=== clause_loader_flat ===
<file path="config.mk">
export PLATFORM = sky130hd
export DESIGN_NAME = clause_loader_flat
export DESIGN_NICKNAME = d
export VERILOG_FILES = /design/src/rtl/sat_pkg.sv /design/src/rtl/clause_loader_if.sv /design/src/rtl/lit_slot_update.sv /design/src/rtl/clause_loader.sv /design/src/flat_wrapper.sv
export SDC_FILE = /design/constraint.sdc
export NUM_CORES = 1
export LEC_CHECK = 0
export ABC_CLOCK_PERIOD_IN_PS = 3500
export CORE_ASPECT_RATIO = 0.75
export CORE_MARGIN = 4
export CORE_UTILIZATION = 30
export CTS_CLUSTER_DIAMETER = 150
export DETAILED_ROUTE_END_ITERATION = 7
export PLACE_DENSITY = 0.55
export SLEW_MARGIN = 20
export SYNTH_ARGS = -nofsm -noshare
export SYNTH_HDL_FRONTEND = slang
export SYNTH_HIERARCHICAL = 1
export SYNTH_SLANG_ARGS = --single-unit
</file>
<file path="constraint.sdc">
create_clock -name clk -period 3.5 [get_ports clk]
set_clock_uncertainty 0.15 [all_clocks]
set_input_delay 1.05 -clock clk [delete_from_list [all_inputs] [get_ports clk]]
set_output_delay 1.05 -clock clk [all_outputs]
set_load 0.1 [all_outputs]
</file>
<file path="src/rtl/sat_pkg.sv">
// Shared SAT clause encodings: per-variable value field and loader FSM states.
package sat_pkg;

  localparam logic [1:0] VAL_FREE = 2'b00;
  localparam logic [1:0] VAL_NEG  = 2'b01;
  localparam logic [1:0] VAL_POS  = 2'b10;
  localparam logic [1:0] VAL_CONF = 2'b11;

  localparam int VAR_FIELD_W = 3;

  typedef enum logic [1:0] {
    ST_COLLECT = 2'd0,
    ST_EMIT    = 2'd1,
    ST_DROP    = 2'd2
  } loader_state_t;

endpackage

</file>
<file path="src/rtl/clause_loader_if.sv">
// Literal stream in, clause-cell load bus out; master drives literals, slave is the loader.
interface clause_loader_if #(
  parameter int NUM_VARS = 8,
  parameter int IDX_W    = 3,
  parameter int LEN_W    = 5
);
  logic                    lit_valid_i;
  logic                    lit_ready_o;
  logic [IDX_W-1:0]        lit_var_i;
  logic                    lit_pol_i;
  logic                    lit_last_i;
  logic                    abort_i;
  logic                    wr_o;
  logic [NUM_VARS*3-1:0]   var_value_o;
  logic [LEN_W-1:0]        clause_len_o;

  modport master (
    output lit_valid_i, lit_var_i, lit_pol_i, lit_last_i, abort_i,
    input  lit_ready_o, wr_o, var_value_o, clause_len_o
  );

  modport slave (
    input  lit_valid_i, lit_var_i, lit_pol_i, lit_last_i, abort_i,
    output lit_ready_o, wr_o, var_value_o, clause_len_o
  );
endinterface

</file>
<file path="src/rtl/lit_slot_update.sv">
// Folds one literal into a single variable slot: fills an empty slot, ignores a repeat,
// flags a tautology when the opposite polarity is already present.
module lit_slot_update
  import sat_pkg::*;
(
  input  logic [VAR_FIELD_W-1:0] slot_i,
  input  logic                   pol_i,
  input  logic                   hit_i,
  output logic [VAR_FIELD_W-1:0] slot_o,
  output logic                   inc_len_o,
  output logic                   taut_o
);
  logic [1:0] w_want;

  assign w_want = pol_i ? VAL_POS : VAL_NEG;

  always_comb begin
    slot_o    = slot_i;
    inc_len_o = 1'b0;
    taut_o    = 1'b0;
    if (hit_i) begin
      if (slot_i[2:1] == VAL_FREE) begin
        slot_o    = {w_want, 1'b0};
        inc_len_o = 1'b1;
      end else if (slot_i[2:1] != w_want) begin
        taut_o = 1'b1;
      end
    end
  end
endmodule

</file>
<file path="src/rtl/clause_loader.sv">
// Assembles a serial literal stream into a clause-cell write, dropping tautological
// or out-of-range clauses and counting successful loads.
module clause_loader
  import sat_pkg::*;
#(
  parameter int NUM_VARS = 8,
  parameter int IDX_W    = 3,
  parameter int LEN_W    = 5,
  parameter int CNT_W    = 16
) (
  input  logic              clk,
  input  logic              rst,
  clause_loader_if.slave    bus,
  output logic              taut_o,
  output logic              range_err_o,
  output logic [CNT_W-1:0]  clause_cnt_o
);
  localparam int VEC_W = NUM_VARS * VAR_FIELD_W;

  loader_state_t    r_state, w_state_next;
  logic [VEC_W-1:0] r_buf, w_buf_next, w_slot_new;
  logic [LEN_W-1:0] r_len, w_len_next;
  logic             r_taut, w_taut_next;
  logic             r_range, w_range_next;
  logic [CNT_W-1:0] r_cnt, w_cnt_next;
  logic             r_rdy_en;

  logic                w_ready, w_xfer, w_range;
  logic [NUM_VARS-1:0] w_hit, w_inc, w_taut;

  assign w_ready = r_rdy_en && (r_state == ST_COLLECT);
  assign w_xfer  = bus.lit_valid_i && w_ready;
  assign w_range = (32'(bus.lit_var_i) >= NUM_VARS);

  genvar gi;
  generate
    for (gi = 0; gi < NUM_VARS; gi++) begin : g_slot
      assign w_hit[gi] = w_xfer && !bus.abort_i && (bus.lit_var_i == IDX_W'(gi));
      lit_slot_update u_slot (
        .slot_i    (r_buf[gi*VAR_FIELD_W +: VAR_FIELD_W]),
        .pol_i     (bus.lit_pol_i),
        .hit_i     (w_hit[gi]),
        .slot_o    (w_slot_new[gi*VAR_FIELD_W +: VAR_FIELD_W]),
        .inc_len_o (w_inc[gi]),
        .taut_o    (w_taut[gi])
      );
    end
  endgenerate

  always_comb begin
    w_state_next = r_state;
    w_buf_next   = r_buf;
    w_len_next   = r_len;
    w_taut_next  = r_taut;
    w_range_next = r_range;
    w_cnt_next   = r_cnt;
    unique case (r_state)
      ST_COLLECT: begin
        if (bus.abort_i) begin
          w_buf_next   = '0;
          w_len_next   = '0;
          w_taut_next  = 1'b0;
          w_range_next = 1'b0;
        end else if (w_xfer) begin
          w_buf_next   = w_slot_new;
          w_len_next   = r_len + LEN_W'(|w_inc);
          w_taut_next  = r_taut | (|w_taut);
          w_range_next = r_range | w_range;
          // The flags include this literal, so a bad last literal also drops the clause.
          if (bus.lit_last_i)
            w_state_next = (w_taut_next || w_range_next) ? ST_DROP : ST_EMIT;
        end
      end
      ST_EMIT, ST_DROP: begin
        if (r_state == ST_EMIT) w_cnt_next = r_cnt + 1'b1;
        w_buf_next   = '0;
        w_len_next   = '0;
        w_taut_next  = 1'b0;
        w_range_next = 1'b0;
        w_state_next = ST_COLLECT;
      end
      default: w_state_next = ST_COLLECT;
    endcase
  end

  always_ff @(posedge clk) begin
    if (!rst) begin
      r_state  <= ST_COLLECT;
      r_buf    <= '0;
      r_len    <= '0;
      r_taut   <= 1'b0;
      r_range  <= 1'b0;
      r_cnt    <= '0;
      r_rdy_en <= 1'b0;
    end else begin
      r_state  <= w_state_next;
      r_buf    <= w_buf_next;
      r_len    <= w_len_next;
      r_taut   <= w_taut_next;
      r_range  <= w_range_next;
      r_cnt    <= w_cnt_next;
      r_rdy_en <= 1'b1;
    end
  end

  assign bus.lit_ready_o  = w_ready;
  assign bus.wr_o         = (r_state == ST_EMIT);
  assign bus.var_value_o  = r_buf;
  assign bus.clause_len_o = r_len;
  assign taut_o           = (r_state == ST_DROP) && r_taut;
  assign range_err_o      = (r_state == ST_DROP) && r_range;
  assign clause_cnt_o     = r_cnt;
endmodule

</file>
<file path="src/flat_wrapper.sv">
// flat-port wrapper written by rule: the top's interface ports become plain ports
module clause_loader_flat import sat_pkg::*;
#(
  parameter int NUM_VARS = 8,
  parameter int IDX_W    = 3,
  parameter int LEN_W    = 5,
  parameter int CNT_W    = 16
)
  (clk, rst, taut_o, range_err_o, clause_cnt_o, bus_lit_valid_i, bus_lit_var_i, bus_lit_pol_i, bus_lit_last_i, bus_abort_i, bus_lit_ready_o, bus_wr_o, bus_var_value_o, bus_clause_len_o);
  clause_loader_if #(.NUM_VARS(NUM_VARS), .IDX_W(IDX_W), .LEN_W(LEN_W)) bus_i ();
  input  logic clk;
  input  logic rst;
  output logic taut_o;
  output logic range_err_o;
  output logic [CNT_W-1:0] clause_cnt_o;
  input wire logic [$bits(bus_i.lit_valid_i)-1:0] bus_lit_valid_i;
  input wire logic [$bits(bus_i.lit_var_i)-1:0] bus_lit_var_i;
  input wire logic [$bits(bus_i.lit_pol_i)-1:0] bus_lit_pol_i;
  input wire logic [$bits(bus_i.lit_last_i)-1:0] bus_lit_last_i;
  input wire logic [$bits(bus_i.abort_i)-1:0] bus_abort_i;
  output wire logic [$bits(bus_i.lit_ready_o)-1:0] bus_lit_ready_o;
  output wire logic [$bits(bus_i.wr_o)-1:0] bus_wr_o;
  output wire logic [$bits(bus_i.var_value_o)-1:0] bus_var_value_o;
  output wire logic [$bits(bus_i.clause_len_o)-1:0] bus_clause_len_o;
  assign bus_i.lit_valid_i = bus_lit_valid_i;
  assign bus_i.lit_var_i = bus_lit_var_i;
  assign bus_i.lit_pol_i = bus_lit_pol_i;
  assign bus_i.lit_last_i = bus_lit_last_i;
  assign bus_i.abort_i = bus_abort_i;
  assign bus_lit_ready_o = bus_i.lit_ready_o;
  assign bus_wr_o = bus_i.wr_o;
  assign bus_var_value_o = bus_i.var_value_o;
  assign bus_clause_len_o = bus_i.clause_len_o;
  clause_loader #(.NUM_VARS(NUM_VARS), .IDX_W(IDX_W), .LEN_W(LEN_W), .CNT_W(CNT_W)) u_core (.clk(clk), .rst(rst), .bus(bus_i), .taut_o(taut_o), .range_err_o(range_err_o), .clause_cnt_o(clause_cnt_o));
endmodule
</file>
=== multi_tap_dispenser_flat ===
==> config.mk <==
export PLATFORM = sky130hd
export DESIGN_NAME = multi_tap_dispenser_flat
export DESIGN_NICKNAME = d
export VERILOG_FILES = /design/src/rtl/multi_tap_dispenser_if.sv /design/src/rtl/multi_tap_dispenser.sv /design/src/flat_wrapper.sv
export SDC_FILE = /design/constraint.sdc
export NUM_CORES = 1
export LEC_CHECK = 0
export CAP_MARGIN = 30
export CORE_UTILIZATION = 30
export DETAILED_ROUTE_END_ITERATION = 16
export HOLD_SLACK_MARGIN = 0.06
export PLACE_DENSITY = 0.47
export SLEW_MARGIN = 10
export SYNTH_ARGS = -nofsm -noshare
export SYNTH_HDL_FRONTEND = slang
export SYNTH_SLANG_ARGS = --single-unit
==> constraint.sdc <==
create_clock -name clk -period 14.1 [get_ports clk]
set_input_delay 3.525 -clock clk [delete_from_list [all_inputs] [get_ports clk]]
set_output_delay 3.525 -clock clk [all_outputs]
set_load 0.1 [all_outputs]
==> src/rtl/multi_tap_dispenser_if.sv <==
// Bundle of the per-tap request, interlock and valve/status signals of the
// multi-tap dispenser. The master side (button debouncers / supply monitor)
// drives requests; the slave side (dispenser core) drives valves and status.
interface multi_tap_dispenser_if #(
  parameter int N_TAPS  = 4,
  parameter int TIMER_W = 4
);
  localparam int CNT_W = $clog2(N_TAPS + 1);

  logic [N_TAPS-1:0]         start_dispense;
  logic [N_TAPS-1:0]         stop_dispense;
  logic [N_TAPS-1:0]         long_mode;
  logic                      tank_empty;

  logic [N_TAPS*TIMER_W-1:0] timer;
  logic [N_TAPS-1:0]         water_flow;
  logic                      dispense_active;
  logic [N_TAPS-1:0]         timeout_done;
  logic [N_TAPS-1:0]         start_reject;
  logic [CNT_W-1:0]          active_count;

  modport master (
    output start_dispense, stop_dispense, long_mode, tank_empty,
    input  timer, water_flow, dispense_active, timeout_done, start_reject, active_count
  );

  modport slave (
    input  start_dispense, stop_dispense, long_mode, tank_empty,
    output timer, water_flow, dispense_active, timeout_done, start_reject, active_count
  );
endinterface

==> src/rtl/multi_tap_dispenser.sv <==
// N-tap water dispenser core. Each tap runs IDLE -> FLOW -> COOL -> IDLE with a
// limit chosen at grant time; a shared supply caps concurrent FLOW taps
// (lowest index wins) and a tank-empty interlock closes every valve.
module multi_tap_dispenser #(
  parameter int N_TAPS      = 4,
  parameter int TIMER_W     = 4,
  parameter int SHORT_LIMIT = 5,
  parameter int LONG_LIMIT  = 10,
  parameter int COOLDOWN    = 2,
  parameter int MAX_ACTIVE  = 2
) (
  input  logic                   clk,
  input  logic                   reset,
  multi_tap_dispenser_if.slave   bus
);
  localparam int CNT_W  = $clog2(N_TAPS + 1);
  localparam int COOL_W = (COOLDOWN > 1) ? $clog2(COOLDOWN) : 1;

  typedef enum logic [1:0] {IDLE, FLOW, COOL} tap_state_e;

  // Where a tap goes when it leaves FLOW: straight to IDLE if there is no cooldown.
  localparam tap_state_e EXIT_STATE = (COOLDOWN == 0) ? IDLE : COOL;

  tap_state_e          r_state [N_TAPS];
  logic [TIMER_W-1:0]  r_timer [N_TAPS];
  logic [TIMER_W-1:0]  r_limit [N_TAPS];
  logic [COOL_W-1:0]   r_cool  [N_TAPS];
  logic [N_TAPS-1:0]   r_water_flow;
  logic [N_TAPS-1:0]   r_timeout_done;
  logic [N_TAPS-1:0]   r_start_reject;
  logic [CNT_W-1:0]    r_active_count;
  logic                r_dispense_active;

  tap_state_e          w_state_nxt [N_TAPS];
  logic [TIMER_W-1:0]  w_timer_nxt [N_TAPS];
  logic [TIMER_W-1:0]  w_limit_nxt [N_TAPS];
  logic [COOL_W-1:0]   w_cool_nxt  [N_TAPS];
  logic [N_TAPS-1:0]   w_stay_flow;
  logic [N_TAPS-1:0]   w_timeout_nxt;
  logic [N_TAPS-1:0]   w_reject_nxt;
  logic [N_TAPS-1:0]   w_flow_nxt;
  logic [CNT_W-1:0]    w_busy;
  logic [CNT_W-1:0]    w_granted;
  logic [CNT_W-1:0]    w_count_nxt;

  // Next state of every tap: FLOW exits first, then grants in index order.
  always_comb begin
    // NOTE: every combinational output gets a default before any branch so no path leaves it unassigned (no latch).
    w_busy        = '0;
    w_granted     = '0;
    w_count_nxt   = '0;
    w_stay_flow   = '0;
    w_timeout_nxt = '0;
    w_reject_nxt  = '0;
    w_flow_nxt    = '0;

    // Taps still flowing after this edge occupy supply slots; exiting taps free theirs.
    for (int i = 0; i < N_TAPS; i++) begin
      w_stay_flow[i] = (r_state[i] == FLOW) && !bus.tank_empty && !bus.stop_dispense[i] &&
                       (r_timer[i] != r_limit[i] - TIMER_W'(1));
      // NOTE: blocking '=' inside always_comb so the running count is visible to later iterations.
      if (w_stay_flow[i]) w_busy = w_busy + CNT_W'(1);
    end

    for (int i = 0; i < N_TAPS; i++) begin
      w_state_nxt[i] = r_state[i];
      w_timer_nxt[i] = r_timer[i];
      w_limit_nxt[i] = r_limit[i];
      w_cool_nxt[i]  = r_cool[i];

      unique case (r_state[i])
        IDLE: begin
          if (bus.start_dispense[i]) begin
            if (!bus.tank_empty && ((w_busy + w_granted) < CNT_W'(MAX_ACTIVE))) begin
              w_state_nxt[i] = FLOW;
              w_timer_nxt[i] = '0;
              w_limit_nxt[i] = bus.long_mode[i] ? TIMER_W'(LONG_LIMIT) : TIMER_W'(SHORT_LIMIT);
              w_granted      = w_granted + CNT_W'(1);
            end else begin
              w_reject_nxt[i] = 1'b1;
            end
          end
        end
        FLOW: begin
          if (bus.tank_empty || bus.stop_dispense[i]) begin
            w_state_nxt[i] = EXIT_STATE;
            w_cool_nxt[i]  = '0;
          end else if (!w_stay_flow[i]) begin
            w_state_nxt[i]   = EXIT_STATE;
            w_cool_nxt[i]    = '0;
            w_timer_nxt[i]   = r_limit[i];
            w_timeout_nxt[i] = 1'b1;
          end else begin
            w_timer_nxt[i] = r_timer[i] + TIMER_W'(1);
          end
        end
        COOL: begin
          w_reject_nxt[i] = bus.start_dispense[i];
          if (r_cool[i] == COOL_W'(COOLDOWN - 1)) begin
            w_state_nxt[i] = IDLE;
          end else begin
            w_cool_nxt[i] = r_cool[i] + COOL_W'(1);
          end
        end
        default: w_state_nxt[i] = IDLE;
      endcase

      w_flow_nxt[i] = (w_state_nxt[i] == FLOW);
      if (w_flow_nxt[i]) w_count_nxt = w_count_nxt + CNT_W'(1);
    end
  end

  // State and registered outputs; reset wins over every other update.
  always_ff @(posedge clk) begin
    if (reset) begin
      // NOTE: the per-tap arrays are a handful of flops, not RAM, so they are all cleared on reset.
      for (int i = 0; i < N_TAPS; i++) begin
        r_state[i] <= IDLE;
        r_timer[i] <= '0;
        r_limit[i] <= '0;
        r_cool[i]  <= '0;
      end
      r_water_flow      <= '0;
      r_timeout_done    <= '0;
      r_start_reject    <= '0;
      r_active_count    <= '0;
      r_dispense_active <= 1'b0;
    end else begin
      for (int i = 0; i < N_TAPS; i++) begin
        r_state[i] <= w_state_nxt[i];
        r_timer[i] <= w_timer_nxt[i];
        r_limit[i] <= w_limit_nxt[i];
        r_cool[i]  <= w_cool_nxt[i];
      end
      r_water_flow      <= w_flow_nxt;
      r_timeout_done    <= w_timeout_nxt;
      r_start_reject    <= w_reject_nxt;
      r_active_count    <= w_count_nxt;
      r_dispense_active <= |w_flow_nxt;
    end
  end

  for (genvar g = 0; g < N_TAPS; g++) begin : g_timer_out
    assign bus.timer[g*TIMER_W +: TIMER_W] = r_timer[g];
  end

  assign bus.water_flow      = r_water_flow;
  assign bus.timeout_done    = r_timeout_done;
  assign bus.start_reject    = r_start_reject;
  assign bus.active_count    = r_active_count;
  assign bus.dispense_active = r_dispense_active;
endmodule

==> src/flat_wrapper.sv <==
// flat-port wrapper written by rule: the top's interface ports become plain ports
module multi_tap_dispenser_flat 
#(
  parameter int N_TAPS      = 4,
  parameter int TIMER_W     = 4,
  parameter int SHORT_LIMIT = 5,
  parameter int LONG_LIMIT  = 10,
  parameter int COOLDOWN    = 2,
  parameter int MAX_ACTIVE  = 2
)
  (clk, reset, bus_start_dispense, bus_stop_dispense, bus_long_mode, bus_tank_empty, bus_timer, bus_water_flow, bus_dispense_active, bus_timeout_done, bus_start_reject, bus_active_count);
  multi_tap_dispenser_if #(.N_TAPS(N_TAPS), .TIMER_W(TIMER_W)) bus_i ();
  input  logic clk;
  input  logic reset;
  input wire logic [$bits(bus_i.start_dispense)-1:0] bus_start_dispense;
  input wire logic [$bits(bus_i.stop_dispense)-1:0] bus_stop_dispense;
  input wire logic [$bits(bus_i.long_mode)-1:0] bus_long_mode;
  input wire logic [$bits(bus_i.tank_empty)-1:0] bus_tank_empty;
  output wire logic [$bits(bus_i.timer)-1:0] bus_timer;
  output wire logic [$bits(bus_i.water_flow)-1:0] bus_water_flow;
  output wire logic [$bits(bus_i.dispense_active)-1:0] bus_dispense_active;
  output wire logic [$bits(bus_i.timeout_done)-1:0] bus_timeout_done;
  output wire logic [$bits(bus_i.start_reject)-1:0] bus_start_reject;
  output wire logic [$bits(bus_i.active_count)-1:0] bus_active_count;
  assign bus_i.start_dispense = bus_start_dispense;
  assign bus_i.stop_dispense = bus_stop_dispense;
  assign bus_i.long_mode = bus_long_mode;
  assign bus_i.tank_empty = bus_tank_empty;
  assign bus_timer = bus_i.timer;
  assign bus_water_flow = bus_i.water_flow;
  assign bus_dispense_active = bus_i.dispense_active;
  assign bus_timeout_done = bus_i.timeout_done;
  assign bus_start_reject = bus_i.start_reject;
  assign bus_active_count = bus_i.active_count;
  multi_tap_dispenser #(.N_TAPS(N_TAPS), .TIMER_W(TIMER_W), .SHORT_LIMIT(SHORT_LIMIT), .LONG_LIMIT(LONG_LIMIT), .COOLDOWN(COOLDOWN), .MAX_ACTIVE(MAX_ACTIVE)) u_core (.clk(clk), .reset(reset), .bus(bus_i));
endmodule

==> gallery <==
Placed cells, one colour a class.
Plate I
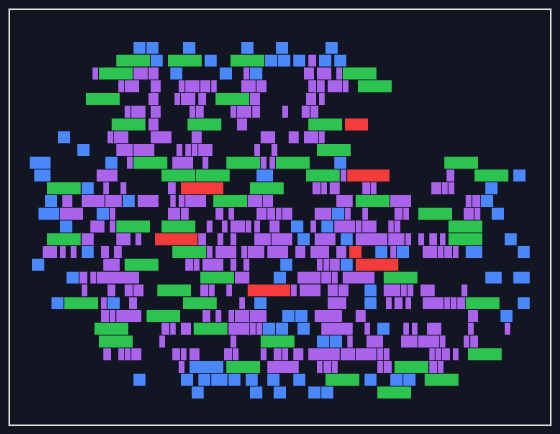
Plate II
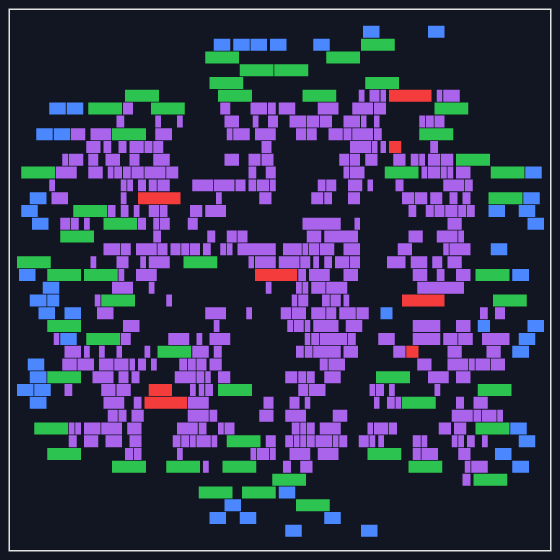
The one with the most cells is Plate II.
The one with the highest utilization is Plate I.
For clause_loader_flat, see Plate I.
For multi_tap_dispenser_flat, see Plate II.

**multi_tap_dispenser_flat: power grid**

The bar under the picture is 20 um long. Pins as bars on the die edge.
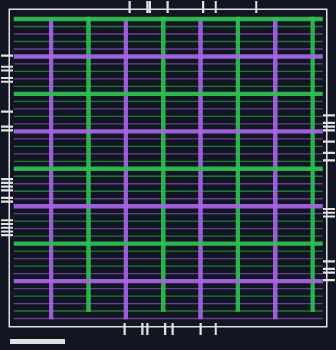
- VDD: green
- VSS: purple
- rows: 40
- met5 straps: 8

==> run summary, multi_tap_dispenser_flat <==
final WL -> 9460 um
status -> finished, final reports clean
worst reg-to-reg path cell count -> 38
XOR-XNOR Cells, Area Fraction -> 7.375%
GRT Total Usage -> 14.90%
Die ar. -> 13180 sq um
initial antenna violation count -> 0
layout cell share with drive strength beyond 1 -> 7.143%
port buffer count -> 46
Top pwr grp -> combinational cells
largest net degree at the start of global routing -> 45
leak pwr -> 1.868 nW
Slew Viols, Final -> 0
critical path peak fanout -> 13
Yosys reg bits -> 52
r2r endpoint -> u_core.bus.dispense_active
Final Cell Area -> 4589 sq um
Final Util -> 37.58%
routed vias -> 3365
Distinct lib cells used -> 67
most frequent CP cell -> ha_1
mapped cell area -> 3817 sq um
VDD IR-drop max -> 0.00004352 V
mean area per synthesized cell -> 8.502 sq um
Max clock buf depth -> 2
vias per cell -> 5.114
Levels on crit path -> 36
Ant. Diodes -> 0
## multi_tap_dispenser_flat: layer usage
layer  vias up  part of all wire (%)  track usage [%]
li1       1711                     -                -
met1      1557                    50            19.70
met2        79                    44            23.64
met3        18                   3.5            3.005
met4         0                   2.2            6.320
met5         -                     0                0
## multi_tap_dispenser_flat: cells in the mapped netlist, drive strengths merged (8+ instances only)
master,n,share of area [%]
mux2i,13,3.4
o21ai,18,2.4
xnor2,12,2.8
inv,31,3.0
nand2,30,2.9
nor2,32,3.1
clkbuf,10,1.0
a21oi,36,4.8
nor3,8,1.0
ha,38,12
nand3,19,2.6
xor2,15,3.4
nor3b,9,1.9
dfxtp,52,27
## multi_tap_dispenser_flat: final cells by class
type | count | area (sq um)
Fill cell | 1274 | 7622
Inverter | 31 | 116.4
Clock buffer | 6 | 138.9
Sequential cell | 52 | 1041
Timing Repair Buffer | 49 | 483.0
Clock inverter | 2 | 15.01
Multi-Input combinational cell | 350 | 2585
Tap cell | 168 | 210.2
## multi_tap_dispenser_flat: worst min-delay path, delay by kind of cell (launching register included)
family / cells / cell delay (ns)
compound gates: 1 / 0.06
flops: 1 / 0.32
simple gates: 1 / 0.08
**clause_loader_flat: clock routing**

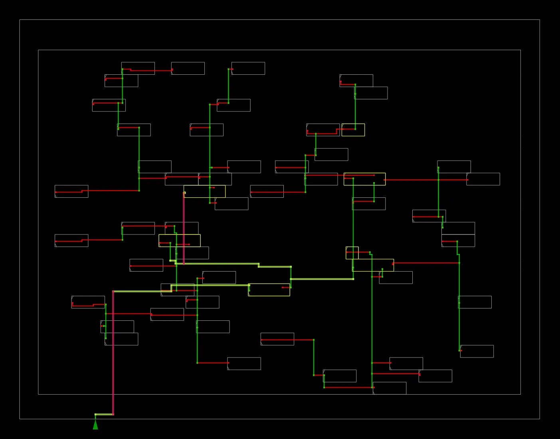
Num CTS Buffers: 5
clock sink count: 49
Clock net power: 0.487 mW
Late-Pin Clk Latency: 0.28 ns

**clause_loader_flat: clock network drawn from the DEF**

The bar under the picture is 20 um long.
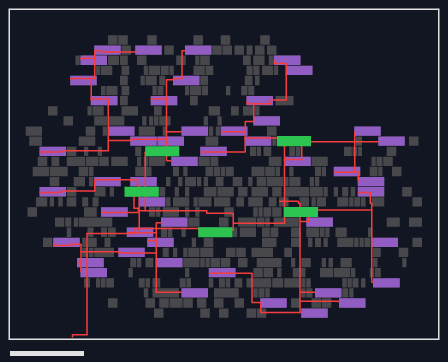
- clock drivers: green (count 5)
- clock wires: red (length 683 um)
- flip-flops: purple (count 49)
- routed clock nets: 6
clock network power share: 41.2%

==> run summary, clause_loader_flat <==
status -> finished, final reports clean
Seq Cell Count -> 49
switching power total -> 0.3021 mW
CP startpoint -> bus_lit_var_i[0]
initial antenna violation count -> 0
Placed Area -> 3288 sq um
Async S/R FF share, synth -> 0%
Comb area share -> 44.09%
mapped cell area -> 2580 sq um
Routed met3 length -> 389 um
CTS clk-pin slew, worst paths -> 0.06 ns
Max clock buf depth -> 2
# fillers -> 838
bufs w/o clock -> 83
Setup Viol. Count Final -> 0
FP Rows -> 28
final WL -> 6968 um
Arr. time, crit path -> 3.31 ns
Startpoint Class -> input pin
VDD IR-drop max -> 0.0002043 V
area leader, netlist -> dfxtp_1
top cells by count -> nand2_1 (66), dfxtp_1 (49), nor2_1 (33)
crit path cell chain -> clkdlybuf4s50_1, nand2b_1, nor2_2, nor3b_4, nor4_1, nand2_1, ha_2, ha_4, nand3_2, a211oi_2, xnor2_1, nor2_1
combinational gate area -> 1573 sq um
fin nets -> 415
grt peak-use layer -> met1
setup TNS -> 0 ns
CP Capture Type -> register
[clause_loader_flat: cell usage in the layout (no fill, tap or decap), drive strengths merged, types with 7 or more instances in the layout]
cell	instances
nor3b	9
nor2	33
a21oi	33
nand2	66
inv	19
nor4	10
mux2i	9
buf	75
xnor2	12
a31o	8
o31ai	8
nor2b	10
dfxtp	49
nand4	7
[clause_loader_flat: flip-flops by register name (all words and copies together) (netlist names)]
name	cells
u_core/r_taut	1
u_core/bus.clause_len_o	5
u_core/bus.var_value_o	24
u_core/r_rdy_en	1
u_core/clause_cnt_o	16
u_core/r_state	2
[clause_loader_flat: cell families (layout without fill, tap and decap cells)]
| logic type | Yosys count | in the layout | synth area share (%) |
|---|---|---|---|
| flip-flops | 49 | 49 | 38.02 |
| buffers and inverters | 31 | 110 | 5.383 |
| other | 1 | 1 | 0.1454 |
| adder cells (fa/ha/maj) | 6 | 6 | 2.910 |
| AND-OR/OR-AND | 55 | 55 | 14.69 |
| AND/OR/NAND/NOR | 154 | 154 | 29.92 |
| XOR/XNOR | 16 | 16 | 5.431 |
| multiplexers | 9 | 9 | 3.492 |

=== mips_instr_encoder ===
**mips_instr_encoder: clock routing**

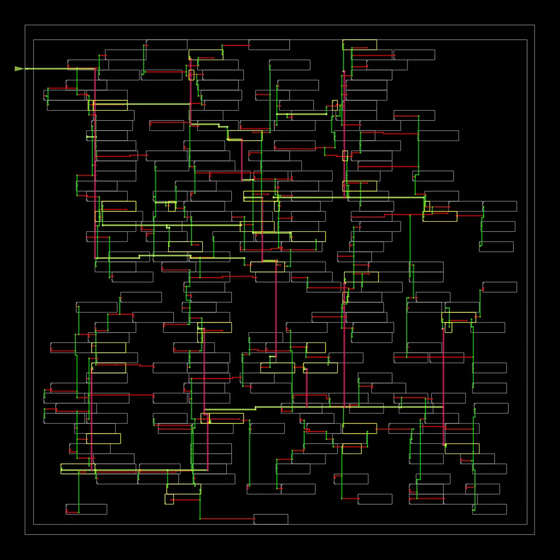

===== src/rtl/mips_instr_encoder.sv =====
// ---------------------------------------------------------------------------
// mips_instr_encoder
//   Turns symbolic instruction requests (add, sub, and, or, slt, lw, sw, beq,
//   bne, j) into 32-bit MIPS words. The words are queued in a small FIFO and
//   written to instruction memory at an auto-incrementing byte address.
//
// Ports
//   clk, reset        : rising-edge clock, asynchronous active-high reset
//   clear             : synchronous flush, restarts addressing at BASE_ADDR
//   in_valid/in_ready : request handshake (in_ready = FIFO not full)
//   op_sel, rs, rt, rd, imm, target : request fields, sampled on acceptance
//   out_valid/out_ready : instruction-memory write handshake
//   imem_wdata        : word at the FIFO head (holds last value when empty)
//   imem_addr         : byte address of the head word
//   word_count        : words delivered since reset/clear, saturating
//   err               : sticky flag, an illegal op_sel was accepted
// ---------------------------------------------------------------------------
module mips_instr_encoder #(
  parameter int                DEPTH     = 4,
  parameter int                ADDR_W    = 32,
  parameter logic [ADDR_W-1:0] BASE_ADDR = '0
) (
  input  logic              clk,
  input  logic              reset,
  input  logic              clear,
  input  logic              in_valid,
  output logic              in_ready,
  input  logic [3:0]        op_sel,
  input  logic [4:0]        rs,
  input  logic [4:0]        rt,
  input  logic [4:0]        rd,
  input  logic [15:0]       imm,
  input  logic [25:0]       target,
  output logic              out_valid,
  input  logic              out_ready,
  output logic [31:0]       imem_wdata,
  output logic [ADDR_W-1:0] imem_addr,
  output logic [15:0]       word_count,
  output logic              err
);

  localparam int                PTR_W     = (DEPTH > 1) ? $clog2(DEPTH) : 1;
  localparam int                CNT_W     = PTR_W + 1;
  localparam logic [CNT_W-1:0]  FULL_CNT  = CNT_W'(DEPTH);
  localparam logic [ADDR_W-1:0] ADDR_STEP = ADDR_W'(4'd4);

  // Returns {legal, word}; illegal selectors give legal=0 and a zero word.
  function automatic logic [32:0] encode(
    input logic [3:0]  op,
    input logic [4:0]  f_rs,
    input logic [4:0]  f_rt,
    input logic [4:0]  f_rd,
    input logic [15:0] f_imm,
    input logic [25:0] f_target
  );
    logic [32:0] res;
    case (op)
      4'd0:    res = {1'b1, 6'h00, f_rs, f_rt, f_rd, 5'd0, 6'h20};
      4'd1:    res = {1'b1, 6'h00, f_rs, f_rt, f_rd, 5'd0, 6'h22};
      4'd2:    res = {1'b1, 6'h00, f_rs, f_rt, f_rd, 5'd0, 6'h24};
      4'd3:    res = {1'b1, 6'h00, f_rs, f_rt, f_rd, 5'd0, 6'h25};
      4'd4:    res = {1'b1, 6'h00, f_rs, f_rt, f_rd, 5'd0, 6'h2A};
      4'd5:    res = {1'b1, 6'h23, f_rs, f_rt, f_imm};
      4'd6:    res = {1'b1, 6'h2B, f_rs, f_rt, f_imm};
      4'd7:    res = {1'b1, 6'h04, f_rs, f_rt, f_imm};
      4'd8:    res = {1'b1, 6'h05, f_rs, f_rt, f_imm};
      4'd9:    res = {1'b1, 6'h02, f_target};
      default: res = {1'b0, 32'h0000_0000};
    endcase
    return res;
  endfunction

  logic [31:0]       mem [DEPTH];
  logic [PTR_W-1:0]  wr_ptr_r;
  logic [PTR_W-1:0]  rd_ptr_r;
  logic [CNT_W-1:0]  count_r;
  logic [31:0]       head_r;
  logic              out_valid_r;
  logic [ADDR_W-1:0] addr_r;
  logic [15:0]       word_count_r;
  logic              err_r;

  logic [32:0]       enc_s;
  logic              full_s;
  logic              accept_s;
  logic              push_s;
  logic              pop_s;
  logic [PTR_W-1:0]  rd_ptr_nxt_s;
  logic [PTR_W-1:0]  wr_ptr_nxt_s;
  logic [CNT_W-1:0]  count_nxt_s;
  logic [31:0]       head_nxt_s;

  assign enc_s    = encode(op_sel, rs, rt, rd, imm, target);
  assign full_s   = (count_r == FULL_CNT);
  assign in_ready = !full_s;
  assign accept_s = in_valid && in_ready;
  // clear swallows both handshakes in its cycle
  assign push_s   = accept_s && enc_s[32] && !clear;
  assign pop_s    = out_valid_r && out_ready && !clear;

  assign out_valid  = out_valid_r;
  assign imem_wdata = head_r;
  assign imem_addr  = addr_r;
  assign word_count = word_count_r;
  assign err        = err_r;

  // Next pointers/occupancy and the word that will sit at the head after this edge.
  always_comb begin
    rd_ptr_nxt_s = rd_ptr_r;
    wr_ptr_nxt_s = wr_ptr_r;
    count_nxt_s  = count_r;
    head_nxt_s   = head_r;
    if (pop_s) begin
      rd_ptr_nxt_s = rd_ptr_r + PTR_W'(1);
    end else begin
      rd_ptr_nxt_s = rd_ptr_r;
    end
    if (push_s) begin
      wr_ptr_nxt_s = wr_ptr_r + PTR_W'(1);
    end else begin
      wr_ptr_nxt_s = wr_ptr_r;
    end
    case ({push_s, pop_s})
      2'b10:   count_nxt_s = count_r + CNT_W'(1);
      2'b01:   count_nxt_s = count_r - CNT_W'(1);
      default: count_nxt_s = count_r;
    endcase
    // When the new head slot is the one being written this edge, the memory
    // does not hold it yet, so forward the freshly encoded word.
    if (count_nxt_s != CNT_W'(0)) begin
      if (push_s && (rd_ptr_nxt_s == wr_ptr_r)) begin
        head_nxt_s = enc_s[31:0];
      end else begin
        head_nxt_s = mem[rd_ptr_nxt_s];
      end
    end else begin
      head_nxt_s = head_r;
    end
  end

  // FIFO storage; only ever read after being written, so no reset needed.
  always_ff @(posedge clk) begin
    if (push_s) begin
      mem[wr_ptr_r] <= enc_s[31:0];
    end
  end

  // Control state, output registers, address and counters.
  always_ff @(posedge clk or posedge reset) begin
    if (reset) begin
      wr_ptr_r     <= '0;
      rd_ptr_r     <= '0;
      count_r      <= '0;
      head_r       <= 32'h0000_0000;
      out_valid_r  <= 1'b0;
      addr_r       <= BASE_ADDR;
      word_count_r <= 16'h0000;
      err_r        <= 1'b0;
    end else if (clear) begin
      wr_ptr_r     <= '0;
      rd_ptr_r     <= '0;
      count_r      <= '0;
      out_valid_r  <= 1'b0;
      addr_r       <= BASE_ADDR;
      word_count_r <= 16'h0000;
      err_r        <= 1'b0;
    end else begin
      wr_ptr_r    <= wr_ptr_nxt_s;
      rd_ptr_r    <= rd_ptr_nxt_s;
      count_r     <= count_nxt_s;
      head_r      <= head_nxt_s;
      out_valid_r <= (count_nxt_s != CNT_W'(0));
      if (pop_s) begin
        addr_r <= addr_r + ADDR_STEP;
        if (word_count_r != 16'hFFFF) begin
          word_count_r <= word_count_r + 16'h0001;
        end
      end
      if (accept_s && !enc_s[32]) begin
        err_r <= 1'b1;
      end
    end
  end

endmodule


===== config.mk =====
export PLATFORM = sky130hd
export DESIGN_NAME = mips_instr_encoder
export DESIGN_NICKNAME = d
export VERILOG_FILES = /design/src/rtl/mips_instr_encoder.sv
export SDC_FILE = /design/constraint.sdc
export NUM_CORES = 1
export LEC_CHECK = 0
export CAP_MARGIN = 15
export CORE_MARGIN = 2
export CORE_UTILIZATION = 59
export CTS_CLUSTER_DIAMETER = 150
export DETAILED_ROUTE_END_ITERATION = 7
export PLACE_DENSITY = 0.89
export SLEW_MARGIN = 20
export SYNTH_ARGS = -nofsm -noshare
export SYNTH_HDL_FRONTEND = slang
export SYNTH_SLANG_ARGS = --single-unit

===== constraint.sdc =====
create_clock -name clk -period 4.9 [get_ports clk]
set_clock_uncertainty 0.05 [all_clocks]
set_input_delay 1.47 -clock clk [delete_from_list [all_inputs] [get_ports clk]]
set_output_delay 1.47 -clock clk [all_outputs]
set_load 0.01 [all_outputs]

=== tqvp_hx2003_pulse_tx_scheduler ===
[src/rtl/tqvp_hx2003_pulse_tx_scheduler.sv]
// Pulse transmitter job scheduler: queues transmit jobs, launches them one at a time,
// holds an idle gap after each job and flags transmitters that never report busy.
module tqvp_hx2003_pulse_tx_scheduler #(
    parameter int DEPTH          = 4,
    parameter int LAUNCH_TIMEOUT = 15
) (
    input  logic                   clk,
    input  logic                   rst_n,
    input  logic                   job_valid,
    output logic                   job_ready,
    input  logic [6:0]             job_end_index,
    input  logic [7:0]             job_loop_count,
    input  logic [15:0]            job_gap,
    input  logic                   abort,
    input  logic                   err_clear,
    output logic                   tx_start,
    output logic [6:0]             tx_end_index,
    output logic [7:0]             tx_loop_count,
    input  logic                   tx_busy,
    output logic                   job_done,
    output logic                   err_timeout,
    output logic                   sched_idle,
    output logic [$clog2(DEPTH):0] fifo_count,
    output logic [2:0]             dbg_state
);

    localparam int AW = $clog2(DEPTH);
    localparam int CW = AW + 1;
    localparam logic [7:0] TCNT_LAST = 8'(LAUNCH_TIMEOUT - 1);

    typedef enum logic [2:0] {
        S_IDLE    = 3'd0,
        S_LAUNCH  = 3'd1,
        S_RUN     = 3'd2,
        S_RELEASE = 3'd3,
        S_GAP     = 3'd4
    } state_e;

    typedef struct packed {
        logic [6:0]  end_index;
        logic [7:0]  loop_count;
        logic [15:0] gap;
    } job_t;

    state_e        state_q, state_d;
    logic [AW-1:0] wr_ptr_q, wr_ptr_d;
    logic [AW-1:0] rd_ptr_q, rd_ptr_d;
    logic [CW-1:0] count_q, count_d;
    logic          tx_start_q, tx_start_d;
    logic [6:0]    tx_end_index_q, tx_end_index_d;
    logic [7:0]    tx_loop_count_q, tx_loop_count_d;
    logic [15:0]   gap_q, gap_d;
    logic [15:0]   gcnt_q, gcnt_d;
    logic [7:0]    tcnt_q, tcnt_d;
    logic          job_done_q, job_done_d;
    logic          err_timeout_q, err_timeout_d;
    logic          timeout_set;

    job_t          mem_q [DEPTH];
    job_t          wr_job;
    job_t          rd_job;
    logic          push;
    logic          pop;

    // Job handshake: a job is taken on every rising edge where job_valid and
    // job_ready are both high; job_ready drops while full or while abort is held.
    assign job_ready = !abort && (count_q < CW'(DEPTH));
    assign push      = job_valid && job_ready;
    assign pop       = !abort && (state_q == S_IDLE) && (count_q != '0);

    assign wr_job.end_index  = job_end_index;
    assign wr_job.loop_count = job_loop_count;
    assign wr_job.gap        = job_gap;
    assign rd_job            = mem_q[rd_ptr_q];

    always_ff @(posedge clk) begin
        if (push) begin
            mem_q[wr_ptr_q] <= wr_job;
        end
    end

    always_comb begin
        state_d         = state_q;
        wr_ptr_d        = wr_ptr_q;
        rd_ptr_d        = rd_ptr_q;
        count_d         = count_q;
        tx_start_d      = tx_start_q;
        tx_end_index_d  = tx_end_index_q;
        tx_loop_count_d = tx_loop_count_q;
        gap_d           = gap_q;
        gcnt_d          = gcnt_q;
        tcnt_d          = tcnt_q;
        job_done_d      = 1'b0;
        err_timeout_d   = err_timeout_q;
        timeout_set     = 1'b0;

        if (push) begin
            wr_ptr_d = wr_ptr_q + AW'(1);
        end
        if (pop) begin
            rd_ptr_d = rd_ptr_q + AW'(1);
        end
        case ({push, pop})
            2'b10:   count_d = count_q + CW'(1);
            2'b01:   count_d = count_q - CW'(1);
            default: count_d = count_q;
        endcase

        case (state_q)
            S_IDLE: begin
                tx_start_d = 1'b0;
                if (pop) begin
                    tx_end_index_d  = rd_job.end_index;
                    tx_loop_count_d = rd_job.loop_count;
                    gap_d           = rd_job.gap;
                    tcnt_d          = '0;
                    tx_start_d      = 1'b1;
                    state_d         = S_LAUNCH;
                end
            end
            S_LAUNCH: begin
                tx_start_d = 1'b1;
                tcnt_d     = tcnt_q + 8'd1;
                if (tx_busy) begin
                    state_d = S_RUN;
                end else if (tcnt_q == TCNT_LAST) begin
                    // Transmitter never came up: the job is dropped without job_done.
                    timeout_set = 1'b1;
                    tx_start_d  = 1'b0;
                    state_d     = S_RELEASE;
                end
            end
            S_RUN: begin
                tx_start_d = 1'b1;
                if (!tx_busy) begin
                    job_done_d = 1'b1;
                    tx_start_d = 1'b0;
                    state_d    = S_RELEASE;
                end
            end
            S_RELEASE: begin
                tx_start_d = 1'b0;
                gcnt_d     = gap_q;
                state_d    = (gap_q == '0) ? S_IDLE : S_GAP;
            end
            S_GAP: begin
                tx_start_d = 1'b0;
                gcnt_d     = gcnt_q - 16'd1;
                if (gcnt_q == 16'd1) begin
                    state_d = S_IDLE;
                end
            end
            default: begin
                tx_start_d = 1'b0;
                state_d    = S_IDLE;
            end
        endcase

        // Abort outranks everything except the sticky error flag.
        if (abort) begin
            state_d     = S_IDLE;
            tx_start_d  = 1'b0;
            count_d     = '0;
            rd_ptr_d    = wr_ptr_q;
            wr_ptr_d    = wr_ptr_q;
            tcnt_d      = '0;
            gcnt_d      = '0;
            job_done_d  = 1'b0;
            timeout_set = 1'b0;
        end

        if (timeout_set) begin
            err_timeout_d = 1'b1;
        end else if (err_clear) begin
            err_timeout_d = 1'b0;
        end
    end

    always_ff @(posedge clk or negedge rst_n) begin
        if (!rst_n) begin
            state_q         <= S_IDLE;
            wr_ptr_q        <= '0;
            rd_ptr_q        <= '0;
            count_q         <= '0;
            tx_start_q      <= 1'b0;
            tx_end_index_q  <= '0;
            tx_loop_count_q <= '0;
            gap_q           <= '0;
            gcnt_q          <= '0;
            tcnt_q          <= '0;
            job_done_q      <= 1'b0;
            err_timeout_q   <= 1'b0;
        end else begin
            state_q         <= state_d;
            wr_ptr_q        <= wr_ptr_d;
            rd_ptr_q        <= rd_ptr_d;
            count_q         <= count_d;
            tx_start_q      <= tx_start_d;
            tx_end_index_q  <= tx_end_index_d;
            tx_loop_count_q <= tx_loop_count_d;
            gap_q           <= gap_d;
            gcnt_q          <= gcnt_d;
            tcnt_q          <= tcnt_d;
            job_done_q      <= job_done_d;
            err_timeout_q   <= err_timeout_d;
        end
    end

    assign tx_start      = tx_start_q;
    assign tx_end_index  = tx_end_index_q;
    assign tx_loop_count = tx_loop_count_q;
    assign job_done      = job_done_q;
    assign err_timeout   = err_timeout_q;
    assign fifo_count    = count_q;
    assign sched_idle    = (state_q == S_IDLE) && (count_q == '0);
    assign dbg_state     = state_q;

endmodule

[config.mk]
export PLATFORM = sky130hd
export DESIGN_NAME = tqvp_hx2003_pulse_tx_scheduler
export DESIGN_NICKNAME = d
export VERILOG_FILES = /design/src/rtl/tqvp_hx2003_pulse_tx_scheduler.sv
export SDC_FILE = /design/constraint.sdc
export NUM_CORES = 1
export LEC_CHECK = 0
export ABC_AREA = 1
export CORE_MARGIN = 4
export CORE_UTILIZATION = 53
export DETAILED_ROUTE_END_ITERATION = 7
export PLACE_DENSITY = 0.73
export SLEW_MARGIN = 10
export SYNTH_ARGS = -nofsm -noshare
export SYNTH_HDL_FRONTEND = slang
export SYNTH_SLANG_ARGS = --single-unit
[constraint.sdc]
create_clock -name clk -period 2.5 [get_ports clk]
set_input_delay 0.75 -clock clk [delete_from_list [all_inputs] [get_ports clk]]
set_output_delay 0.75 -clock clk [all_outputs]
set_load 0.005 [all_outputs]
=== scan_chain_ctrl ===
**config.mk**
```make
export PLATFORM = sky130hd
export DESIGN_NAME = scan_chain_ctrl
export DESIGN_NICKNAME = d
export VERILOG_FILES = /design/src/rtl/scan_pkg.sv /design/src/rtl/scan_shreg.sv /design/src/rtl/scan_chain_ctrl.sv
export SDC_FILE = /design/constraint.sdc
export NUM_CORES = 1
export LEC_CHECK = 0
export CAP_MARGIN = 5
export CORE_MARGIN = 8
export CORE_UTILIZATION = 55
export CTS_CLUSTER_DIAMETER = 150
export DETAILED_ROUTE_END_ITERATION = 7
export PLACE_DENSITY = 0.85
export SLEW_MARGIN = 10
export SYNTH_ARGS = -nofsm -noshare
export SYNTH_HDL_FRONTEND = slang
export SYNTH_SLANG_ARGS = --single-unit
```
**constraint.sdc**
```tcl
create_clock -name CK -period 4.6 [get_ports CK]
set_clock_uncertainty 0.05 [all_clocks]
set_input_delay 0.69 -clock CK [delete_from_list [all_inputs] [get_ports CK]]
set_output_delay 0.69 -clock CK [all_outputs]
set_load 0.1 [all_outputs]
```
**src/rtl/scan_pkg.sv**
```systemverilog
// Shared definitions for the scan chain controller.
// Contents:
//   scanState_e : controller states (IDLE, SHIFT_IN, CAPTURE, SHIFT_OUT, FIN)
//   cntWidth()  : width of a counter that can hold 0..chainLen
package scan_pkg;

  typedef enum logic [2:0] {
    IDLE      = 3'd0,
    SHIFT_IN  = 3'd1,
    CAPTURE   = 3'd2,
    SHIFT_OUT = 3'd3,
    FIN       = 3'd4
  } scanState_e;

  function automatic int cntWidth(input int chainLen);
    return $clog2(chainLen + 1);
  endfunction

endpackage

```
**src/rtl/scan_shreg.sv**
```systemverilog
// Serial-to-parallel collector: writes bit_i into data_o[idx_i] on each
// enabled clock edge and holds every other bit.
// Ports:
//   clk_i   : clock, rising edge
//   rst_i   : asynchronous active-high reset, clears the word
//   wrEn_i  : write enable for this cycle
//   idx_i   : bit position to write
//   bit_i   : value written
//   data_o  : collected word
module scan_shreg #(
  parameter int WIDTH = 16,
  parameter int IDX_W = 5
) (
  input  logic             clk_i,
  input  logic             rst_i,
  input  logic             wrEn_i,
  input  logic [IDX_W-1:0] idx_i,
  input  logic             bit_i,
  output logic [WIDTH-1:0] data_o
);

  logic [WIDTH-1:0] data_q;
  logic [WIDTH-1:0] data_d;

  // Index decode is done as a compare per bit so the index may be wider
  // than the natural select width of the word.
  always_comb begin
    data_d = data_q;
    if (wrEn_i) begin
      for (int i = 0; i < WIDTH; i++) begin
        if (idx_i == IDX_W'(i)) begin
          data_d[i] = bit_i;
        end
      end
    end
  end

  always_ff @(posedge clk_i or posedge rst_i) begin
    if (rst_i) begin
      data_q <= '0;
    end else begin
      data_q <= data_d;
    end
  end

  assign data_o = data_q;

endmodule

```
**src/rtl/scan_chain_ctrl.sv**
```systemverilog
// Controller for a chain of CHAIN_LEN mux-scan flops. One operation shifts
// LOAD_DATA into the chain while unloading its old contents into PRE_DATA,
// performs one functional capture cycle, then shifts the captured state out
// into CAP_DATA while filling the chain with zeros.
// Ports:
//   CK        : clock, rising edge, shared with the chain
//   CD        : asynchronous active-high reset
//   START     : one-cycle request, honoured only in IDLE
//   LOAD_DATA : pattern to shift in, latched when START is accepted
//   SD        : scan select to the chain (1 = shift, 0 = functional)
//   SI        : scan-in bit to chain position 0
//   SO        : scan-out bit from chain position CHAIN_LEN-1
//   BUSY      : high while shifting or capturing
//   DONE      : one-cycle completion pulse
//   PRE_DATA  : chain contents before the operation (bit k = old position CHAIN_LEN-1-k)
//   CAP_DATA  : chain contents after capture (same indexing)
module scan_chain_ctrl
  import scan_pkg::*;
#(
  parameter int CHAIN_LEN = 16
) (
  input  logic                 CK,
  input  logic                 CD,
  input  logic                 START,
  input  logic [CHAIN_LEN-1:0] LOAD_DATA,
  output logic                 SD,
  output logic                 SI,
  input  logic                 SO,
  output logic                 BUSY,
  output logic                 DONE,
  output logic [CHAIN_LEN-1:0] PRE_DATA,
  output logic [CHAIN_LEN-1:0] CAP_DATA
);

  localparam int               CNT_W    = cntWidth(CHAIN_LEN);
  localparam logic [CNT_W-1:0] LAST_IDX = CNT_W'(CHAIN_LEN - 1);

  scanState_e           state_q, state_d;
  logic [CNT_W-1:0]     count_q, count_d;
  logic [CHAIN_LEN-1:0] pattern_q, pattern_d;
  logic                 sd_q, sd_d;
  logic                 si_q, si_d;
  logic                 busy_q, busy_d;
  logic                 done_q, done_d;
  logic                 preWe;
  logic                 capWe;

  always_ff @(posedge CK or posedge CD) begin
    if (CD) begin
      state_q   <= IDLE;
      count_q   <= '0;
      pattern_q <= '0;
      sd_q      <= 1'b0;
      si_q      <= 1'b0;
      busy_q    <= 1'b0;
      done_q    <= 1'b0;
    end else begin
      state_q   <= state_d;
      count_q   <= count_d;
      pattern_q <= pattern_d;
      sd_q      <= sd_d;
      si_q      <= si_d;
      busy_q    <= busy_d;
      done_q    <= done_d;
    end
  end

  // The pattern register shifts right once per SHIFT_IN cycle, so bit 0 is
  // always the next bit to present on SI. All outputs are decoded from the
  // next state and registered, which keeps SD/SI stable for a whole cycle.
  always_comb begin
    state_d   = state_q;
    count_d   = count_q;
    pattern_d = pattern_q;

    case (state_q)
      IDLE: begin
        if (START) begin
          state_d   = SHIFT_IN;
          count_d   = '0;
          pattern_d = LOAD_DATA;
        end
      end
      SHIFT_IN: begin
        pattern_d = pattern_q >> 1;
        if (count_q == LAST_IDX) begin
          state_d = CAPTURE;
          count_d = '0;
        end else begin
          count_d = count_q + 1'b1;
        end
      end
      CAPTURE: begin
        state_d = SHIFT_OUT;
        count_d = '0;
      end
      SHIFT_OUT: begin
        if (count_q == LAST_IDX) begin
          state_d = FIN;
          count_d = '0;
        end else begin
          count_d = count_q + 1'b1;
        end
      end
      FIN: begin
        state_d = IDLE;
        count_d = '0;
      end
      default: begin
        state_d = IDLE;
        count_d = '0;
      end
    endcase

    sd_d   = (state_d == SHIFT_IN) || (state_d == SHIFT_OUT);
    busy_d = sd_d || (state_d == CAPTURE);
    done_d = (state_d == FIN);
    si_d   = (state_d == SHIFT_IN) ? pattern_d[0] : 1'b0;
  end

  assign preWe = (state_q == SHIFT_IN);
  assign capWe = (state_q == SHIFT_OUT);

  scan_shreg #(
    .WIDTH (CHAIN_LEN),
    .IDX_W (CNT_W)
  ) u_preShreg (
    .clk_i  (CK),
    .rst_i  (CD),
    .wrEn_i (preWe),
    .idx_i  (count_q),
    .bit_i  (SO),
    .data_o (PRE_DATA)
  );

  scan_shreg #(
    .WIDTH (CHAIN_LEN),
    .IDX_W (CNT_W)
  ) u_capShreg (
    .clk_i  (CK),
    .rst_i  (CD),
    .wrEn_i (capWe),
    .idx_i  (count_q),
    .bit_i  (SO),
    .data_o (CAP_DATA)
  );

  assign SD   = sd_q;
  assign SI   = si_q;
  assign BUSY = busy_q;
  assign DONE = done_q;

endmodule

```
=== fetch_pred_ctrl ===
--- src/rtl/fetch_pkg.sv ---
// Shared types and constants for the fetch unit: per-request prediction
// metadata and the decode-side instruction-queue entry.
package fetch_pkg;

  localparam logic [31:0] RESET_PC = 32'h1eceb000;

  typedef struct packed {
    logic [31:0] pc;
    logic        pred_taken;
    logic [31:0] pred_target;
    logic        kill;
  } fetch_meta_t;

  typedef struct packed {
    logic [31:0] pc;
    logic [31:0] inst;
    logic        pred_taken;
    logic [31:0] pred_target;
  } iq_entry_t;

endpackage

--- src/rtl/fifo_sync.sv ---
// Synchronous FIFO with show-ahead head and synchronous flush; DEPTH must be a
// power of two. The caller guarantees no push when full (unless also popping) and no pop when empty.
module fifo_sync #(
  parameter type         T     = logic [31:0],
  parameter int unsigned DEPTH = 8
) (
  input  logic                     clk,
  input  logic                     rst,
  input  logic                     flush,
  input  logic                     push,
  input  T                         push_data,
  input  logic                     pop,
  output T                         head,
  output logic [$clog2(DEPTH):0]   count
);

  localparam int unsigned AW = $clog2(DEPTH);

  T             mem [DEPTH];
  logic [AW-1:0] wr_ptr;
  logic [AW-1:0] rd_ptr;

  always_ff @(posedge clk or posedge rst) begin
    if (rst) begin
      wr_ptr <= '0;
      rd_ptr <= '0;
      count  <= '0;
    end else if (flush) begin
      wr_ptr <= '0;
      rd_ptr <= '0;
      count  <= '0;
    end else begin
      if (push) wr_ptr <= wr_ptr + AW'(1);
      if (pop)  rd_ptr <= rd_ptr + AW'(1);
      count <= count + (AW+1)'(push) - (AW+1)'(pop);
    end
  end

  // Full with push+pop writes the slot being read out this cycle, which becomes the new tail.
  always_ff @(posedge clk) begin
    if (push && !flush) mem[wr_ptr] <= push_data;
  end

  assign head = mem[rd_ptr];

endmodule

--- src/rtl/fetch_pred_ctrl.sv ---
// Fetch-side initiator of the IFU<->BPU prediction protocol: owns the fetch PC,
// issues in-order imem requests, steers on predictions. Macro FETCH_BTB_HIT_TAKEN_EN: BTB hit alone means taken.
module fetch_pred_ctrl #(
  parameter int unsigned QUEUE_DEPTH     = 8,
  parameter int unsigned MAX_OUTSTANDING = 4,
  parameter logic [31:0] RESET_PC        = fetch_pkg::RESET_PC
) (
  input  logic        clk,
  input  logic        rst,
  output logic        bpu_fetch,
  output logic [31:0] bpu_fetch_pc,
  input  logic        bpu_predict_taken,
  input  logic        bpu_predict_valid,
  input  logic [31:0] bpu_predict_pc,
  output logic        imem_req,
  output logic [31:0] imem_addr,
  input  logic        imem_gnt,
  input  logic        imem_rvalid,
  input  logic [31:0] imem_rdata,
  input  logic        redirect,
  input  logic [31:0] redirect_pc,
  output logic        iq_valid,
  input  logic        iq_ready,
  output logic [31:0] iq_pc,
  output logic [31:0] iq_inst,
  output logic        iq_pred_taken,
  output logic [31:0] iq_pred_target
);

  import fetch_pkg::*;

  localparam int unsigned CW = $clog2(QUEUE_DEPTH + MAX_OUTSTANDING + 1);
  localparam int unsigned QW = $clog2(QUEUE_DEPTH);
  localparam int unsigned MW = $clog2(MAX_OUTSTANDING);

  logic [31:0]   pc;
  logic [CW-1:0] outstanding;
  logic [CW-1:0] outstanding_nxt;
  logic [CW-1:0] drop_cnt;
  logic          s1_valid;
  logic          s1_kill;
  logic [31:0]   s1_pc;

  logic [QW:0]   iq_count;
  logic [MW:0]   meta_count;
  logic [CW:0]   reserved;

  fetch_meta_t   meta_in;
  fetch_meta_t   meta_head;
  fetch_meta_t   resp_meta;
  iq_entry_t     iq_in;
  iq_entry_t     iq_head;

  logic accept;
  logic pred_raw;
  logic s1_taken;
  logic drop_resp;
  logic resp_live;
  logic meta_bypass;
  logic meta_push;
  logic meta_pop;
  logic iq_push;
  logic iq_pop;

`ifdef FETCH_BTB_HIT_TAKEN_EN
  assign pred_raw = bpu_predict_valid;
`else
  assign pred_raw = bpu_predict_valid && bpu_predict_taken;
`endif

  // Outstanding requests reserve IQ space so a returning response always has a slot.
  assign reserved = {1'b0, outstanding} + (CW+1)'(iq_count);

  always_comb begin
    imem_req = !rst && !redirect
               && (reserved < (CW+1)'(QUEUE_DEPTH))
               && (outstanding < CW'(MAX_OUTSTANDING));
    accept   = imem_req && imem_gnt;
    s1_taken = s1_valid && !s1_kill && pred_raw;
    meta_in  = '{pc: s1_pc, pred_taken: s1_taken, pred_target: bpu_predict_pc, kill: s1_kill};

    drop_resp = imem_rvalid && (drop_cnt != '0);
    resp_live = imem_rvalid && (drop_cnt == '0);
    // Memory latency is at least one cycle, so a response meeting an empty
    // metadata FIFO belongs to the request whose prediction is arriving now.
    meta_bypass = resp_live && (meta_count == '0);
    resp_meta   = meta_bypass ? meta_in : meta_head;

    meta_push = s1_valid && !redirect && !meta_bypass;
    meta_pop  = resp_live && !meta_bypass && !redirect;
    iq_push   = resp_live && !redirect && !resp_meta.kill;
    iq_pop    = iq_ready && iq_valid && !redirect;
    iq_in     = '{pc: resp_meta.pc, inst: imem_rdata,
                  pred_taken: resp_meta.pred_taken, pred_target: resp_meta.pred_target};

    outstanding_nxt = outstanding + CW'(accept) - CW'(imem_rvalid);
  end

  always_ff @(posedge clk or posedge rst) begin
    if (rst) begin
      pc          <= RESET_PC;
      outstanding <= '0;
      drop_cnt    <= '0;
      s1_valid    <= 1'b0;
      s1_kill     <= 1'b0;
      s1_pc       <= '0;
    end else begin
      outstanding <= outstanding_nxt;
      s1_pc       <= pc;
      if (redirect) begin
        pc       <= redirect_pc;
        drop_cnt <= outstanding_nxt;
        s1_valid <= 1'b0;
        s1_kill  <= 1'b0;
      end else begin
        s1_valid <= accept;
        s1_kill  <= accept && s1_taken;
        if (s1_taken)
          pc <= bpu_predict_pc;
        else if (accept)
          pc <= pc + 32'd4;
        if (drop_resp)
          drop_cnt <= drop_cnt - CW'(1);
      end
    end
  end

  fifo_sync #(
    .T     (fetch_meta_t),
    .DEPTH (MAX_OUTSTANDING)
  ) u_meta_fifo (
    .clk       (clk),
    .rst       (rst),
    .flush     (redirect),
    .push      (meta_push),
    .push_data (meta_in),
    .pop       (meta_pop),
    .head      (meta_head),
    .count     (meta_count)
  );

  fifo_sync #(
    .T     (iq_entry_t),
    .DEPTH (QUEUE_DEPTH)
  ) u_iq_fifo (
    .clk       (clk),
    .rst       (rst),
    .flush     (redirect),
    .push      (iq_push),
    .push_data (iq_in),
    .pop       (iq_pop),
    .head      (iq_head),
    .count     (iq_count)
  );

  always_comb begin
    imem_addr      = imem_req ? pc : '0;
    bpu_fetch      = accept;
    bpu_fetch_pc   = imem_addr;
    iq_valid       = (iq_count != '0);
    iq_pc          = iq_valid ? iq_head.pc : '0;
    iq_inst        = iq_valid ? iq_head.inst : '0;
    iq_pred_taken  = iq_valid && iq_head.pred_taken;
    iq_pred_target = iq_valid ? iq_head.pred_target : '0;
  end

endmodule

--- config.mk ---
export PLATFORM = sky130hd
export DESIGN_NAME = fetch_pred_ctrl
export DESIGN_NICKNAME = d
export VERILOG_FILES = /design/src/rtl/fetch_pkg.sv /design/src/rtl/fifo_sync.sv /design/src/rtl/fetch_pred_ctrl.sv
export SDC_FILE = /design/constraint.sdc
export NUM_CORES = 1
export LEC_CHECK = 0
export ABC_AREA = 1
export CAP_MARGIN = 20
export CORE_ASPECT_RATIO = 0.75
export CORE_UTILIZATION = 50
export CTS_CLUSTER_DIAMETER = 30
export CTS_CLUSTER_SIZE = 12
export DETAILED_ROUTE_END_ITERATION = 12
export GPL_TIMING_DRIVEN = 0
export PLACE_DENSITY = 0.71
export SLEW_MARGIN = 20
export SYNTH_ARGS = -nofsm -noshare
export SYNTH_HDL_FRONTEND = slang
export SYNTH_SLANG_ARGS = --single-unit
--- constraint.sdc ---
create_clock -name clk -period 11.2 [get_ports clk]
set_clock_uncertainty 0.1 [all_clocks]
set_input_delay 2.24 -clock clk [delete_from_list [all_inputs] [get_ports clk]]
set_output_delay 2.24 -clock clk [all_outputs]
set_load 0.005 [all_outputs]

==> gallery <==
Wiring by layer.
picture 1
The bar under the picture is 100 um long.
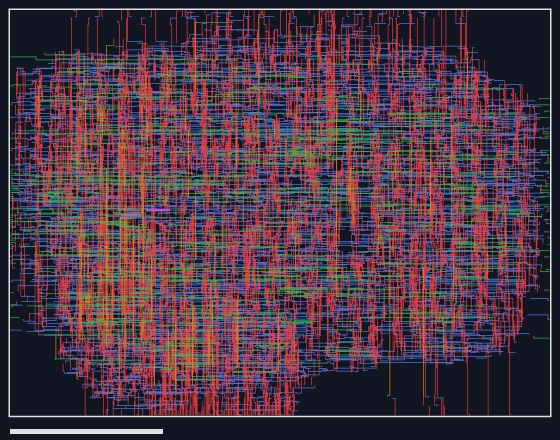
picture 2
The bar under the picture is 50 um long.
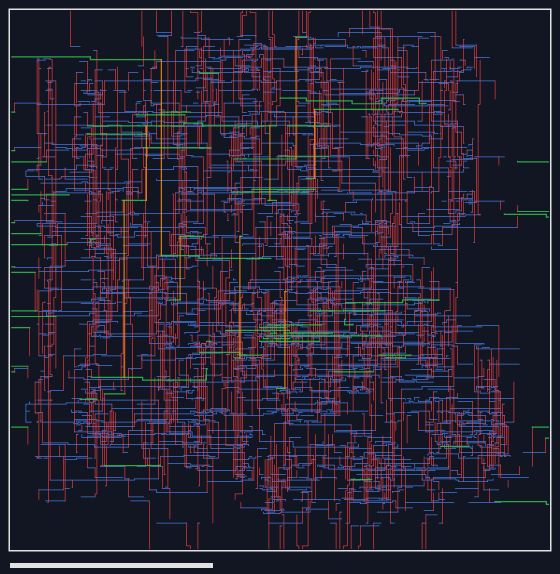
picture 3
The bar under the picture is 20 um long.
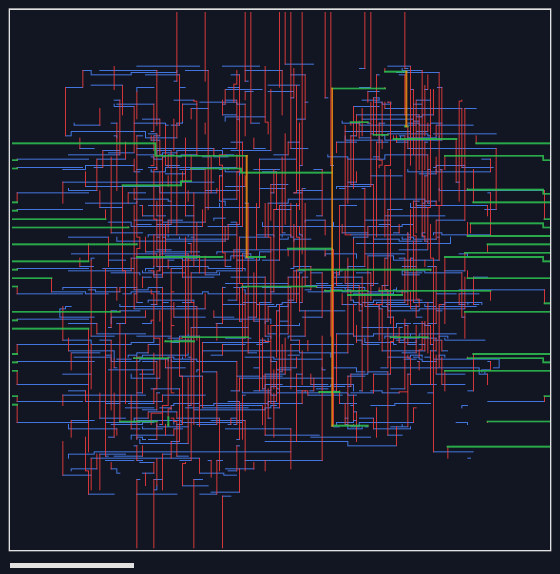
picture 4
The bar under the picture is 50 um long.
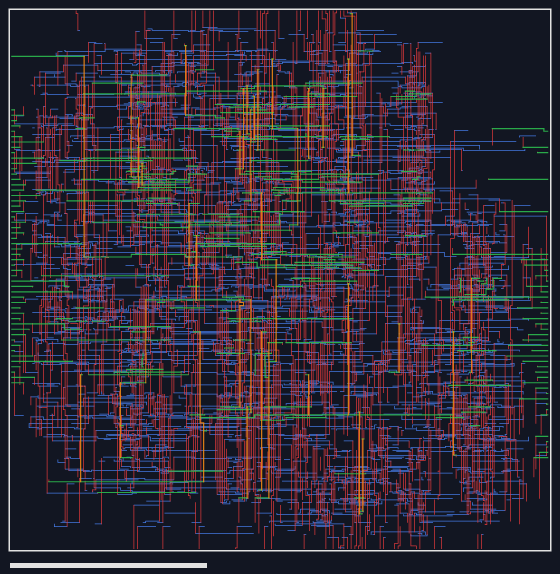
The one with the smallest die is picture 3.
The one with the largest die is picture 1.
tqvp_hx2003_pulse_tx_scheduler is picture 2.
fetch_pred_ctrl is picture 1.
scan_chain_ctrl is picture 3.
mips_instr_encoder is picture 4.

**tqvp_hx2003_pulse_tx_scheduler: clock routing**

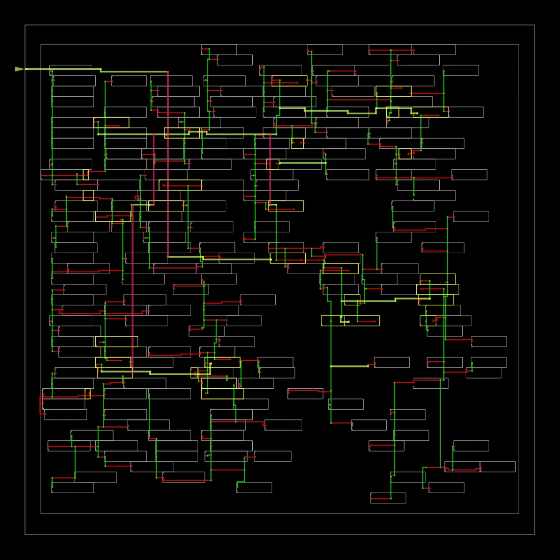
clock sink count: 192
Late-Pin Clk Latency: 0.43 ns
Seq Cell Count: 192

==> run summary, tqvp_hx2003_pulse_tx_scheduler <==
drt drc -> 0
Layout area overhead -> 20.05%
R2R setup slack -> 0.79 ns
grt peak-use layer -> met2
worst path bufs/invs -> 2
Setup Viol. Count Final -> 0
Simple-Gate Area Share -> 15.91%
Yosys reg bits -> 192
Tmin final -> 2.383 ns
Routed met3 length -> 708 um
first-pass GRT wire length -> 28340 um
combinational gate area -> 2474 sq um
Hold WC Path Type -> input pin to asynchronous set/reset pin
Post-Synth AOI/OAI Area -> 11.56%
Chip Area, Yosys -> 8267 sq um
crit path cell chain -> dlygate4sd2_1, nor2_4, clkdlybuf4s50_1
vias in the first global route -> 5710
CP startpoint -> abort
# fillers -> 1158
total core area -> 15260 sq um
Post-synth seq share -> 65.63%
Die H -> 132.9 um
Max clock buf depth -> 2
routed vias -> 5706
initial DRC count -> 552
Synth top cell by count -> nor2_1
CP Capture Type -> output port
port buffer count -> 62
GRT met3 Usage -> 4.373%
status -> finished, final reports clean
initial antenna violation count -> 0
Layout Skew -> 0.008925 ns
type of the worst setup path -> input pin to output port
Root Driver -> clkbuf_16
CP max stage cell -> clkdlybuf4s50_1
Worst EP required -> 1.75 ns
number of routed nets with antenna violations -> 0
Distinct lib cells used -> 42
Final Util -> 65.04%
Adder Area Share -> 1.453%
worst reg-to-reg path cell count -> 10
Synth Net Count -> 816
Ant. Diodes -> 0
CTS Hold Bufs -> 0
Critical Path Sink -> job_ready
layout cell share with drive strength beyond 1 -> 11.37%
Die ar. -> 17660 sq um
Top Metal Used -> met4
gr ovfl total -> 0
M1 wire length -> 7404 um
Num CTS Buffers -> 17
CTS tree -> yes
[tqvp_hx2003_pulse_tx_scheduler: cells in the final DEF, fill, tap and decap left out, types with 6 or more instances in the layout]
cell type and instances:
nor2_1 155, o21ai_1 7, dfrtp_1 65, o22ai_1 21
nand2_1 101, nand3_1 19, inv_1 51, ha_1 8
a31oi_1 10, a31oi_2 7, nand4_1 6, edfxtp_1 124
o21ai_0 100, buf_4 21, nor2_4 8, buf_12 6
nor3_1 6, clkbuf_16 17, clkdlybuf4s50_1 59, a21oi_1 10
[tqvp_hx2003_pulse_tx_scheduler: area by class of cell]
class / count / share of cell area (%)
tap: 211 / 2.660
timing repair buffer: 88 / 8.964
clock buffer: 19 / 4.362
clock inverter: 13 / 2.080
sequential: 192 / 54.70
inverter: 59 / 2.307
multi-input combinational: 491 / 24.92
[tqvp_hx2003_pulse_tx_scheduler: flip-flops by register name, indices dropped and copies added, names as in the netlist, 2 cells and up]
signal / cells
fifo_count: 3
wr_ptr_q: 2
gap_q: 16
tx_loop_count: 8
rd_ptr_q: 2
tcnt_q: 8
tx_end_index: 7
dbg_state: 3
mem_q: 124
gcnt_q: 16
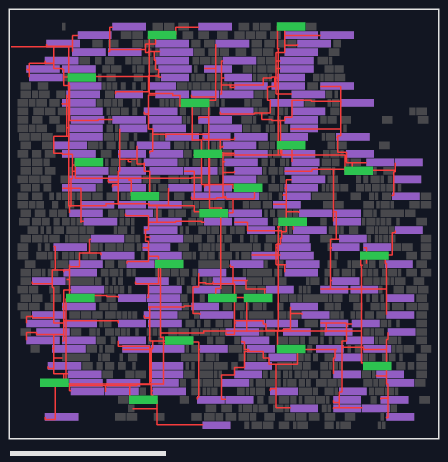
**Above:** mips_instr_encoder (clock network drawn from the DEF).
The bar under the picture is 50 um long.
- clock drivers: green (count 22)
- flip-flops: purple (count 210)
- clock wires: red (length 2450 um)
- routed clock nets: 23
- flops lie: all over the die

**mips_instr_encoder: placed cells, one colour a class**

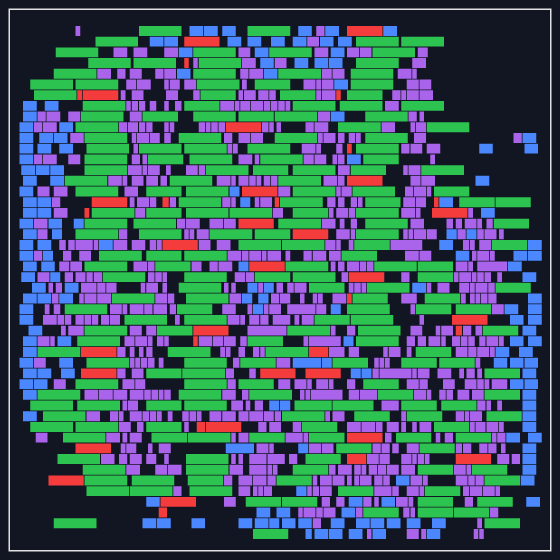
- remaining buffers and delay cells: blue (cells 171)
- sequential cells: green (cells 210)
- clock drivers and dummy loads: red (cells 40)
- combinational and other logic: purple (cells 643)
Seq/total area: 45.80%
FP Rows: 48
Final Cell Area: 12840 sq um

## Picture notes: 'clock routing' of mips_instr_encoder
Seq Cell Count: 210
Late-Pin Clk Latency: 0.50 ns
Num CTS Buffers: 22
clock buffers: 33

==> run summary, mips_instr_encoder <==
DP HPWL -> 16830 um
area leader, netlist -> edfxtp_1
number of routed nets with antenna violations -> 0
Setup Viol. Count Final -> 0
status -> finished, final reports clean
routability cong. -> 0.8285
Hold Path Stages -> 2
Log Warnings -> 29
Synth top cell by count -> edfxtp_1
cells in synth_stat.txt -> 920
# placed instances -> 1249
Yosys reg bits -> 210
setup TNS -> 0 ns
CP max stage cell -> clkdlybuf4s50_1
CTS clk-pin slew, worst paths -> 0.06 ns
mean area per synthesized cell -> 11.39 sq um
type of the worst setup path -> input pin to register
fp_density -> 60.35%
post-route clock period utilization -> 86.80%
Place WS -> 0.1910 ns
FF/Latch Area -> 5881 sq um
mips_instr_encoder: kinds of logic after synthesis:
group,after synthesis,synth area share (%)
AOI/OAI and AO/OA,215,14.73
xor gates and xnor gates,47,3.930
adders and majority gates,8,1.027
buffers and inverters,82,3.404
DFF,210,56.09
muxes,71,7.322
other,1,0.03580
and+or+nand+nor,286,13.46
mips_instr_encoder: per-layer routing:
metal	vias to the layer above	global-route usage [%]	share of wire (%)
met2	497	49.28	50
li1	3700	-	-
met5	-	0	0
met3	86	3.753	8.7
met4	0	12.60	3.2
met1	4021	37.11	38
mips_instr_encoder: layout make-up:
| cell class | count | share of cell area, % |
|---|---|---|
| inverter | 13 | 0.3995 |
| tap | 225 | 2.193 |
| timing repair buffer | 171 | 12.98 |
| clock buffer | 33 | 5.262 |
| sequential | 210 | 45.80 |
| multi-input combinational | 630 | 33.10 |
| clock inverter | 7 | 0.2631 |
mips_instr_encoder: registers in the layout (all words and copies together), names as in the netlist:
signal and count:
out_valid 1, mem 124, imem_wdata 31, rd_ptr_r 2, word_count 16, wr_ptr_r 2, err 1, count_r 3
imem_addr 30
**fetch_pred_ctrl: power grid**

The bar under the picture is 100 um long. Pins as bars on the die edge.
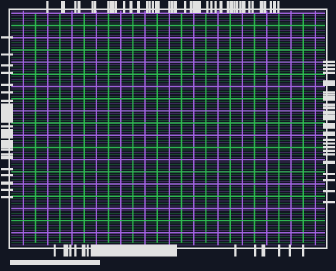
- VSS: purple
- VDD: green
- met1 rails: 97
- met4 straps: 25
- signal pins: 268
- rows: 96
Die H: 264.8 um
Die W: 352.5 um
total core area: 91410 sq um

**fetch_pred_ctrl: placed cells, one colour a class**

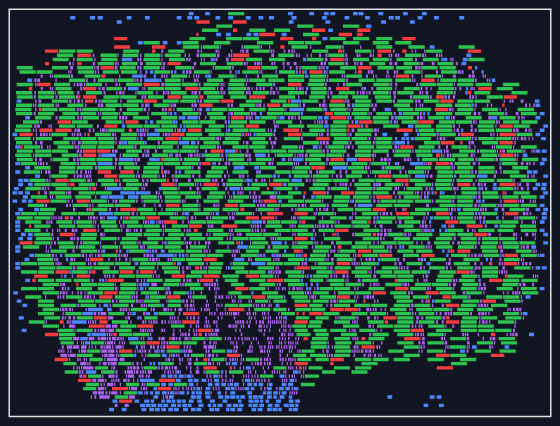
- combinational and other logic: purple (cells 2459)
- sequential cells: green (cells 1131)
- clock drivers and dummy loads: red (cells 287)
- remaining buffers and delay cells: blue (cells 590)
Seq/total area: 58.79%
FP Rows: 96

==> run summary, fetch_pred_ctrl <==
status -> finished, final reports clean
CP max stage cell -> clkdlybuf4s50_1
Top cells by area -> edfxtp_1 (68%), nor2_1 (8.4%), o21ai_0 (6.4%), dfrtp_1 (4.3%), nand2_1 (2.2%)
final WL -> 130900 um
crit path cell chain -> clkdlybuf4s50_1, inv_2, nand3_1, nor2_1, nand2_2, clkbuf_1, nor2_1, buf_4, clkdlybuf4s50_1
largest net degree at the start of global routing -> 75
cells in synth_stat.txt -> 3861
Hold WC Path Type -> register to register
Adder Area Share -> 0.7824%
RSZ-0062 raised after global routing -> no
combinational gate area -> 10870 sq um
CTS clk-pin slew, worst paths -> 0.06 ns
area leader, netlist -> edfxtp_1
Arr. time, crit path -> 4.45 ns
pin slew with the least headroom to its limit -> 1.157 ns
hold_sp -> pc[28]
[fetch_pred_ctrl: worst register-to-register path, delay by kind of cell, from the launching register on]
kind	cells	cell delay (ns)
buffers and inverters	6	1.12
adder cells (fa/ha/maj)	1	0.21
flip-flops	1	0.37
AND/OR/NAND/NOR	7	1.39
[fetch_pred_ctrl: how the worst max path moves through the flow]
stage / start / cells past startpoint / endpoint / slack (ns)
after global routing: rst / 9 / imem_addr[12] / 4.21
after CTS: rst / 9 / imem_addr[13] / 4.43
after detailed placement: rst / 9 / imem_addr[13] / 4.48
after global placement: imem_rvalid / 9 / u_iq_fifo.mem[4][84] / -0.75
final: redirect / 9 / imem_addr[12] / 4.41
after floorplan: imem_rvalid / 8 / u_iq_fifo.mem[0][0] / 3.62
[fetch_pred_ctrl: metal layers]
metal	global-route usage, %	part of all wire (%)	vias to the layer above
met5	0	0.019	-
li1	-	-	14760
met3	5.501	11	248
met2	42.59	46	1929
met4	9.988	3.0	4
met1	39.90	41	15920
**scan_chain_ctrl: power grid**

The bar under the picture is 20 um long. Pins as bars on the die edge.
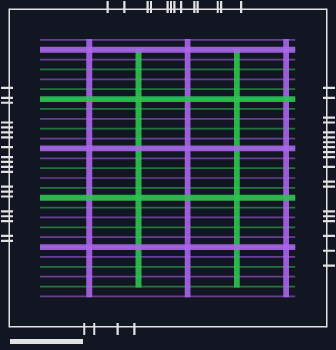
- VDD: green
- VSS: purple
- met5 straps: 5
- met4 straps: 5
- met1 rails: 27

==> run summary, scan_chain_ctrl <==
vias per cell -> 5.728
crit-path max cell delay -> 1.17 ns
Post-CTS Setup Repair Bufs -> 0
Synth Net Count -> 261
CP max stage cell -> clkdlybuf4s50_1
vias in the first global route -> 2156
FP Rows -> 26
M1 GR Usage -> 23.57%
RSZ-0062 raised after global routing -> no
DRT Pass-1 Iters -> 5
Yosys reg bits -> 59
Seq Cell Count -> 59
commonest non-fill, non-tap cells in the layout -> dfrtp_1 (59), clkdlybuf4s50_1 (55), mux2_2 (24)
routed vias -> 2062
Tmin final -> 2.639 ns
Num CTS Buffers -> 9
Die W -> 87.12 um
routability cong. -> 0.8287
CTS resizes -> 0
Hold Path Stages -> 1
number of routed nets with antenna violations -> 0
Critical Path Sink -> CAP_DATA[11]
Non-clk invs -> 4
setup TNS -> 0 ns
Slew HR -> 33.72%
status -> finished, final reports clean
Top cells by area -> dfrtp_1 (53%), mux2_2 (9.7%), mux2_1 (3.2%), nand3_1 (3.1%), o2bb2ai_1 (2.8%)
final WL -> 6294 um
post-route clock period utilization -> 57.37%
CTS clk-pin slew, worst paths -> 0.06 ns
Crit Reg-Reg Startpoint -> state_q[0]
# fillers -> 369
Max clock buf depth -> 2
Startpoint Class -> register
R2R setup slack -> 2.55 ns
worst path bufs/invs -> 1
top cells by count -> dfrtp_1 (59), mux2_2 (24), nand3_1 (17)
crit path cell chain -> clkdlybuf4s50_1
CTS Hold Bufs -> 0
bufs w/o clock -> 56
GRT met3 Usage -> 5.472%
total core area -> 4977 sq um
Ant. Diodes -> 0
port buffer count -> 55
Max Clk Rate -> 378.9 MHz
number of multi-input logic gates -> 155
XOR-XNOR Cells, Area Fraction -> 0.3149%
fin nets -> 309
Chip Area, Yosys -> 2781 sq um
Setup Viol. Count Final -> 0
==> scan_chain_ctrl: sequential cells by signal, summed over array words and instances, names as in the netlist, 3 cells and up <==
register           flops
u_capShreg.data_o     16
u_preShreg.data_o     16
pattern_q             15
count_q                5
state_q                3
==> scan_chain_ctrl: per-layer routing <==
| metal | up-vias | wire length [um] | share of wire, % |
|---|---|---|---|
| met2 | 80 | 2921 | 46 |
| met4 | 0 | 79 | 1.3 |
| met1 | 1008 | 2726 | 43 |
| li1 | 966 | - | - |
| met3 | 8 | 565 | 9.0 |
| met5 | - | 0 | 0 |
==> scan_chain_ctrl: worst min-delay path by stage <==
stage	startpoint	end	slack, ns
after global routing	pattern_q[10]	pattern_q[10]	0.46
after CTS	pattern_q[12]	pattern_q[12]	0.44
after floorplan	pattern_q[10]	pattern_q[10]	0.41
after detailed placement	pattern_q[12]	pattern_q[12]	0.43
final	pattern_q[12]	pattern_q[12]	0.44
after global placement	pattern_q[12]	pattern_q[12]	0.42


==> notes/layouts.md <==
Pictures saved along the way, in no particular order.

Clock routing.
panel A
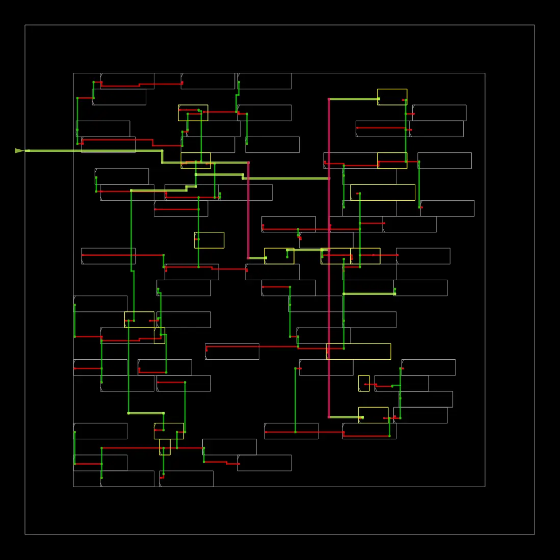
panel B
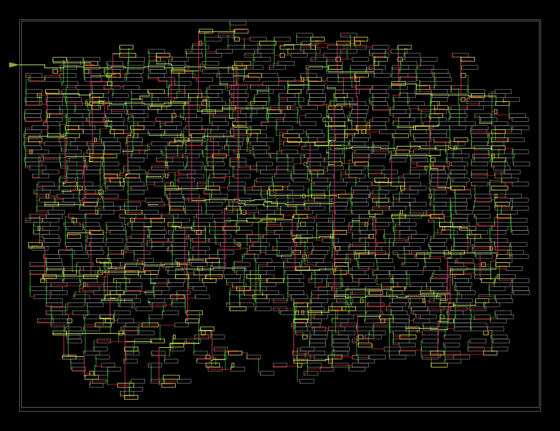
panel C
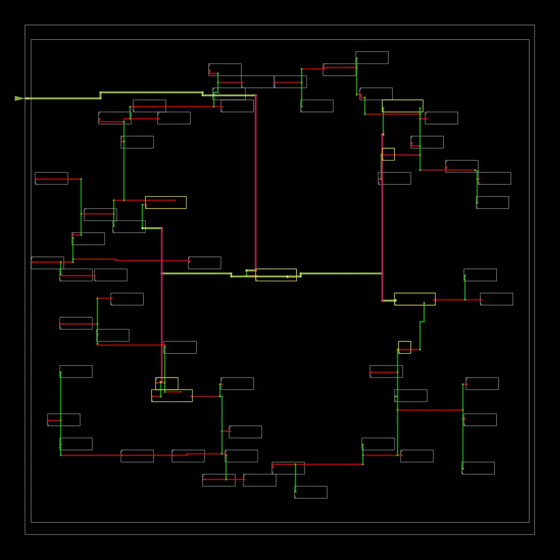
Of these, fewest clock buffers: panel C
Of these, most sequential cells: panel B
| from | picture |
|---|---|
| scan_chain_ctrl | panel A |
| multi_tap_dispenser_flat | panel C |
| fetch_pred_ctrl | panel B |


## Gallery

Clock network drawn from the DEF.
shot_01.png
The bar under the picture is 50 um long.
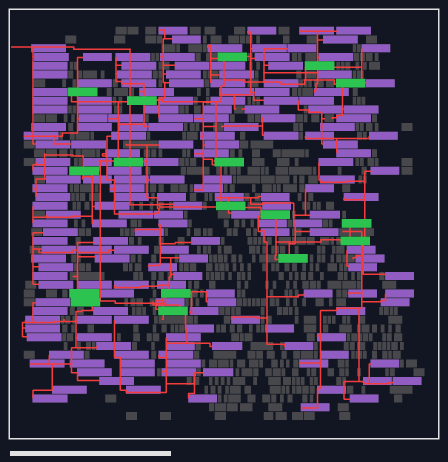
shot_02.png
The bar under the picture is 20 um long.
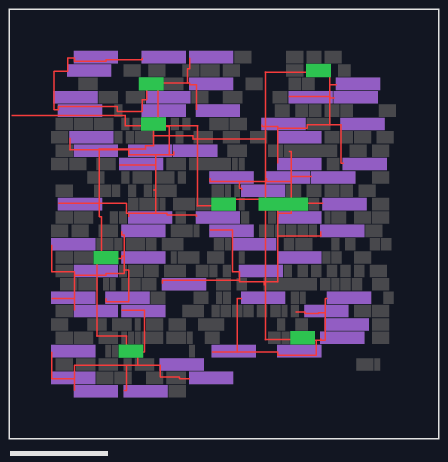
shot_03.png
The bar under the picture is 100 um long.
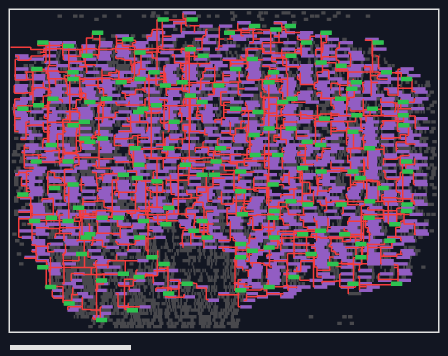
shot_04.png
The bar under the picture is 20 um long.
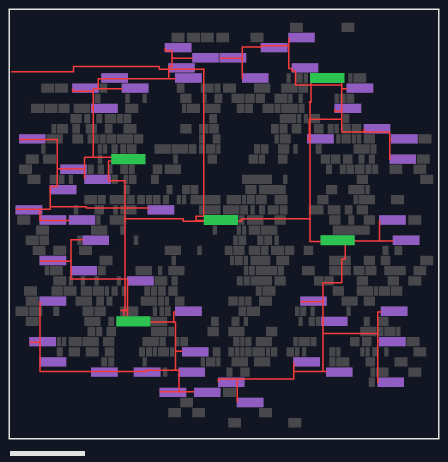
Of these, largest die: shot_03.png
shot_03.png: fetch_pred_ctrl
shot_01.png: tqvp_hx2003_pulse_tx_scheduler
shot_04.png: multi_tap_dispenser_flat
shot_02.png: scan_chain_ctrl

Key to shot_01.png:
- clock drivers: green (count 17)
- flip-flops: purple (count 192)
- clock wires: red (length 1930 um)
- routed clock nets: 18
- flops lie: all over the die

Power figures rest on the tool's default switching activity, not on a simulated workload.
